# alu_serial_sequencer

alu_serial_sequencer, I/O nets highlighted:
Scale: 2 px per um.
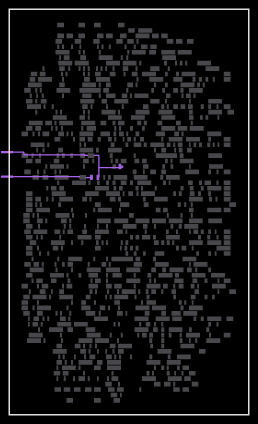

$ cat src/rtl/alu_serial_sequencer.sv
// Bit-serial ALU sequencer: runs a 1-bit add/sub/and/or slice across a WIDTH-bit
// operand pair, LSB first, with valid/ready handshakes and registered Z/C/V flags.
module alu_serial_sequencer #(
    parameter int WIDTH = 32
) (
    input  logic             clk,
    input  logic             rst,
    input  logic             start_valid,
    output logic             start_ready,
    input  logic [WIDTH-1:0] a,
    input  logic [WIDTH-1:0] b,
    input  logic [1:0]       alu_control,
    output logic [WIDTH-1:0] result,
    output logic             flag_z,
    output logic             flag_c,
    output logic             flag_v,
    output logic             busy,
    output logic             done_valid,
    input  logic             done_ready
);

    localparam int CW = (WIDTH > 2) ? $clog2(WIDTH) : 1;

    typedef enum logic [1:0] {
        ST_IDLE = 2'd0,
        ST_RUN  = 2'd1,
        ST_DONE = 2'd2
    } state_e;

    function automatic logic maj3(input logic x, input logic y, input logic z);
        return (x & y) | (x & z) | (y & z);
    endfunction

    state_e           state_q, state_d;
    logic [WIDTH-1:0] a_q, a_d;
    logic [WIDTH-1:0] b_q, b_d;
    logic [1:0]       op_q, op_d;
    logic             carry_q, carry_d;
    logic [CW-1:0]    cnt_q, cnt_d;
    logic [WIDTH-1:0] res_sh_q, res_sh_d;
    logic [WIDTH-1:0] result_q, result_d;
    logic             flag_z_q, flag_z_d;
    logic             flag_c_q, flag_c_d;
    logic             flag_v_q, flag_v_d;
    logic             start_ready_q, start_ready_d;
    logic             busy_q, busy_d;
    logic             done_valid_q, done_valid_d;

    logic             beff_s;
    logic             sum_s;
    logic             cout_s;
    logic             bit_s;
    logic             last_bit_s;
    logic [WIDTH-1:0] final_res_s;

    // The operand registers shift right, so bit i of each operand sits at index 0.
    assign beff_s      = op_q[0] ? ~b_q[0] : b_q[0];
    assign sum_s       = a_q[0] ^ beff_s ^ carry_q;
    assign cout_s      = maj3(a_q[0], beff_s, carry_q);
    assign last_bit_s  = (cnt_q == CW'(WIDTH - 1));
    assign final_res_s = {bit_s, res_sh_q[WIDTH-1:1]};

    // Slice output select: logic ops use the raw b bit, not the inverted one.
    always_comb begin
        bit_s = 1'b0;
        case (op_q)
            2'b00:   bit_s = sum_s;
            2'b01:   bit_s = sum_s;
            2'b10:   bit_s = a_q[0] & b_q[0];
            2'b11:   bit_s = a_q[0] | b_q[0];
            default: bit_s = 1'b0;
        endcase
    end

    // Next-state and datapath update for the IDLE/RUN/DONE sequencer.
    always_comb begin
        state_d  = state_q;
        a_d      = a_q;
        b_d      = b_q;
        op_d     = op_q;
        carry_d  = carry_q;
        cnt_d    = cnt_q;
        res_sh_d = res_sh_q;
        result_d = result_q;
        flag_z_d = flag_z_q;
        flag_c_d = flag_c_q;
        flag_v_d = flag_v_q;
        case (state_q)
            ST_IDLE: begin
                if (start_valid) begin
                    a_d      = a;
                    b_d      = b;
                    op_d     = alu_control;
                    carry_d  = alu_control[0];
                    cnt_d    = '0;
                    res_sh_d = '0;
                    result_d = '0;
                    state_d  = ST_RUN;
                end else begin
                    state_d = ST_IDLE;
                end
            end
            ST_RUN: begin
                a_d      = a_q >> 1;
                b_d      = b_q >> 1;
                carry_d  = cout_s;
                res_sh_d = final_res_s;
                if (last_bit_s) begin
                    // carry_q here is the carry into the MSB; cout_s is the carry out.
                    cnt_d    = '0;
                    result_d = final_res_s;
                    flag_z_d = ~|final_res_s;
                    flag_c_d = ~op_q[1] & cout_s;
                    flag_v_d = ~op_q[1] & (carry_q ^ cout_s);
                    state_d  = ST_DONE;
                end else begin
                    cnt_d   = cnt_q + CW'(1);
                    state_d = ST_RUN;
                end
            end
            ST_DONE: begin
                if (done_ready) begin
                    state_d = ST_IDLE;
                end else begin
                    state_d = ST_DONE;
                end
            end
            default: begin
                state_d = ST_IDLE;
            end
        endcase
        start_ready_d = (state_d == ST_IDLE);
        busy_d        = (state_d != ST_IDLE);
        done_valid_d  = (state_d == ST_DONE);
    end

    // State and datapath registers with synchronous reset.
    always_ff @(posedge clk) begin
        if (rst) begin
            state_q       <= ST_IDLE;
            a_q           <= '0;
            b_q           <= '0;
            op_q          <= 2'b00;
            carry_q       <= 1'b0;
            cnt_q         <= '0;
            res_sh_q      <= '0;
            result_q      <= '0;
            flag_z_q      <= 1'b0;
            flag_c_q      <= 1'b0;
            flag_v_q      <= 1'b0;
            start_ready_q <= 1'b1;
            busy_q        <= 1'b0;
            done_valid_q  <= 1'b0;
        end else begin
            state_q       <= state_d;
            a_q           <= a_d;
            b_q           <= b_d;
            op_q          <= op_d;
            carry_q       <= carry_d;
            cnt_q         <= cnt_d;
            res_sh_q      <= res_sh_d;
            result_q      <= result_d;
            flag_z_q      <= flag_z_d;
            flag_c_q      <= flag_c_d;
            flag_v_q      <= flag_v_d;
            start_ready_q <= start_ready_d;
            busy_q        <= busy_d;
            done_valid_q  <= done_valid_d;
        end
    end

    assign start_ready = start_ready_q;
    assign busy        = busy_q;
    assign done_valid  = done_valid_q;
    assign result      = result_q;
    assign flag_z      = flag_z_q;
    assign flag_c      = flag_c_q;
    assign flag_v      = flag_v_q;

endmodule

$ cat config.mk
export PLATFORM = sky130hd
export DESIGN_NAME = alu_serial_sequencer
export DESIGN_NICKNAME = d
export VERILOG_FILES = /design/src/rtl/alu_serial_sequencer.sv
export SDC_FILE = /design/constraint.sdc
export NUM_CORES = 1
export LEC_CHECK = 0
export CELL_PAD_IN_SITES_DETAIL_PLACEMENT = 1
export CELL_PAD_IN_SITES_GLOBAL_PLACEMENT = 1
export CORE_AREA = 5 5 114 197
export CTS_BUF_LIST = sky130_fd_sc_hd__clkbuf_4 sky130_fd_sc_hd__clkbuf_8
export DETAILED_ROUTE_END_ITERATION = 7
export DIE_AREA = 0 0 119 202
export GPL_TIMING_DRIVEN = 0
export PLACE_DENSITY_LB_ADDON = 0.1
export SKIP_LAST_GASP = 1
export SLEW_MARGIN = 20
export SYNTH_ARGS = -nofsm -noshare
export SYNTH_HDL_FRONTEND = slang
export SYNTH_SLANG_ARGS = --single-unit
$ cat constraint.sdc
create_clock -name clk -period 4.1 [get_ports clk]
set_input_delay 1.025 -clock clk [delete_from_list [all_inputs] [get_ports clk]]
set_output_delay 1.025 -clock clk [all_outputs]
set_load 0.02 [all_outputs]
# idma_reg32_3d_launcher

### config.mk
export PLATFORM = sky130hd
export DESIGN_NAME = idma_reg32_3d_launcher
export DESIGN_NICKNAME = d
export VERILOG_FILES = /design/src/rtl/idma_reg32_3d_launcher.sv
export SDC_FILE = /design/constraint.sdc
export NUM_CORES = 1
export LEC_CHECK = 0
export CAP_MARGIN = 10
export CORE_MARGIN = 2
export CORE_UTILIZATION = 49
export DETAILED_ROUTE_END_ITERATION = 7
export PLACE_DENSITY = 0.8
export SYNTH_ARGS = -nofsm -noshare
export SYNTH_HDL_FRONTEND = slang
export SYNTH_SLANG_ARGS = --single-unit
### constraint.sdc
create_clock -name clk_i -period 2.85 [get_ports clk_i]
set_clock_uncertainty 0.15 [all_clocks]
set_input_delay 0.57 -clock clk_i [delete_from_list [all_inputs] [get_ports clk_i]]
set_output_delay 0.57 -clock clk_i [all_outputs]
set_load 0.01 [all_outputs]
### src/rtl/idma_reg32_3d_launcher.sv
// Register-interface initiator: programs an idma_reg32_3d frontend from a 3D job handshake and returns the ID.
// Optional macro IDMA_REG32_3D_LAUNCHER_POLL_EN: poll done_id until the launched transfer has completed.
package idma_reg32_3d_launcher_pkg;

    typedef struct packed {
        logic [31:0] addr;
        logic        write;
        logic [31:0] wdata;
        logic [3:0]  wstrb;
        logic        valid;
    } reg32_req_t;

    typedef struct packed {
        logic [31:0] rdata;
        logic        error;
        logic        ready;
    } reg32_rsp_t;

    typedef struct packed {
        logic [31:0] src_addr;
        logic [31:0] dst_addr;
        logic [31:0] length;
        logic [11:0] conf;
        logic [31:0] src_stride2;
        logic [31:0] dst_stride2;
        logic [31:0] reps2;
        logic [31:0] src_stride3;
        logic [31:0] dst_stride3;
        logic [31:0] reps3;
    } job_t;

endpackage

module idma_reg32_3d_launcher #(
    parameter int unsigned NumStreams  = 1,
    parameter int unsigned StreamWidth = (NumStreams > 1) ? $clog2(NumStreams) : 1,
    parameter type         reg_req_t   = idma_reg32_3d_launcher_pkg::reg32_req_t,
    parameter type         reg_rsp_t   = idma_reg32_3d_launcher_pkg::reg32_rsp_t
) (
    input  logic                   clk_i,
    input  logic                   rst_ni,
    input  logic                   job_valid_i,
    output logic                   job_ready_o,
    input  logic [31:0]            src_addr_i,
    input  logic [31:0]            dst_addr_i,
    input  logic [31:0]            length_i,
    input  logic [11:0]            conf_i,
    input  logic [31:0]            src_stride2_i,
    input  logic [31:0]            dst_stride2_i,
    input  logic [31:0]            reps2_i,
    input  logic [31:0]            src_stride3_i,
    input  logic [31:0]            dst_stride3_i,
    input  logic [31:0]            reps3_i,
    input  logic [StreamWidth-1:0] stream_i,
    output reg_req_t               reg_req_o,
    input  reg_rsp_t               reg_rsp_i,
    output logic [31:0]            id_o,
    output logic                   id_valid_o,
    output logic                   err_o,
    output logic                   busy_o
);

    localparam int unsigned IdxW  = 4;
    localparam int unsigned DataW = 32;

`ifdef IDMA_REG32_3D_LAUNCHER_POLL_EN
    typedef enum logic [2:0] {IDLE, WRITE, LAUNCH, POLL, ERR} state_e;
`else
    typedef enum logic [2:0] {IDLE, WRITE, LAUNCH, ERR} state_e;
`endif

    state_e                                state_q;
    logic [IdxW-1:0]                       idx_q;
    idma_reg32_3d_launcher_pkg::job_t      job_q;
    logic [StreamWidth-1:0]                stream_q;
    reg_req_t                              req_q;
    logic [31:0]                           id_q;
    logic                                  id_valid_q;
    logic                                  err_q;
    logic                                  job_ready_q;
    logic                                  busy_q;

    logic [IdxW-1:0]  last_idx;
    logic [DataW-1:0] wr_addr;
    logic [DataW-1:0] wr_data;
    logic [DataW-1:0] stream_ofs;
    logic [DataW-1:0] next_id_addr;
`ifdef IDMA_REG32_3D_LAUNCHER_POLL_EN
    logic [DataW-1:0] done_id_addr;
`endif

    // Last write index: enable_nd=3 behaves like enable_nd=2.
    always_comb begin
        last_idx = IdxW'(3);
        if (job_q.conf[11:10] == 2'd1) begin
            last_idx = IdxW'(6);
        end else if (job_q.conf[11]) begin
            last_idx = IdxW'(9);
        end
    end

    always_comb begin
        wr_addr = '0;
        wr_data = '0;
        case (idx_q)
            4'd0: begin wr_addr = 32'h0000_0000; wr_data = DataW'(job_q.conf);  end
            4'd1: begin wr_addr = 32'h0000_00D0; wr_data = job_q.dst_addr;      end
            4'd2: begin wr_addr = 32'h0000_00D8; wr_data = job_q.src_addr;      end
            4'd3: begin wr_addr = 32'h0000_00E0; wr_data = job_q.length;        end
            4'd4: begin wr_addr = 32'h0000_00E8; wr_data = job_q.dst_stride2;   end
            4'd5: begin wr_addr = 32'h0000_00F0; wr_data = job_q.src_stride2;   end
            4'd6: begin wr_addr = 32'h0000_00F8; wr_data = job_q.reps2;         end
            4'd7: begin wr_addr = 32'h0000_0100; wr_data = job_q.dst_stride3;   end
            4'd8: begin wr_addr = 32'h0000_0108; wr_data = job_q.src_stride3;   end
            4'd9: begin wr_addr = 32'h0000_0110; wr_data = job_q.reps3;         end
            default: begin wr_addr = '0; wr_data = '0; end
        endcase
    end

    assign stream_ofs   = DataW'({stream_q, 2'b00});
    assign next_id_addr = 32'h0000_0044 + stream_ofs;
`ifdef IDMA_REG32_3D_LAUNCHER_POLL_EN
    assign done_id_addr = 32'h0000_0084 + stream_ofs;
`endif

    // Each access: one cycle to raise valid, then hold until ready; one request outstanding at most.
    always_ff @(posedge clk_i or negedge rst_ni) begin
        if (!rst_ni) begin
            state_q     <= IDLE;
            idx_q       <= '0;
            job_q       <= '0;
            stream_q    <= '0;
            req_q       <= '0;
            id_q        <= '0;
            id_valid_q  <= 1'b0;
            err_q       <= 1'b0;
            job_ready_q <= 1'b1;
            busy_q      <= 1'b0;
        end else begin
            id_valid_q <= 1'b0;
            err_q      <= 1'b0;
            case (state_q)
                IDLE: begin
                    if (job_valid_i) begin
                        job_q <= '{src_addr:    src_addr_i,
                                   dst_addr:    dst_addr_i,
                                   length:      length_i,
                                   conf:        conf_i,
                                   src_stride2: src_stride2_i,
                                   dst_stride2: dst_stride2_i,
                                   reps2:       reps2_i,
                                   src_stride3: src_stride3_i,
                                   dst_stride3: dst_stride3_i,
                                   reps3:       reps3_i};
                        stream_q    <= stream_i;
                        idx_q       <= '0;
                        job_ready_q <= 1'b0;
                        busy_q      <= 1'b1;
                        state_q     <= WRITE;
                    end
                end
                WRITE: begin
                    if (!req_q.valid) begin
                        req_q.valid <= 1'b1;
                        req_q.write <= 1'b1;
                        req_q.addr  <= wr_addr;
                        req_q.wdata <= wr_data;
                        req_q.wstrb <= 4'hF;
                    end else if (reg_rsp_i.ready) begin
                        req_q.valid <= 1'b0;
                        if (reg_rsp_i.error) begin
                            err_q   <= 1'b1;
                            state_q <= ERR;
                        end else if (idx_q == last_idx) begin
                            state_q <= LAUNCH;
                        end else begin
                            idx_q <= idx_q + IdxW'(1);
                        end
                    end
                end
                LAUNCH: begin
                    if (!req_q.valid) begin
                        req_q.valid <= 1'b1;
                        req_q.write <= 1'b0;
                        req_q.addr  <= next_id_addr;
                        req_q.wdata <= '0;
                        req_q.wstrb <= 4'h0;
                    end else if (reg_rsp_i.ready) begin
                        req_q.valid <= 1'b0;
                        if (reg_rsp_i.error) begin
                            err_q   <= 1'b1;
                            state_q <= ERR;
                        end else begin
                            id_q <= reg_rsp_i.rdata;
`ifdef IDMA_REG32_3D_LAUNCHER_POLL_EN
                            state_q <= POLL;
`else
                            id_valid_q  <= 1'b1;
                            job_ready_q <= 1'b1;
                            busy_q      <= 1'b0;
                            state_q     <= IDLE;
`endif
                        end
                    end
                end
`ifdef IDMA_REG32_3D_LAUNCHER_POLL_EN
                POLL: begin
                    if (!req_q.valid) begin
                        req_q.valid <= 1'b1;
                        req_q.write <= 1'b0;
                        req_q.addr  <= done_id_addr;
                        req_q.wdata <= '0;
                        req_q.wstrb <= 4'h0;
                    end else if (reg_rsp_i.ready) begin
                        req_q.valid <= 1'b0;
                        if (reg_rsp_i.error) begin
                            err_q   <= 1'b1;
                            state_q <= ERR;
                        end else if (reg_rsp_i.rdata == id_q) begin
                            id_valid_q  <= 1'b1;
                            job_ready_q <= 1'b1;
                            busy_q      <= 1'b0;
                            state_q     <= IDLE;
                        end
                    end
                end
`endif
                ERR: begin
                    job_ready_q <= 1'b1;
                    busy_q      <= 1'b0;
                    state_q     <= IDLE;
                end
                default: begin
                    req_q.valid <= 1'b0;
                    job_ready_q <= 1'b1;
                    busy_q      <= 1'b0;
                    state_q     <= IDLE;
                end
            endcase
        end
    end

    assign reg_req_o   = req_q;
    assign id_o        = id_q;
    assign id_valid_o  = id_valid_q;
    assign err_o       = err_q;
    assign job_ready_o = job_ready_q;
    assign busy_o      = busy_q;

endmodule

# spi_slv

## config.mk

```make
export PLATFORM = sky130hd
export DESIGN_NAME = spi_slv
export DESIGN_NICKNAME = d
export VERILOG_FILES = /design/src/rtl/spi_pkg.sv /design/src/rtl/sync_fifo.sv /design/src/rtl/spi_slv.sv
export SDC_FILE = /design/constraint.sdc
export NUM_CORES = 1
export LEC_CHECK = 0
export ABC_CLOCK_PERIOD_IN_PS = 2800
export CAP_MARGIN = 10
export CORE_MARGIN = 2
export CORE_UTILIZATION = 50
export DETAILED_ROUTE_END_ITERATION = 12
export GPL_TIMING_DRIVEN = 0
export PLACE_DENSITY = 0.72
export SYNTH_ARGS = -nofsm -noshare
export SYNTH_HDL_FRONTEND = slang
export SYNTH_SLANG_ARGS = --single-unit
export TNS_END_PERCENT = 10
```

## constraint.sdc

```tcl
create_clock -name clk_i -period 2.8 [get_ports clk_i]
set_input_delay 0.84 -clock clk_i [delete_from_list [all_inputs] [get_ports clk_i]]
set_output_delay 0.84 -clock clk_i [all_outputs]
set_load 0.005 [all_outputs]
```

## src/rtl/spi_pkg.sv

```systemverilog
// spi_pkg: register map, STATUS/CTRL bit positions and frame state shared by spi_slv.
package spi_pkg;

    localparam logic [4:0] ADDR_RXDATA = 5'h00;
    localparam logic [4:0] ADDR_TXDATA = 5'h04;
    localparam logic [4:0] ADDR_STATUS = 5'h08;
    localparam logic [4:0] ADDR_CTRL   = 5'h0C;

    localparam int STAT_RX_EMPTY = 0;
    localparam int STAT_RX_FULL  = 1;
    localparam int STAT_TX_EMPTY = 2;
    localparam int STAT_TX_FULL  = 3;
    localparam int STAT_RX_OVR   = 4;
    localparam int STAT_TX_OVF   = 5;

    localparam int CTRL_FLUSH  = 0;
    localparam int CTRL_IRQ_EN = 1;

    typedef enum logic {
        FRAME_IDLE,
        FRAME_ACTIVE
    } frame_state_e;

endpackage

```

## src/rtl/sync_fifo.sv

```systemverilog
// sync_fifo: single-clock show-ahead FIFO with flush; a push succeeds when full if a pop happens the same cycle.
module sync_fifo #(
    parameter int WIDTH = 8,
    parameter int DEPTH = 8
) (
    input  logic             clk_i,
    input  logic             rst_ni,
    input  logic             push,
    input  logic             pop,
    input  logic             flush,
    input  logic [WIDTH-1:0] wdata,
    output logic [WIDTH-1:0] rdata,
    output logic             full,
    output logic             empty
);

    localparam int AW = $clog2(DEPTH);

    logic [WIDTH-1:0] mem [DEPTH];
    logic [AW-1:0]    wr_ptr;
    logic [AW-1:0]    rd_ptr;
    logic [AW:0]      count;
    logic             do_push;
    logic             do_pop;

    assign empty   = (count == '0);
    assign full    = (count == (AW+1)'(DEPTH));
    assign do_pop  = pop & ~empty;
    assign do_push = push & (~full | do_pop);
    assign rdata   = mem[rd_ptr];

    // NOTE: the storage array has no reset; only pointers and count need a defined state.
    always_ff @(posedge clk_i) begin
        if (do_push && !flush) begin
            mem[wr_ptr] <= wdata;
        end
    end

    always_ff @(posedge clk_i or negedge rst_ni) begin
        if (!rst_ni) begin
            wr_ptr <= '0;
            rd_ptr <= '0;
            count  <= '0;
        end else if (flush) begin
            wr_ptr <= '0;
            rd_ptr <= '0;
            count  <= '0;
        end else begin
            if (do_push) wr_ptr <= wr_ptr + AW'(1);
            if (do_pop)  rd_ptr <= rd_ptr + AW'(1);
            case ({do_push, do_pop})
                2'b10:   count <= count + (AW+1)'(1);
                2'b01:   count <= count - (AW+1)'(1);
                default: count <= count;
            endcase
        end
    end

endmodule

```

## src/rtl/spi_slv.sv

```systemverilog
// spi_slv: SPI mode-0 slave with RX/TX FIFOs behind the handshake register interface.
// Optional interrupt output and CTRL.irq_en are built only when SPI_SLV_IRQ_EN is defined.
module spi_slv
    import spi_pkg::*;
#(
    parameter int         FIFO_DEPTH = 8,
    parameter logic [7:0] FILL_BYTE  = 8'hFF
) (
    input  logic       clk_i,
    input  logic       rst_ni,
    input  logic       hs_read_i,
    input  logic       hs_write_i,
    input  logic [4:0] hs_addr_i,
    input  logic [7:0] hs_data_i,
    output logic       hs_ready_o,
    output logic [7:0] hs_data_o,
    input  logic       sck_i,
    input  logic       cs_ni,
    input  logic       mosi_i,
    output logic       miso_o,
    output logic       miso_oe_o
`ifdef SPI_SLV_IRQ_EN
    ,
    output logic       irq_o
`endif
);

    logic cs_meta, cs_s, cs_d;
    logic sck_meta, sck_s, sck_d;
    logic mosi_meta, mosi_s;

    // NOTE: registers use non-blocking assignments so every stage samples the previous cycle's value.
    always_ff @(posedge clk_i or negedge rst_ni) begin
        if (!rst_ni) begin
            cs_meta   <= 1'b1;
            cs_s      <= 1'b1;
            cs_d      <= 1'b1;
            sck_meta  <= 1'b0;
            sck_s     <= 1'b0;
            sck_d     <= 1'b0;
            mosi_meta <= 1'b0;
            mosi_s    <= 1'b0;
        end else begin
            cs_meta   <= cs_ni;
            cs_s      <= cs_meta;
            cs_d      <= cs_s;
            sck_meta  <= sck_i;
            sck_s     <= sck_meta;
            sck_d     <= sck_s;
            mosi_meta <= mosi_i;
            mosi_s    <= mosi_meta;
        end
    end

    frame_state_e state;
    logic [2:0]   bit_cnt;
    logic [6:0]   rx_sh;
    logic [6:0]   tx_rest;
    logic         cs_fall, cs_rise, sck_rise, sck_fall, spi_step;
    logic         rx_push, rx_pop, rx_full, rx_empty;
    logic         tx_load, tx_push, tx_full, tx_empty;
    logic [7:0]   rx_rdata, tx_rdata, tx_byte, rx_byte;
    logic         rx_ovr, tx_ovf, flush;

    assign cs_fall  = cs_d & ~cs_s;
    assign cs_rise  = ~cs_d & cs_s;
    assign sck_rise = ~sck_d & sck_s;
    assign sck_fall = sck_d & ~sck_s;
    assign spi_step = (state == FRAME_ACTIVE) & ~cs_rise & ~cs_fall;
    assign rx_byte  = {rx_sh, mosi_s};
    assign rx_push  = spi_step & sck_rise & (bit_cnt == 3'd7);
    assign tx_load  = cs_fall | (spi_step & sck_fall & (bit_cnt == 3'd0));
    assign tx_byte  = tx_empty ? FILL_BYTE : tx_rdata;

    // miso_o holds the bit on the wire; tx_rest holds the bits still to come.
    always_ff @(posedge clk_i or negedge rst_ni) begin
        if (!rst_ni) begin
            state     <= FRAME_IDLE;
            bit_cnt   <= '0;
            rx_sh     <= '0;
            tx_rest   <= '0;
            miso_o    <= 1'b0;
            miso_oe_o <= 1'b0;
        end else if (cs_rise) begin
            state     <= FRAME_IDLE;
            bit_cnt   <= '0;
            miso_o    <= 1'b0;
            miso_oe_o <= 1'b0;
        end else if (cs_fall) begin
            state     <= FRAME_ACTIVE;
            bit_cnt   <= '0;
            miso_o    <= tx_byte[7];
            tx_rest   <= tx_byte[6:0];
            miso_oe_o <= 1'b1;
        end else if (spi_step) begin
            if (sck_rise) begin
                rx_sh   <= rx_byte[6:0];
                bit_cnt <= bit_cnt + 3'd1;
            end else if (sck_fall) begin
                if (bit_cnt != 3'd0) begin
                    miso_o  <= tx_rest[6];
                    tx_rest <= {tx_rest[5:0], 1'b0};
                end else begin
                    miso_o  <= tx_byte[7];
                    tx_rest <= tx_byte[6:0];
                end
            end
        end
    end

    logic       req, wr_en, rd_en, ctrl_wr, stat_wr;
    logic [7:0] status, rd_val;
    logic       irq_en;

    assign req     = (hs_read_i | hs_write_i) & ~hs_ready_o;
    assign wr_en   = req & hs_write_i;
    assign rd_en   = req & ~hs_write_i;
    assign ctrl_wr = wr_en & (hs_addr_i == ADDR_CTRL);
    assign stat_wr = wr_en & (hs_addr_i == ADDR_STATUS);
    assign flush   = ctrl_wr & hs_data_i[CTRL_FLUSH];
    assign tx_push = wr_en & (hs_addr_i == ADDR_TXDATA);
    assign rx_pop  = rd_en & (hs_addr_i == ADDR_RXDATA);

    // NOTE: every output of this block gets a default first so no latch is inferred.
    always_comb begin
        status                = '0;
        status[STAT_RX_EMPTY] = rx_empty;
        status[STAT_RX_FULL]  = rx_full;
        status[STAT_TX_EMPTY] = tx_empty;
        status[STAT_TX_FULL]  = tx_full;
        status[STAT_RX_OVR]   = rx_ovr;
        status[STAT_TX_OVF]   = tx_ovf;
        rd_val                = '0;
        if (rd_en) begin
            case (hs_addr_i)
                ADDR_RXDATA: rd_val = rx_empty ? 8'h00 : rx_rdata;
                ADDR_STATUS: rd_val = status;
                ADDR_CTRL:   rd_val[CTRL_IRQ_EN] = irq_en;
                default:     rd_val = '0;
            endcase
        end
    end

    always_ff @(posedge clk_i or negedge rst_ni) begin
        if (!rst_ni) begin
            hs_ready_o <= 1'b0;
            hs_data_o  <= '0;
            rx_ovr     <= 1'b0;
            tx_ovf     <= 1'b0;
        end else begin
            hs_ready_o <= req;
            hs_data_o  <= rd_val;
            // A new overflow in the same cycle as a clear wins, so no event is lost.
            rx_ovr <= (rx_push & rx_full & ~rx_pop) | (rx_ovr & ~(stat_wr & hs_data_i[STAT_RX_OVR]));
            tx_ovf <= (tx_push & tx_full & ~tx_load) | (tx_ovf & ~(stat_wr & hs_data_i[STAT_TX_OVF]));
        end
    end

`ifdef SPI_SLV_IRQ_EN
    always_ff @(posedge clk_i or negedge rst_ni) begin
        if (!rst_ni) begin
            irq_en <= 1'b0;
            irq_o  <= 1'b0;
        end else begin
            if (ctrl_wr) irq_en <= hs_data_i[CTRL_IRQ_EN];
            irq_o <= irq_en & (~rx_empty | rx_ovr | tx_ovf);
        end
    end
`else
    assign irq_en = 1'b0;
`endif

    sync_fifo #(.WIDTH(8), .DEPTH(FIFO_DEPTH)) u_rx_fifo (
        .clk_i  (clk_i),
        .rst_ni (rst_ni),
        .push   (rx_push),
        .pop    (rx_pop),
        .flush  (flush),
        .wdata  (rx_byte),
        .rdata  (rx_rdata),
        .full   (rx_full),
        .empty  (rx_empty)
    );

    sync_fifo #(.WIDTH(8), .DEPTH(FIFO_DEPTH)) u_tx_fifo (
        .clk_i  (clk_i),
        .rst_ni (rst_ni),
        .push   (tx_push),
        .pop    (tx_load),
        .flush  (flush),
        .wdata  (hs_data_i),
        .rdata  (tx_rdata),
        .full   (tx_full),
        .empty  (tx_empty)
    );

endmodule

```

# twiddle_gen

[src/rtl/twiddle_gen.sv]
// Twiddle-factor generator: W = exp(-j*2*pi*k/N) for runtime N = 2^log2n.
// A quarter-wave cosine table is generated at elaboration by a constant
// function; all four quadrants are rebuilt by index mirroring and sign swaps.
// Three-stage valid/ready pipeline with a single global advance signal.
module twiddle_gen #(
  parameter int MAX_LOG2N = 9,
  parameter int DATA_W    = 8
) (
  input  logic                 clk,
  input  logic                 reset,
  input  logic [3:0]           log2n,
  input  logic                 inverse,
  input  logic                 in_valid,
  output logic                 in_ready,
  input  logic [MAX_LOG2N-1:0] k,
  output logic                 out_valid,
  input  logic                 out_ready,
  output logic [DATA_W-1:0]    dout_real,
  output logic [DATA_W-1:0]    dout_imag
);

  localparam int unsigned QW = MAX_LOG2N - 2;
  localparam int unsigned M  = 1 << QW;
  localparam longint ONE_Q30 = 64'sd1 << 30;
  localparam longint PI_Q30  = 64'sd3373259426;

  // Entry r = round((2^(DATA_W-1)-1) * cos(2*pi*r/N_MAX)), r = 0..M, evaluated
  // with a Q30 fixed-point Taylor series (angles never exceed pi/2).
  function automatic logic [(M+1)*DATA_W-1:0] build_quarter_table();
    logic [(M+1)*DATA_W-1:0] tbl;
    longint x, x2, term, acc, fs, val;
    tbl = '0;
    fs  = (64'sd1 << (DATA_W - 1)) - 64'sd1;
    for (int unsigned r = 0; r <= M; r++) begin
      x    = (64'sd2 * PI_Q30 * longint'(r)) / longint'(4 * M);
      x2   = (x * x) / ONE_Q30;
      term = ONE_Q30;
      acc  = ONE_Q30;
      for (int unsigned n = 1; n <= 12; n++) begin
        term = -((term * x2) / ONE_Q30) / longint'((2 * n - 1) * (2 * n));
        acc  = acc + term;
      end
      if (acc < 0) acc = 0;
      val = (fs * acc + ONE_Q30 / 2) / ONE_Q30;
      tbl[r*DATA_W +: DATA_W] = DATA_W'(val);
    end
    return tbl;
  endfunction

  localparam logic [(M+1)*DATA_W-1:0] QTABLE = build_quarter_table();

  logic                 advance;
  logic [3:0]           eff_log2n;
  logic [3:0]           shamt;
  logic [MAX_LOG2N-1:0] idx;
  logic [QW:0]          mr;
  logic [DATA_W-1:0]    cos_v, sin_v;

  logic              v1_q, v1_d, inv1_q, inv1_d;
  logic [1:0]        q1_q, q1_d;
  logic [QW-1:0]     r1_q, r1_d;
  logic              v2_q, v2_d, inv2_q, inv2_d;
  logic [1:0]        q2_q, q2_d;
  logic [DATA_W-1:0] a2_q, a2_d, b2_q, b2_d;
  logic              out_valid_q, out_valid_d;
  logic [DATA_W-1:0] dout_real_q, dout_real_d, dout_imag_q, dout_imag_d;

  assign advance   = !out_valid_q || out_ready;
  assign in_ready  = advance;
  assign out_valid = out_valid_q;
  assign dout_real = dout_real_q;
  assign dout_imag = dout_imag_q;

  // Map size select to a table stride and scale k to a full-size index.
  always_comb begin
    eff_log2n = ((log2n < 4'd2) || (log2n > 4'(MAX_LOG2N))) ? 4'(MAX_LOG2N) : log2n;
    shamt     = 4'(MAX_LOG2N) - eff_log2n;
    idx       = (k & ({MAX_LOG2N{1'b1}} >> shamt)) << shamt;
    mr        = (QW+1)'(M) - {1'b0, r1_q};
  end

  // Rebuild (cos, sin) for the registered quadrant from the two table reads.
  always_comb begin
    cos_v = a2_q;
    sin_v = b2_q;
    case (q2_q)
      2'd0: begin cos_v = a2_q;  sin_v = b2_q;  end
      2'd1: begin cos_v = -b2_q; sin_v = a2_q;  end
      2'd2: begin cos_v = -a2_q; sin_v = -b2_q; end
      default: begin cos_v = b2_q; sin_v = -a2_q; end
    endcase
  end

  // Next-state for all stages; everything, including the table read, holds when stalled.
  always_comb begin
    v1_d        = v1_q;
    q1_d        = q1_q;
    r1_d        = r1_q;
    inv1_d      = inv1_q;
    v2_d        = v2_q;
    q2_d        = q2_q;
    inv2_d      = inv2_q;
    a2_d        = a2_q;
    b2_d        = b2_q;
    out_valid_d = out_valid_q;
    dout_real_d = dout_real_q;
    dout_imag_d = dout_imag_q;
    if (advance) begin
      v1_d        = in_valid;
      q1_d        = idx[MAX_LOG2N-1 -: 2];
      r1_d        = idx[QW-1:0];
      inv1_d      = inverse;
      v2_d        = v1_q;
      q2_d        = q1_q;
      inv2_d      = inv1_q;
      a2_d        = QTABLE[32'(r1_q) * DATA_W +: DATA_W];
      b2_d        = QTABLE[32'(mr) * DATA_W +: DATA_W];
      out_valid_d = v2_q;
      dout_real_d = cos_v;
      dout_imag_d = inv2_q ? sin_v : -sin_v;
    end
  end

  // Pipeline registers; reset clears every in-flight request.
  always_ff @(posedge clk or posedge reset) begin
    if (reset) begin
      v1_q        <= 1'b0;
      q1_q        <= '0;
      r1_q        <= '0;
      inv1_q      <= 1'b0;
      v2_q        <= 1'b0;
      q2_q        <= '0;
      inv2_q      <= 1'b0;
      a2_q        <= '0;
      b2_q        <= '0;
      out_valid_q <= 1'b0;
      dout_real_q <= '0;
      dout_imag_q <= '0;
    end else begin
      v1_q        <= v1_d;
      q1_q        <= q1_d;
      r1_q        <= r1_d;
      inv1_q      <= inv1_d;
      v2_q        <= v2_d;
      q2_q        <= q2_d;
      inv2_q      <= inv2_d;
      a2_q        <= a2_d;
      b2_q        <= b2_d;
      out_valid_q <= out_valid_d;
      dout_real_q <= dout_real_d;
      dout_imag_q <= dout_imag_d;
    end
  end

endmodule

[config.mk]
export PLATFORM = sky130hd
export DESIGN_NAME = twiddle_gen
export DESIGN_NICKNAME = d
export VERILOG_FILES = /design/src/rtl/twiddle_gen.sv
export SDC_FILE = /design/constraint.sdc
export NUM_CORES = 1
export LEC_CHECK = 0
export CAP_MARGIN = 10
export CELL_PAD_IN_SITES_DETAIL_PLACEMENT = 2
export CELL_PAD_IN_SITES_GLOBAL_PLACEMENT = 2
export CORE_MARGIN = 2
export CORE_UTILIZATION = 30
export CTS_BUF_LIST = sky130_fd_sc_hd__clkbuf_4 sky130_fd_sc_hd__clkbuf_8
export DETAILED_ROUTE_END_ITERATION = 12
export PLACE_DENSITY_LB_ADDON = 0.1
export SETUP_SLACK_MARGIN = 0.15
export SLEW_MARGIN = 20
export SYNTH_ARGS = -nofsm -noshare
export SYNTH_HDL_FRONTEND = slang
export SYNTH_SLANG_ARGS = --single-unit
[constraint.sdc]
create_clock -name clk -period 3.1 [get_ports clk]
set_clock_uncertainty 0.1 [all_clocks]
set_input_delay 0.62 -clock clk [delete_from_list [all_inputs] [get_ports clk]]
set_output_delay 0.62 -clock clk [all_outputs]
set_load 0.03 [all_outputs]
alu_serial_sequencer, clock routing:
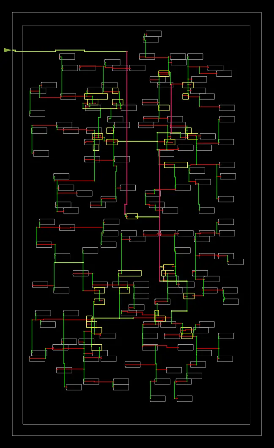
Sink Count: 143
number of CTS-inserted buffers: 17
P_clk: 1.22 mW

Notes on 'I/O nets highlighted' of alu_serial_sequencer above:
[purple] alu_control | bits: 2 | direction: input | edge: left | end cells: 3 | buffers: 2 | wire: 105 um
Port Buf Inserts: 106
number of top-level pins: 108

==> run notes, alu_serial_sequencer <==
The run has ended; figures from its reports follow.

For the worst reg-to-reg path, the startpoint reported by OpenROAD is cnt_q[0]. The run finished with clean final reports. Yosys shows that the main logic family after synthesis is simple AND/OR/NAND/NOR gates. The layout report gives the register share of total cell area as between 30% and 40%.

The post-route antenna net violation count came out at 0. The area fraction in full adders, half adders and majority gates came out at less than 1%. The dominant power group in this design is sequential cells. The overall die width is 119 um. The overall power consumption came out at 3.10 mW. The number of cells traversed by the worst hold path came out at 2.

Across all register-to-register paths, the minimum setup slack is 2030 ps. The number of endpoints failing setup at the final stage is 0. The area of the chip came out at 24000 um^2. Of the total power, registers draw between 40% and 50%.

In the final layout, flip-flops and latches occupy 2860 um^2. The clock share of power is ~39%. Global routing put the most usage on met2. The category of the worst setup path capture point is an output port. The pre-CTS worst setup slack came out at between 1000 and 1500 ps. The pin slew with the least headroom to its limit is about 590 ps. After layout, the setup clock skew is reported as approximately 15 ps. In the final layout, non-clock buffers account for between 10% and 20% of the cell area. Per the layout report, the design carries roughly 2500 filler cells. The overflow left after global routing is 0.

Summing the areas of all xor and xnor instances in the mapped netlist gives less than 1% of the synthesized area. The clock-pin slew on the worst setup and hold paths is about 80 ps. The most common cell in the synthesized netlist is sky130_fd_sc_hd__nand2_1. The fraction of met1 tracks used by global routing is around 15%. Entering global routing, the biggest net connects 17 pins. The synthesis stat section lists a flop and latch total of 143. The number of logic gates is 485. The capture point of the worst register-to-register path is recorded as result[31].
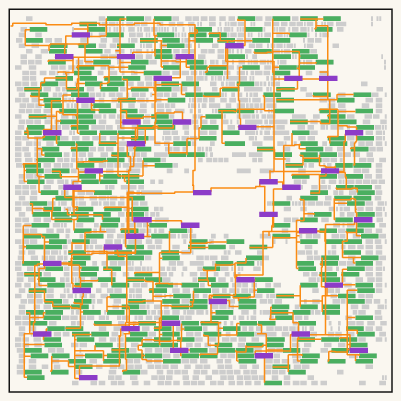
idma_reg32_3d_launcher: clock network drawn from the DEF
Scale: 2 px per um.
[green] flip-flops | count: 384
[purple] cells driving clock nets | count: 41
[orange] clock wires | length: 4800 um
routed clock nets: 42
flops lie: spread over the die

==> run notes, idma_reg32_3d_launcher <==
The run has ended; figures from its reports follow.

After global routing, the most crowded layer is met2. The combinational logic power came out at approximately 9 mW. The worst hold margin came out at between 300 and 400 ps. The critical path launch point is idx_q[0]. The post-layout net count came out at between 2000 and 2500. IR analysis of the VDD net gives a maximum drop of between 500 and 600 uV. Yosys reports that the leading cell type by area covers 56.2% of the netlist area. The number of signal-net buffers in the layout is approximately 480. Once detail routing completed, the nets flagged for antenna violations numbered 0. The cell with the most instances after synthesis is sky130_fd_sc_hd__dfrtp_1. The biggest slice of the area belongs to sequential cells. The area of the chip is ~36000 um^2. The combinational share of cell area came out at 29.5%.

The number of design-rule violations left by the first detailed-router iteration is 847. STA lists the startpoint of the worst register-to-register path as idx_q[0]. In this run the worst setup path terminates at reg_req_o[25].

The share of cells above drive strength 1 is between 20% and 30%. The share of the synthesized netlist area taken by xor and xnor gates came out at less than 1%. The reported leakage power is between 9 and 10 nW. The startpoint of the most critical hold path is id_o[1]. The proportion of synthesized area in mux cells is 22.7%. The die span in y came out at roughly 190 um. The script parses the final routing iteration and logs DRC violations as 0. In the Yosys report, the sequential cells make up between 50% and 60% of the chip area. The yosys-reported design area after synthesis came out at approximately 17000 um^2.

The timing report attributes the biggest portion of critical-path delay to AND-OR/OR-AND gates. Ranking logic cells in the layout by count gives the top entries sky130_fd_sc_hd__clkdlybuf4s50_1 (417), sky130_fd_sc_hd__dfrtp_1 (381), sky130_fd_sc_hd__mux2_2 (324). The layout has slightly above 60 clock buffers. The power density over the cells is roughly 1000 nW/um^2.

The non-clock inverter instance count of the final layout is 12. After synthesis, the cell types taking the most area are sky130_fd_sc_hd__dfrtp_1 (56%), sky130_fd_sc_hd__mux2_2 (21%), sky130_fd_sc_hd__nand2_1 (3.0%), sky130_fd_sc_hd__a22oi_1 (2.3%), sky130_fd_sc_hd__buf_2 (1.5%). The via count came out at between 10000 and 15000. The portion of total power attributed to combinational logic came out at a little under two fifths. The clock share of power came out at 22.5%. The run finished with clean final reports.

The area fraction in full adders, half adders and majority gates came out at less than 1%.
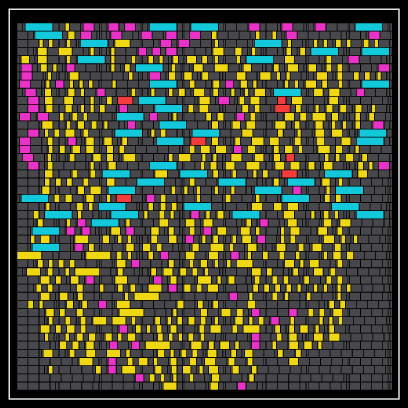
twiddle_gen: placed cells, one colour a class
Scale: 3 px per um. Fill, decap, tap and diode cells in grey.
[red] clock drivers and dummy loads | cells: 7
[cyan] flops | cells: 46
[magenta] other buffers and delay cells | cells: 80
[yellow] all other logic | cells: 536
floorplan row count: 45
fraction of standard cell area that is sequential: 20.9%
Layout Utilization: 36.0%
post-layout instance area: 5520 um^2

==> run notes, twiddle_gen <==
The run has ended; figures from its reports follow.

The top cell type by area accounts for around a quarter of the synthesized area. The setup slack on the worst flop-to-flop path came out at roughly 230 ps. The critical path start-end classification is reg2reg.

The relative max-transition margin came out at 30.6%. The sum of negative setup slack came out at 0 ps. TritonCTS built the clock tree. After layout the clock buffers and inverters come to 1.52% of cell area.

The area fraction in full adders, half adders and majority gates came out at about 4%. Multiplexer cells account for 7.24% of the synthesized area. The flow ran to the end, and the final reports show no timing, DRC or antenna violations.

Among the non-sequential cells, AND-OR/OR-AND gates take the most area. In this run the layout overhead on the synthesized area is reported as 16.9%. The reported leakage power is around 2.2 nW. The post-placement cell area is roughly 5400 um^2. The post-layout net count is between 700 and 800. The minimum clock period came out at roughly 2900 ps.

The number of enable flip-flop cells is 0. The combined area of the multi-input logic cells is ~3200 um^2. For reference, compound AND-OR and OR-AND cells occupy 29.8% of the area reported after synthesis.

The routing usage on met2 is approximately 36%. The clock share of power is between 8 and 9%. The flop count came out at around 46. By area, combinational gates come first.
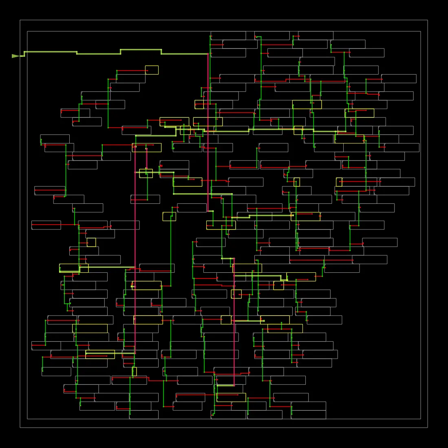
spi_slv: clock routing
clock insertion delay at the later pin of the skew report: 440 ps
post-route clock skew: 11.0 ps
number of CTS-inserted buffers: 17
clk_buf instances: 17

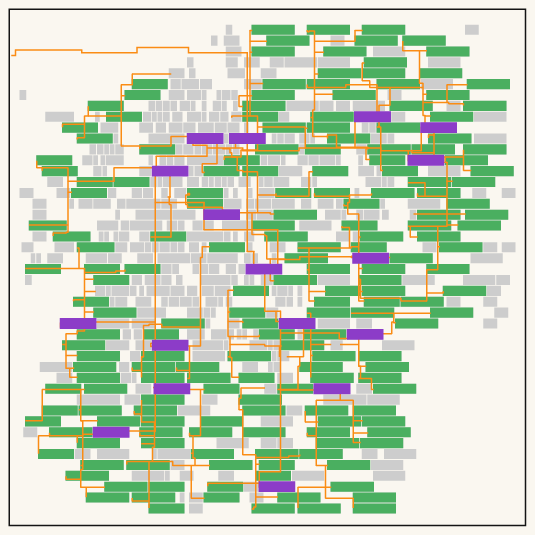
spi_slv: clock network drawn from the DEF
Scale: 4 px per um.
[purple] cells driving clock nets | count: 17
[green] flip-flops | count: 186
[orange] clock wires | length: 2000 um
flops lie: spread over the die
routed clock nets: 18

==> run notes, spi_slv <==
The run has ended; figures from its reports follow.

Ranked by instance count, the synthesized netlist is headed by sky130_fd_sc_hd__edfxtp_1 (128), sky130_fd_sc_hd__dfrtp_1 (55), sky130_fd_sc_hd__nor2_1 (43). The worst IR drop on VDD came out at about 480 uV. OpenROAD emitted warnings numbering 32. The diode insertion count for antenna repair is 0.

The via count is around 4600. Global route summary, busiest routing layer listed as met2. In this run the standard cell core region covers between 15000 and 20000 um^2. The number of endpoints failing setup at the final stage came out at 3. The clock network power consumption is between 2 and 2.5 mW. The combinational power reported by the tool is around 1.5 mW. Sequential cells burn a little under half of the power. The smallest setup slack after layout is -142 ps. The share of the synthesized area in the top cell type came out at about 50%.

In this run, placement finished with an instance count of 707. The final reports fail on negative setup slack. The capturing element of the worst setup path is u_rx_fifo.count[3]. The average detailed-routed wire length per instance came out at about 22 um. The initial antenna violation count is 1. The relative max-transition margin is between 40% and 50%. The fraction of area in clock buffers and inverters came out at 6.29%. The top layer used by detailed routing is met4. The fill cell total of the finished layout came out at ~1100.

The fraction of met1 tracks used by global routing is a little under 30%. The analysis attributes to cell leakage a power of roughly 3.3 nW. Setup repair after global routing could not meet its margin everywhere.

Of all the cell area in the finished design, non-clock buffers hold under 10%. The internal power contribution came out at between 5 and 6 mW. The largest stage delay on the critical path is about 580 ps. The flow ran to the end, but the final reports show violations. The most critical min-delay path falls under reg2reg. The minimum clock period is slightly below 3000 ps. The post-synthesis cell count from yosys is around 500. The worst setup path is captured at a flip-flop.

# led_display_hub75_driver

led_display_hub75_driver, clock network drawn from the DEF:
Scale: 2 px per um.
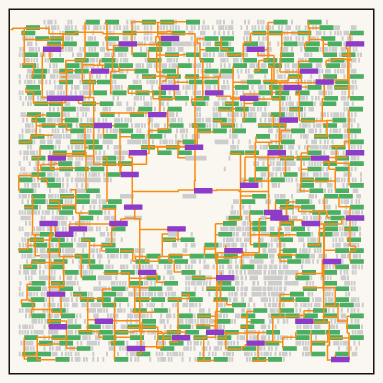

===== config.mk =====
export PLATFORM = sky130hd
export DESIGN_NAME = led_display_hub75_driver
export DESIGN_NICKNAME = d
export VERILOG_FILES = /design/src/rtl/led_display_hub75_driver_pkg.sv /design/src/rtl/led_display_hub75_driver_clk_tick.sv /design/src/rtl/led_display_hub75_driver.sv
export SDC_FILE = /design/constraint.sdc
export NUM_CORES = 1
export LEC_CHECK = 0
export CORE_MARGIN = 4
export CORE_UTILIZATION = 60
export CTS_CLUSTER_DIAMETER = 40
export DETAILED_ROUTE_END_ITERATION = 8
export DONT_BUFFER_PORTS = 1
export PLACE_DENSITY = 0.76
export SLEW_MARGIN = 40
export SYNTH_ARGS = -nofsm -noshare
export SYNTH_HDL_FRONTEND = slang
export SYNTH_SLANG_ARGS = --single-unit
export TNS_END_PERCENT = 1

===== constraint.sdc =====
create_clock -name clk_in -period 4.28 [get_ports clk_in]
set_input_delay 0.428 -clock clk_in [delete_from_list [all_inputs] [get_ports clk_in]]
set_output_delay 0.428 -clock clk_in [all_outputs]
set_load 0.01 [all_outputs]

===== src/rtl/led_display_hub75_driver_pkg.sv =====
// Shared types for the LED display pipeline: row-pair layout, HUB75 pin group
// and the driver's sequencing states.
package led_display_hub75_driver_pkg;

    localparam int GL_NUM_COL_PIXELS = 64;
    localparam int GL_RGB_ROW_W      = 6 * GL_NUM_COL_PIXELS;

    typedef struct packed {
        logic [GL_NUM_COL_PIXELS-1:0] red;
        logic [GL_NUM_COL_PIXELS-1:0] green;
        logic [GL_NUM_COL_PIXELS-1:0] blue;
    } rgb_half_t;

    typedef struct packed {
        rgb_half_t top;
        rgb_half_t bot;
    } rgb_row_t;

    // rgb is ordered {r0, g0, b0, r1, g1, b1}
    typedef struct packed {
        logic [5:0] rgb;
        logic       clk;
        logic       latch;
        logic       oe_n;
        logic [3:0] addr;
    } hub75_t;

    typedef enum logic [2:0] {
        ST_IDLE,
        ST_SHIFT,
        ST_BLANK,
        ST_LATCH,
        ST_DISPLAY
    } hub75_state_t;

endpackage


===== src/rtl/led_display_hub75_driver_clk_tick.sv =====
// Panel-clock divider: one-cycle tick at every half-phase boundary while enabled.
// Held at zero outside SHIFT so the first low phase starts right after the transfer.
module hub75_clk_tick #(
    parameter int CLK_DIV = 2
) (
    input  logic clk_in,
    input  logic reset_in,
    input  logic clear_in,
    input  logic enable_in,
    output logic tick_out
);
    localparam int CW = (CLK_DIV > 1) ? $clog2(CLK_DIV) : 1;

    logic [CW-1:0] cnt;

    always_ff @(posedge clk_in) begin
        if (reset_in || clear_in || !enable_in)
            cnt <= '0;
        else if (cnt == CW'(CLK_DIV - 1))
            cnt <= '0;
        else
            cnt <= cnt + 1'b1;
    end

    assign tick_out = enable_in && (cnt == CW'(CLK_DIV - 1));

endmodule


===== src/rtl/led_display_hub75_driver.sv =====
// Shifts one row pair into a HUB75 panel, then blanks, latches and lights it.
// The last latched row stays lit while the next one shifts in.
module led_display_hub75_driver
    import led_display_hub75_driver_pkg::*;
#(
    parameter int CLK_DIV        = 2,
    parameter int LATCH_CYCLES   = 2,
    parameter int DISPLAY_CYCLES = 256
) (
    input  logic       clk_in,
    input  logic       reset_in,
    input  rgb_row_t   row_in,
    input  logic       row_valid_in,
    output logic       row_ready_out,
    input  logic [3:0] row_address_in,
    output logic       r0_out,
    output logic       g0_out,
    output logic       b0_out,
    output logic       r1_out,
    output logic       g1_out,
    output logic       b1_out,
    output logic       panel_clk_out,
    output logic       latch_out,
    output logic       oe_n_out,
    output logic [3:0] addr_out
);
    localparam int N       = GL_NUM_COL_PIXELS;
    localparam int PIX_W   = $clog2(N);
    localparam int CYC_MAX = (LATCH_CYCLES > DISPLAY_CYCLES) ? LATCH_CYCLES : DISPLAY_CYCLES;
    localparam int CYC_W   = $clog2(CYC_MAX + 1);

    hub75_state_t      state;
    logic [5:0][N-1:0] sr;
    logic [PIX_W-1:0]  pix_cnt;
    logic [CYC_W-1:0]  cyc_cnt;
    logic [3:0]        addr_pending;
    logic              phase_high;
    logic              lit;
    logic              tick;
    logic              xfer;
    logic              clk_q;
    logic              latch_q;
    logic              oe_n_q;
    logic [3:0]        addr_q;
    hub75_t            hub;

    assign xfer = row_valid_in && row_ready_out;

    hub75_clk_tick #(.CLK_DIV(CLK_DIV)) u_tick (
        .clk_in    (clk_in),
        .reset_in  (reset_in),
        .clear_in  (xfer),
        .enable_in (state == ST_SHIFT),
        .tick_out  (tick)
    );

    always_ff @(posedge clk_in) begin
        if (reset_in) begin
            state         <= ST_IDLE;
            sr            <= '0;
            pix_cnt       <= '0;
            cyc_cnt       <= '0;
            addr_pending  <= '0;
            phase_high    <= 1'b0;
            lit           <= 1'b0;
            row_ready_out <= 1'b0;
            clk_q         <= 1'b0;
            latch_q       <= 1'b0;
            oe_n_q        <= 1'b1;
            addr_q        <= '0;
        end else begin
            unique case (state)
                ST_IDLE: begin
                    oe_n_q <= !lit;
                    if (xfer) begin
                        sr <= {row_in.top.red, row_in.top.green, row_in.top.blue,
                               row_in.bot.red, row_in.bot.green, row_in.bot.blue};
                        addr_pending  <= row_address_in;
                        pix_cnt       <= PIX_W'(N - 1);
                        phase_high    <= 1'b0;
                        row_ready_out <= 1'b0;
                        state         <= ST_SHIFT;
                    end else begin
                        row_ready_out <= 1'b1;
                    end
                end
                ST_SHIFT: begin
                    if (tick && !phase_high) begin
                        clk_q      <= 1'b1;
                        phase_high <= 1'b1;
                    end else if (tick) begin
                        clk_q      <= 1'b0;
                        phase_high <= 1'b0;
                        if (pix_cnt == '0) begin
                            // new address goes out with the blank so it settles before the latch
                            oe_n_q <= 1'b1;
                            addr_q <= addr_pending;
                            state  <= ST_BLANK;
                        end else begin
                            pix_cnt <= pix_cnt - 1'b1;
                            for (int ch = 0; ch < 6; ch++)
                                sr[ch] <= sr[ch] << 1;
                        end
                    end
                end
                ST_BLANK: begin
                    latch_q <= 1'b1;
                    lit     <= 1'b1;
                    cyc_cnt <= '0;
                    state   <= ST_LATCH;
                end
                ST_LATCH: begin
                    if (cyc_cnt == CYC_W'(LATCH_CYCLES - 1)) begin
                        latch_q <= 1'b0;
                        oe_n_q  <= 1'b0;
                        cyc_cnt <= '0;
                        state   <= ST_DISPLAY;
                    end else begin
                        cyc_cnt <= cyc_cnt + 1'b1;
                    end
                end
                ST_DISPLAY: begin
                    if (cyc_cnt == CYC_W'(DISPLAY_CYCLES - 1)) begin
                        oe_n_q        <= !lit;
                        row_ready_out <= 1'b1;
                        state         <= ST_IDLE;
                    end else begin
                        cyc_cnt <= cyc_cnt + 1'b1;
                    end
                end
                default: state <= ST_IDLE;
            endcase
        end
    end

    // Data pins are the shift-register MSBs, so they hold their last value outside SHIFT.
    always_comb begin
        hub = '0;
        for (int ch = 0; ch < 6; ch++)
            hub.rgb[ch] = sr[ch][N-1];
        hub.clk   = clk_q;
        hub.latch = latch_q;
        hub.oe_n  = oe_n_q;
        hub.addr  = addr_q;
    end

    assign {r0_out, g0_out, b0_out, r1_out, g1_out, b1_out} = hub.rgb;
    assign panel_clk_out = hub.clk;
    assign latch_out     = hub.latch;
    assign oe_n_out      = hub.oe_n;
    assign addr_out      = hub.addr;

endmodule


# tmds_serializer

**src/rtl/tmds_serializer_pkg.sv**
```systemverilog
// -----------------------------------------------------------------------------
// tmds_serializer_pkg
// Shared TMDS constants for the serializer and its shift lanes:
//   - TMDS_W  : width of one TMDS symbol
//   - CTRL_xx : the four TMDS control symbols (CTRL_00 is the idle filler)
//   - CLK_PAT : clock-lane symbol, LSB-first five 1s then five 0s
//   - last_slot(): index of the final bit-slot of a word period
// -----------------------------------------------------------------------------
package tmds_serializer_pkg;

    localparam int TMDS_W = 10;

    localparam logic [TMDS_W-1:0] CTRL_00 = 10'b1101010100;
    localparam logic [TMDS_W-1:0] CTRL_01 = 10'b0010101011;
    localparam logic [TMDS_W-1:0] CTRL_10 = 10'b0101010100;
    localparam logic [TMDS_W-1:0] CTRL_11 = 10'b1010101011;

    localparam logic [TMDS_W-1:0] CLK_PAT = 10'b0000011111;

    // DDR moves two bits per cycle (5 slots), SDR one bit per cycle (10 slots).
    function automatic logic [3:0] last_slot(input logic ddr);
        return ddr ? 4'd4 : 4'd9;
    endfunction

endpackage

```
**src/rtl/tmds_shift_lane.sv**
```systemverilog
// -----------------------------------------------------------------------------
// tmds_shift_lane
// One 10-bit TMDS shift register, LSB first. Reloads only when i_load is high,
// otherwise shifts right by 2 (DDR) or 1 (SDR) every cycle.
// Ports:
//   clk_shift    in   bit-rate clock
//   rst          in   synchronous active-high reset (loads P_RST_WORD)
//   i_load       in   reload strobe (word boundary)
//   i_load_word  in   word to load on i_load
//   o_pair       out  DDR: {later, earlier} bit pair; SDR: {1'b0, bit}
// -----------------------------------------------------------------------------
module tmds_shift_lane
    import tmds_serializer_pkg::*;
#(
    parameter logic              C_ddr      = 1'b0,
    parameter logic [TMDS_W-1:0] P_RST_WORD = CTRL_00
) (
    input  logic              clk_shift,
    input  logic              rst,
    input  logic              i_load,
    input  logic [TMDS_W-1:0] i_load_word,
    output logic [1:0]        o_pair
);

    logic [TMDS_W-1:0] r_sh;

    always_ff @(posedge clk_shift) begin
        if (rst) begin
            r_sh <= P_RST_WORD;
        end else if (i_load) begin
            r_sh <= i_load_word;
        end else begin
            r_sh <= r_sh >> (C_ddr ? 2 : 1);
        end
    end

    // Outputs come straight from the register: no input-to-output path.
    generate
        if (C_ddr) begin : g_ddr
            assign o_pair = r_sh[1:0];
        end else begin : g_sdr
            assign o_pair = {1'b0, r_sh[0]};
        end
    endgenerate

endmodule

```
**src/rtl/tmds_serializer.sv**
```systemverilog
// -----------------------------------------------------------------------------
// tmds_serializer
// Takes one 10-bit TMDS word per colour lane through a 1-entry holding buffer
// (valid/ready) and shifts it out LSB-first as DDR pairs or SDR bits, plus a
// generated TMDS clock lane. Everything runs on clk_shift.
// Ports:
//   clk_shift      in   bit-rate clock (only clock)
//   rst            in   synchronous active-high reset
//   in_red/green/blue in 10-bit TMDS words
//   in_valid       in   word triple valid
//   in_ready       out  holding buffer can accept this cycle
//   word_tick      out  pulse on last bit-slot of each word period
//   underflow      out  sticky: a boundary found the holding buffer empty
//   clr_underflow  in   clears underflow (a same-cycle set takes priority)
//   out_clock      out  TMDS clock lane pair
//   out_red/green/blue out data lane pairs
// -----------------------------------------------------------------------------
module tmds_serializer
    import tmds_serializer_pkg::*;
#(
    parameter logic C_ddr = 1'b0
) (
    input  logic              clk_shift,
    input  logic              rst,
    input  logic [TMDS_W-1:0] in_red,
    input  logic [TMDS_W-1:0] in_green,
    input  logic [TMDS_W-1:0] in_blue,
    input  logic              in_valid,
    output logic              in_ready,
    output logic              word_tick,
    output logic              underflow,
    input  logic              clr_underflow,
    output logic [1:0]        out_clock,
    output logic [1:0]        out_red,
    output logic [1:0]        out_green,
    output logic [1:0]        out_blue
);

    localparam logic [3:0] LAST = last_slot(C_ddr);

    logic [3:0]        r_cnt;
    logic              r_hold_full;
    logic [TMDS_W-1:0] r_hold [3];
    logic              r_underflow;

    logic              w_boundary;
    logic              w_accept;
    logic [TMDS_W-1:0] w_in_word   [3];
    logic [TMDS_W-1:0] w_load_word [3];
    logic [1:0]        w_data_pair [3];

    assign w_boundary = (r_cnt == LAST);
    // A boundary drains the buffer, so it can be refilled in the same cycle.
    assign in_ready   = !r_hold_full | w_boundary;
    assign w_accept   = in_valid & in_ready;
    assign word_tick  = w_boundary;
    assign underflow  = r_underflow;

    assign w_in_word[0] = in_red;
    assign w_in_word[1] = in_green;
    assign w_in_word[2] = in_blue;

    always_ff @(posedge clk_shift) begin
        if (rst) begin
            r_cnt <= 4'd0;
        end else if (w_boundary) begin
            r_cnt <= 4'd0;
        end else begin
            r_cnt <= r_cnt + 4'd1;
        end
    end

    always_ff @(posedge clk_shift) begin
        if (rst) begin
            r_hold_full <= 1'b0;
        end else if (w_accept) begin
            r_hold_full <= 1'b1;
        end else if (w_boundary) begin
            r_hold_full <= 1'b0;
        end
    end

    always_ff @(posedge clk_shift) begin
        if (rst) begin
            r_underflow <= 1'b0;
        end else if (w_boundary && !r_hold_full) begin
            r_underflow <= 1'b1;
        end else if (clr_underflow) begin
            r_underflow <= 1'b0;
        end
    end

    genvar gi;
    generate
        for (gi = 0; gi < 3; gi++) begin : g_lane
            always_ff @(posedge clk_shift) begin
                if (w_accept) begin
                    r_hold[gi] <= w_in_word[gi];
                end
            end

            // An empty buffer at the boundary sends the idle control symbol.
            assign w_load_word[gi] = r_hold_full ? r_hold[gi] : CTRL_00;

            tmds_shift_lane #(
                .C_ddr      (C_ddr),
                .P_RST_WORD (CTRL_00)
            ) u_lane (
                .clk_shift   (clk_shift),
                .rst         (rst),
                .i_load      (w_boundary),
                .i_load_word (w_load_word[gi]),
                .o_pair      (w_data_pair[gi])
            );
        end
    endgenerate

    tmds_shift_lane #(
        .C_ddr      (C_ddr),
        .P_RST_WORD (CLK_PAT)
    ) u_clk_lane (
        .clk_shift   (clk_shift),
        .rst         (rst),
        .i_load      (w_boundary),
        .i_load_word (CLK_PAT),
        .o_pair      (out_clock)
    );

    assign out_red   = w_data_pair[0];
    assign out_green = w_data_pair[1];
    assign out_blue  = w_data_pair[2];

endmodule

```
**config.mk**
```make
export PLATFORM = sky130hd
export DESIGN_NAME = tmds_serializer
export DESIGN_NICKNAME = d
export VERILOG_FILES = /design/src/rtl/tmds_serializer_pkg.sv /design/src/rtl/tmds_shift_lane.sv /design/src/rtl/tmds_serializer.sv
export SDC_FILE = /design/constraint.sdc
export NUM_CORES = 1
export LEC_CHECK = 0
export CAP_MARGIN = 20
export CORE_AREA = 8 8 79 81
export DETAILED_ROUTE_END_ITERATION = 6
export DIE_AREA = 0 0 87 89
export PLACE_DENSITY = 0.87
export SLEW_MARGIN = 20
export SYNTH_ARGS = -nofsm -noshare
export SYNTH_HDL_FRONTEND = slang
export SYNTH_SLANG_ARGS = --single-unit
export TNS_END_PERCENT = 20
```
**constraint.sdc**
```tcl
create_clock -name clk_shift -period 4.75 [get_ports clk_shift]
set_input_delay 0.95 -clock clk_shift [delete_from_list [all_inputs] [get_ports clk_shift]]
set_output_delay 0.95 -clock clk_shift [all_outputs]
set_load 0.02 [all_outputs]
```
# intra_recon_join

[src/rtl/intra_recon_pkg.sv]
// Shared definitions for intra reconstruction: TU mode encoding, beats-per-TU
// arithmetic and the sample clipping helper.
package intra_recon_pkg;

  typedef enum logic [1:0] {
    MODE_PRED = 2'd0,
    MODE_RESI = 2'd1,
    MODE_PCM  = 2'd2
  } recon_mode_e;

  localparam int CLIP_W = 16;

  // PCM wins over the residual flag.
  function automatic recon_mode_e decode_mode(input logic has_resi, input logic is_pcm);
    if (is_pcm) return MODE_PCM;
    if (has_resi) return MODE_RESI;
    return MODE_PRED;
  endfunction

  function automatic logic [10:0] beats_per_tu(input logic [2:0] size_log2, input int nsamp_log2);
    logic [10:0] samples;
    samples = 11'd1 << {size_log2, 1'b0};
    return samples >> nsamp_log2;
  endfunction

  function automatic logic [CLIP_W-1:0] clip_pixel(input logic signed [CLIP_W-1:0] val,
                                                   input logic [3:0] bit_depth);
    logic signed [CLIP_W-1:0] max_val;
    max_val = $signed((CLIP_W'(1) << bit_depth) - CLIP_W'(1));
    if (val < 0) return '0;
    if (val > max_val) return max_val;
    return val;
  endfunction

endpackage

[src/rtl/intra_recon_fifo.sv]
// Output FIFO with registered read data; a pushed word is presented on the
// cycle after the push, including the write-through case into an empty FIFO.
module intra_recon_fifo #(
  parameter int WIDTH = 8,
  parameter int DEPTH = 4
) (
  input  logic                         clk,
  input  logic                         arst_n,
  input  logic                         push,
  input  logic [WIDTH-1:0]             push_data,
  input  logic                         pop,
  output logic [WIDTH-1:0]             rd_data,
  output logic [$clog2(DEPTH+1)-1:0]   count,
  output logic                         full,
  output logic                         empty
);

  localparam int PTR_W = (DEPTH > 1) ? $clog2(DEPTH) : 1;
  localparam int CNT_W = $clog2(DEPTH+1);
  localparam logic [CNT_W-1:0] FULL_CNT = CNT_W'(DEPTH);

  logic [WIDTH-1:0] mem [DEPTH];
  logic [PTR_W-1:0] wr_ptr_reg, rd_ptr_reg, rd_ptr_next;
  logic [CNT_W-1:0] count_reg, count_next;
  logic [WIDTH-1:0] rd_data_reg, rd_data_next;
  logic             push_ok, pop_ok;

  assign push_ok     = push && (count_reg != FULL_CNT);
  assign pop_ok      = pop && (count_reg != '0);
  assign rd_ptr_next = rd_ptr_reg + PTR_W'(pop_ok);

  always_comb begin
    count_next = count_reg;
    case ({push_ok, pop_ok})
      2'b10:   count_next = count_reg + CNT_W'(1);
      2'b01:   count_next = count_reg - CNT_W'(1);
      default: count_next = count_reg;
    endcase
  end

  // The head register follows the next read pointer; bypass when that slot is
  // being written this same cycle.
  always_comb begin
    rd_data_next = mem[rd_ptr_next];
    if (push_ok && (wr_ptr_reg == rd_ptr_next)) rd_data_next = push_data;
  end

  always_ff @(posedge clk) begin
    if (push_ok) mem[wr_ptr_reg] <= push_data;
  end

  always_ff @(posedge clk or negedge arst_n) begin
    if (!arst_n) begin
      wr_ptr_reg  <= '0;
      rd_ptr_reg  <= '0;
      count_reg   <= '0;
      rd_data_reg <= '0;
    end else begin
      if (push_ok) wr_ptr_reg <= wr_ptr_reg + PTR_W'(1);
      rd_ptr_reg  <= rd_ptr_next;
      count_reg   <= count_next;
      rd_data_reg <= rd_data_next;
    end
  end

  assign rd_data = rd_data_reg;
  assign count   = count_reg;
  assign full    = (count_reg == FULL_CNT);
  assign empty   = (count_reg == '0);

endmodule

[src/rtl/intra_recon_join.sv]
// Joins prediction and residual beats into reconstructed samples, one TU
// command at a time, buffering the result in a small output FIFO.
module intra_recon_join
  import intra_recon_pkg::*;
#(
  parameter int BDEPTH     = 10,
  parameter int NSAMP      = 16,
  parameter int FIFO_DEPTH = 4
) (
  input  logic                        clk,
  input  logic                        arst_n,
  input  logic [3:0]                  gp_bitDepth,
  input  logic                        tu_val,
  output logic                        tu_rdy,
  input  logic [2:0]                  tuSizeLog2,
  input  logic                        has_resi,
  input  logic                        isPcm,
  input  logic [3:0]                  pcm_shift,
  input  logic [BDEPTH*NSAMP-1:0]     predSamples,
  input  logic                        pred_val,
  output logic                        pred_rdy,
  input  logic [(BDEPTH+1)*NSAMP-1:0] residuals,
  input  logic                        resi_val,
  output logic                        resi_rdy,
  output logic [BDEPTH*NSAMP-1:0]     r_reconSamples,
  output logic                        recon_val,
  input  logic                        recon_rdy,
  output logic                        recon_last
);

  localparam logic [0:0] ST_IDLE = 1'b0;
  localparam logic [0:0] ST_RUN  = 1'b1;

  localparam int NSAMP_LOG2 = $clog2(NSAMP);
  localparam int DATA_W     = BDEPTH * NSAMP;
  localparam int CNT_W      = 8;
  localparam int SW         = BDEPTH + 15;
  localparam int FCNT_W     = $clog2(FIFO_DEPTH+1);

  logic [0:0]       state_reg, state_next;
  logic [CNT_W-1:0] beat_cnt_reg, beat_cnt_next;
  recon_mode_e      mode_reg, mode_next;
  logic [3:0]       pcm_shift_reg, pcm_shift_next;

  logic              consume, fire, last_beat, idle_or_done, accept;
  logic [DATA_W-1:0] recon_bus;
  logic [SW-1:0]     pix_max;
  logic [DATA_W:0]   fifo_rd_data;
  logic [FCNT_W-1:0] fifo_count;
  logic              fifo_full, fifo_empty;

  assign consume = (mode_reg == MODE_RESI);
  // Only the registered full flag gates a fire, so recon_rdy never reaches pred_rdy.
  assign fire = (state_reg == ST_RUN) && pred_val && !fifo_full && (resi_val || !consume);
  assign last_beat    = fire && (beat_cnt_reg == '0);
  assign idle_or_done = (state_reg == ST_IDLE) || last_beat;
  assign tu_rdy       = arst_n && idle_or_done;
  assign accept       = tu_val && tu_rdy;
  assign pred_rdy     = fire;
  assign resi_rdy     = fire && consume;

  always_comb begin
    state_next     = state_reg;
    beat_cnt_next  = beat_cnt_reg;
    mode_next      = mode_reg;
    pcm_shift_next = pcm_shift_reg;
    if (accept) begin
      state_next     = ST_RUN;
      beat_cnt_next  = CNT_W'(beats_per_tu(tuSizeLog2, NSAMP_LOG2) - 11'd1);
      mode_next      = decode_mode(has_resi, isPcm);
      pcm_shift_next = pcm_shift;
    end else if (last_beat) begin
      state_next = ST_IDLE;
    end else if (fire) begin
      beat_cnt_next = beat_cnt_reg - CNT_W'(1);
    end
  end

  always_ff @(posedge clk or negedge arst_n) begin
    if (!arst_n) begin
      state_reg     <= ST_IDLE;
      beat_cnt_reg  <= '0;
      mode_reg      <= MODE_PRED;
      pcm_shift_reg <= '0;
    end else begin
      state_reg     <= state_next;
      beat_cnt_reg  <= beat_cnt_next;
      mode_reg      <= mode_next;
      pcm_shift_reg <= pcm_shift_next;
    end
  end

  assign pix_max = (SW'(1) << gp_bitDepth) - SW'(1);

  generate
    for (genvar gi = 0; gi < NSAMP; gi++) begin : g_samp
      logic        [BDEPTH-1:0] pred_s;
      logic signed [BDEPTH:0]   res_s;
      logic signed [BDEPTH+1:0] sum_s;
      logic        [SW-1:0]     shifted_s;
      logic        [BDEPTH-1:0] recon_s;

      assign pred_s    = predSamples[(NSAMP-1-gi)*BDEPTH +: BDEPTH];
      assign res_s     = residuals[(NSAMP-1-gi)*(BDEPTH+1) +: BDEPTH+1];
      assign sum_s     = $signed({2'b00, pred_s}) + $signed({res_s[BDEPTH], res_s});
      assign shifted_s = SW'(pred_s) << pcm_shift_reg;

      always_comb begin
        recon_s = pred_s;
        case (mode_reg)
          MODE_PCM:  recon_s = (shifted_s > pix_max) ? pix_max[BDEPTH-1:0] : shifted_s[BDEPTH-1:0];
          MODE_RESI: recon_s = BDEPTH'(clip_pixel(
                         $signed({{(CLIP_W-BDEPTH-2){sum_s[BDEPTH+1]}}, sum_s}), gp_bitDepth));
          default:   recon_s = pred_s;
        endcase
      end

      assign recon_bus[(NSAMP-1-gi)*BDEPTH +: BDEPTH] = recon_s;
    end
  endgenerate

  intra_recon_fifo #(
    .WIDTH (DATA_W + 1),
    .DEPTH (FIFO_DEPTH)
  ) u_fifo (
    .clk       (clk),
    .arst_n    (arst_n),
    .push      (fire),
    .push_data ({recon_bus, last_beat}),
    .pop       (recon_val && recon_rdy),
    .rd_data   (fifo_rd_data),
    .count     (fifo_count),
    .full      (fifo_full),
    .empty     (fifo_empty)
  );

  assign recon_val      = (fifo_count != '0);
  assign r_reconSamples = fifo_rd_data[DATA_W:1];
  assign recon_last     = fifo_rd_data[0] && !fifo_empty;

endmodule

[config.mk]
export PLATFORM = sky130hd
export DESIGN_NAME = intra_recon_join
export DESIGN_NICKNAME = d
export VERILOG_FILES = /design/src/rtl/intra_recon_pkg.sv /design/src/rtl/intra_recon_fifo.sv /design/src/rtl/intra_recon_join.sv
export SDC_FILE = /design/constraint.sdc
export NUM_CORES = 2
export LEC_CHECK = 0
export ABC_AREA = 1
export CAP_MARGIN = 20
export CELL_PAD_IN_SITES_DETAIL_PLACEMENT = 0
export CELL_PAD_IN_SITES_GLOBAL_PLACEMENT = 1
export CORE_MARGIN = 2
export CORE_UTILIZATION = 41
export CTS_BUF_LIST = sky130_fd_sc_hd__clkbuf_4
export CTS_CLUSTER_DIAMETER = 120
export CTS_CLUSTER_SIZE = 8
export DETAILED_ROUTE_END_ITERATION = 10
export GPL_TIMING_DRIVEN = 0
export HOLD_SLACK_MARGIN = 0.03
export PLACE_DENSITY_LB_ADDON = 0.15
export SYNTH_ARGS = -nofsm -noshare
export SYNTH_HDL_FRONTEND = slang
export SYNTH_SLANG_ARGS = --single-unit
[constraint.sdc]
create_clock -name clk -period 8.3 [get_ports clk]
set_input_delay 1.245 -clock clk [delete_from_list [all_inputs] [get_ports clk]]
set_output_delay 1.245 -clock clk [all_outputs]
set_load 0.1 [all_outputs]
tmds_serializer, clock network drawn from the DEF:
Scale: 6 px per um.
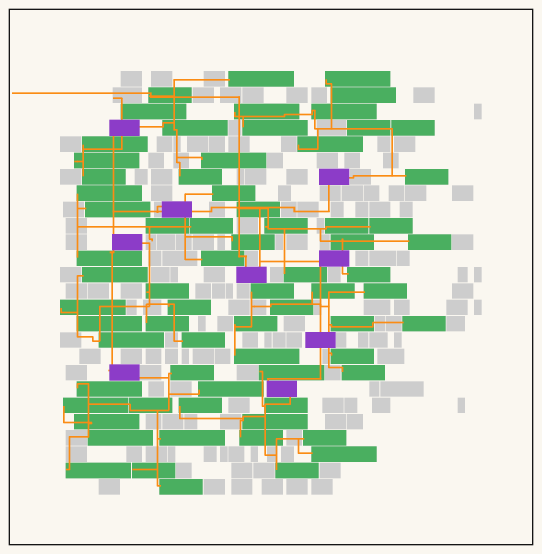
[purple] cells driving clock nets | count: 9
[orange] clock wires | length: 727 um
[green] flip-flops | count: 71
routed clock nets: 10
clock share of power: 34.4%
clock insertion delay at the later pin of the skew report: 330 ps

==> run notes, tmds_serializer <==
The run has ended; figures from its reports follow.

The largest registers in the layout are g_lane.u_lane.r_sh: 30 flops, r_hold: 30 flops, u_clk_lane.r_sh: 5 flops. The largest share of the power goes to sequential cells. The combined area of the multi-input logic cells came out at 836 um^2.

The length in cells of the worst reg-to-reg path came out at 3. The final power report lists total power as roughly 1.2 mW. The number of instances in the synthesized netlist is slightly above 200. The worst IR drop on VDD is 243 uV. The number of endpoints failing setup at the final stage is 0.

Clock tree synthesis selected as its root buffer the cell sky130_fd_sc_hd__clkbuf_8. The deepest level of the CTS H-tree came out at 3. The post-layout net count came out at 273. STA classifies the critical path startpoint as a flip-flop. The count of input and output buffers is 40. Per the detail_route report, routed wire per instance is 13.8 um.

The fraction of power spent switching nets is roughly a fifth. The first-pass GRT wire length is ~7000 um. Summing the sequential cell areas from Yosys gives about 64% of the chip area. The minimum clock period came out at around 2700 ps. The startpoint identified for the worst register-to-register timing path is r_cnt[0].

The via density per instance is about 4.9. For reference, the most critical setup path is categorized as reg2out. The flow ran to the end, and the final reports show no timing, DRC or antenna violations.
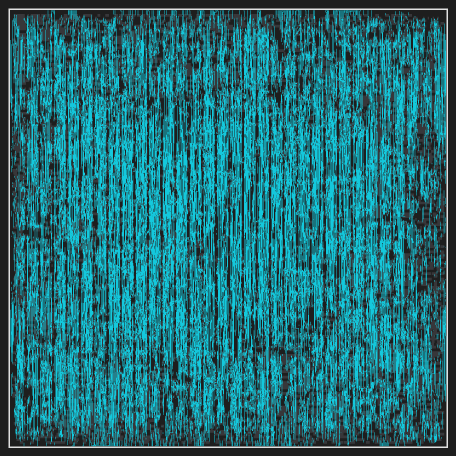
intra_recon_join: metal 2
Scale: 1 px per um.
longest straight run: 143 um
main direction: vertical
nets with wire on the layer: 10487
wire length on this layer: 183 mm
share of all routed wire: 41%
met2 Track Usage GR: 66.0%
Vias: 88400
Routed Wire Length: 452000 um

==> run notes, intra_recon_join <==
The run has ended; figures from its reports follow.

The flow ran to the end, but the final reports show violations. The final reports fail on design-rule violations. The relative max-transition margin came out at 5.88%. The min-delay analysis places its worst path in the category in2async. The critical path's top delay family is buffers and inverters. The number of clock sinks is 827.

The cell with the most instances after synthesis is sky130_fd_sc_hd__nand2_1. After synthesis the netlist holds a flip-flop and latch count of 827. The count of endpoints failing hold in the final timing report is 0. The pin slew with the least headroom to its limit came out at around 1400 ps. The largest stage delay on the critical path came out at between 900 and 1000 ps. The combinational share of cell area is between 50% and 60%. The endpoint identified for the worst register-to-register timing path is u_fifo.mem[1][160]. The remaining design rule violation count came out at 1. The number of distinct standard cells referenced by the synthesized netlist is roughly 67. Per the synthesis report, the dominant area consumer among library cells is sky130_fd_sc_hd__edfxtp_1.

Setup repair after global routing left no endpoint under its margin. Global route summary, busiest routing layer listed as met2. The global routing usage summed across all routing layers is between 40% and 50%. Internal power comes to between 15 and 20 mW. The number of buffer and inverter instances along the worst setup path is 10. The flop count came out at 827.

The largest individual stage delay along the critical path comes from the cell sky130_fd_sc_hd__a31oi_2. The clock arrives with 115 ps of skew. The report puts the hold buffer count at CTS at 1. The via count of the first global-routing pass was ~80000.

The routed design shows a wire length per standard cell of 30.4 um. After the last flow step, the layout net total stands at approximately 13000. RePlAce ended its routability-driven mode at a weighted congestion of approximately 1.1.

The clock-pin slew on the worst setup and hold paths is 160 ps. The power report puts the net switching power at approximately 27 mW. The worst hold margin came out at ~330 ps.

Per the layout area report, the register area comes to between 20000 and 25000 um^2. The fraction of power consumed by sequential logic came out at ~17%. The post-detailed-placement half-perimeter wirelength is 344000 um. The warning total across the stage logs is 31. The total non-filler cell area in the finished layout is 90200 um^2.

In the final layout, clock buffers and inverters account for under 10% of the cell area. The synthesis report gives the async set-or-reset register share as 22.1%. The worst setup path is captured at a flip-flop. Clock tree synthesis inserted a total of roughly 120 buffers. The highest-count logic cell in the final layout is sky130_fd_sc_hd__nand2_1. 8968 cells are multi-input combinational gates.
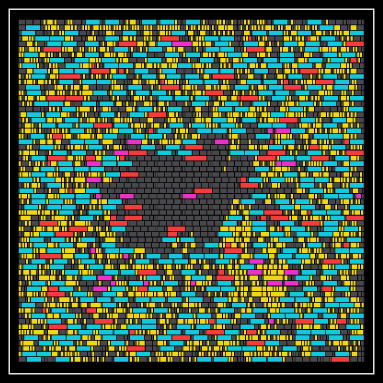
led_display_hub75_driver: placed cells, one colour a class
Scale: 2 px per um. Fill, decap, tap and diode cells in grey.
[magenta] other buffers and delay cells | cells: 27
[red] clock drivers and dummy loads | cells: 90
[yellow] all other logic | cells: 1672
[cyan] flops | cells: 417

About 'clock network drawn from the DEF' of led_display_hub75_driver:
[purple] cells driving clock nets | count: 49
[orange] clock wires | length: 4840 um
[green] flip-flops | count: 417
flops lie: spread over the die

==> run notes, led_display_hub75_driver <==
The run has ended; figures from its reports follow.

The share of the synthesized netlist area taken by xor and xnor gates came out at less than 1%. The register fraction of the total cell area came out at between 40% and 50%. The run finished with clean final reports. The flop count came out at roughly 420. The fill cell total of the finished layout came out at between 2000 and 2500. The critical path start-end classification is reg2reg. The first-pass GRT wire length came out at a little over 70000 um. The logic depth of the worst path, buffers included came out at 6. Overall routing resource usage recorded by global route was between 20% and 30%. The basic-gate share of the synthesized area counting and, or, nand and nor cells came out at between 20% and 30%. The max-slew violation count came out at 0. The wire length on met2 came out at 21100 um. In the final layout, the registers with the most flip-flops are sr: 378 flops, cyc_cnt: 9 flops, pix_cnt: 6 flops. The maximum clock frequency is between 0.3 and 0.4 GHz. The non-clock buffer share of cell area came out at 2.15%. The critical path's top delay family is simple AND/OR/NAND/NOR gates. The layer flagged by global routing as most heavily used is met2. Yosys shows that the main logic family after synthesis is simple AND/OR/NAND/NOR gates. Routed signal wires occupy layers up through met5. The detailed router reported a total wirelength of 45200 um.

By area, the class that comes first in the final layout consists of combinational gates. The pre-CTS worst setup slack is around 1400 ps. The number of detailed-routing iterations run before antenna repair is 5.

After layout, the setup clock skew is reported as 12.1 ps. STA classifies the critical path endpoint as a flip-flop. The report gives the cell count of the worst hold path as 2. The cell taking the most area after synthesis is sky130_fd_sc_hd__dfxtp_1. The total CTS buffers came out at between 40 and 50. STA reports the tightest min-delay check as being of type in2reg. The count of buffers added on input and output ports is 0.

In the final layout, the multi-input gates occupy roughly 8700 um^2. The die span in y is about 180 um. The library cell contributing the largest single delay on the critical path is sky130_fd_sc_hd__and2_4.

Yosys reported that registers with async set or reset make up 0%. The largest part of the power goes to sequential cells. In this run the critical register-to-register path is launched from state[0]. In the synthesized netlist the dominant register cell turns out to be sky130_fd_sc_hd__dfxtp_1.

The post-route antenna net violation count is 0. The via density per instance is ~6.


==> notes/layouts.md <==
Pictures saved along the way, in no particular order.

Placed cells, one colour a class.
panel A
Scale: 2 px per um. Fill, decap, tap and diode cells in grey.
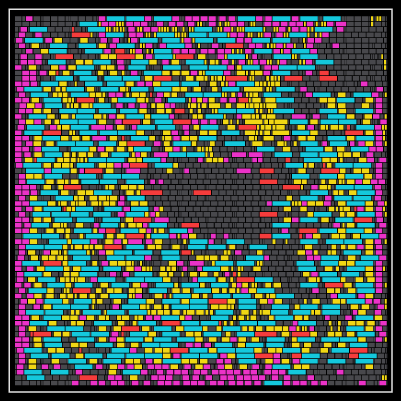
panel B
Scale: 2 px per um. Fill, decap, tap and diode cells in grey.
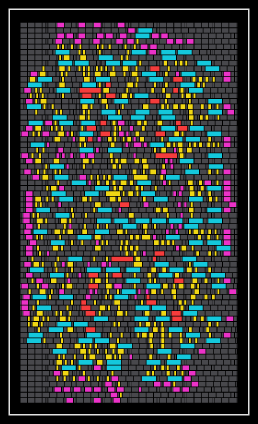
panel C
Scale: 4 px per um. Fill, decap, tap and diode cells in grey.
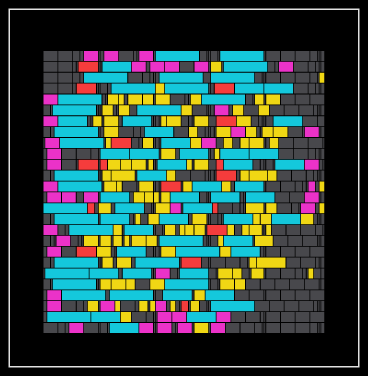
panel D
Scale: 1 px per um. Fill, decap, tap and diode cells in grey.
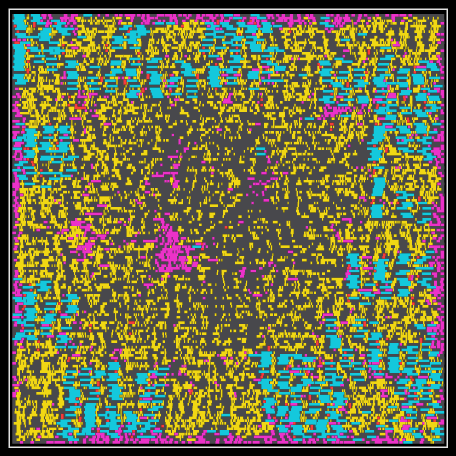
panel E
Scale: 3 px per um. Fill, decap, tap and diode cells in grey.
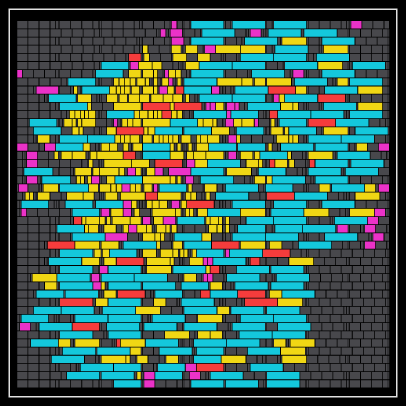
- most cells: panel D
panel E -> spi_slv
panel C -> tmds_serializer
panel D -> intra_recon_join
panel A -> idma_reg32_3d_launcher
panel B -> alu_serial_sequencer


==> layout pictures side by side <==
Clock routing.
image #1
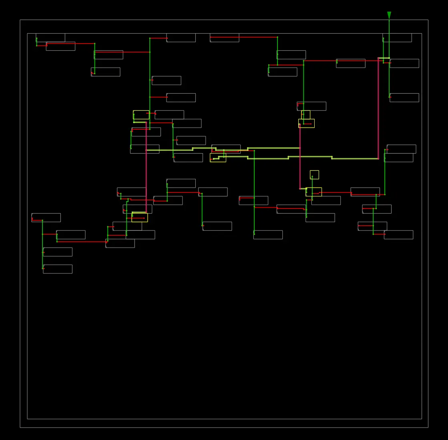
image #2
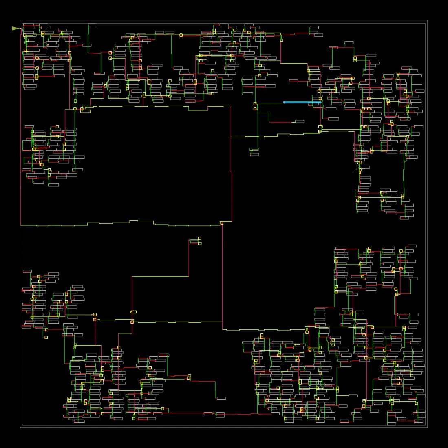
image #3
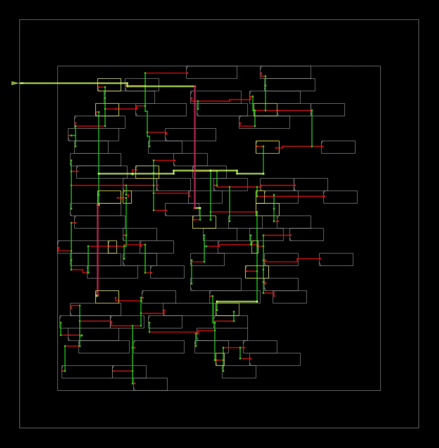
image #4
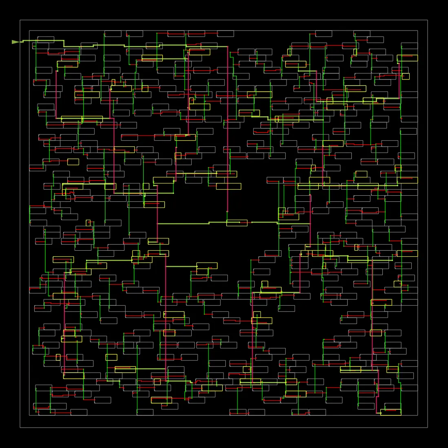
image #5
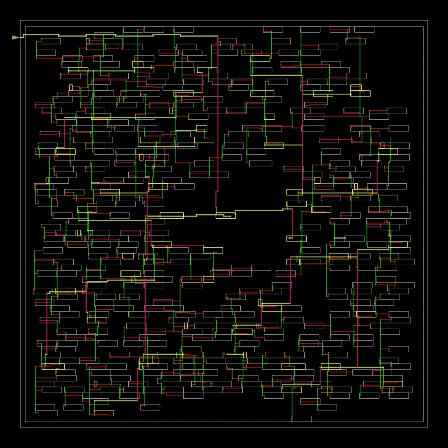
The one with the most clock buffers is image #2.
The one with the most sequential cells is image #2.
Image #2 is intra_recon_join.
Image #3 is tmds_serializer.
Image #4 is led_display_hub75_driver.
Image #1 is twiddle_gen.
Image #5 is idma_reg32_3d_launcher.

Power is estimated from default activity; no workload was simulated.
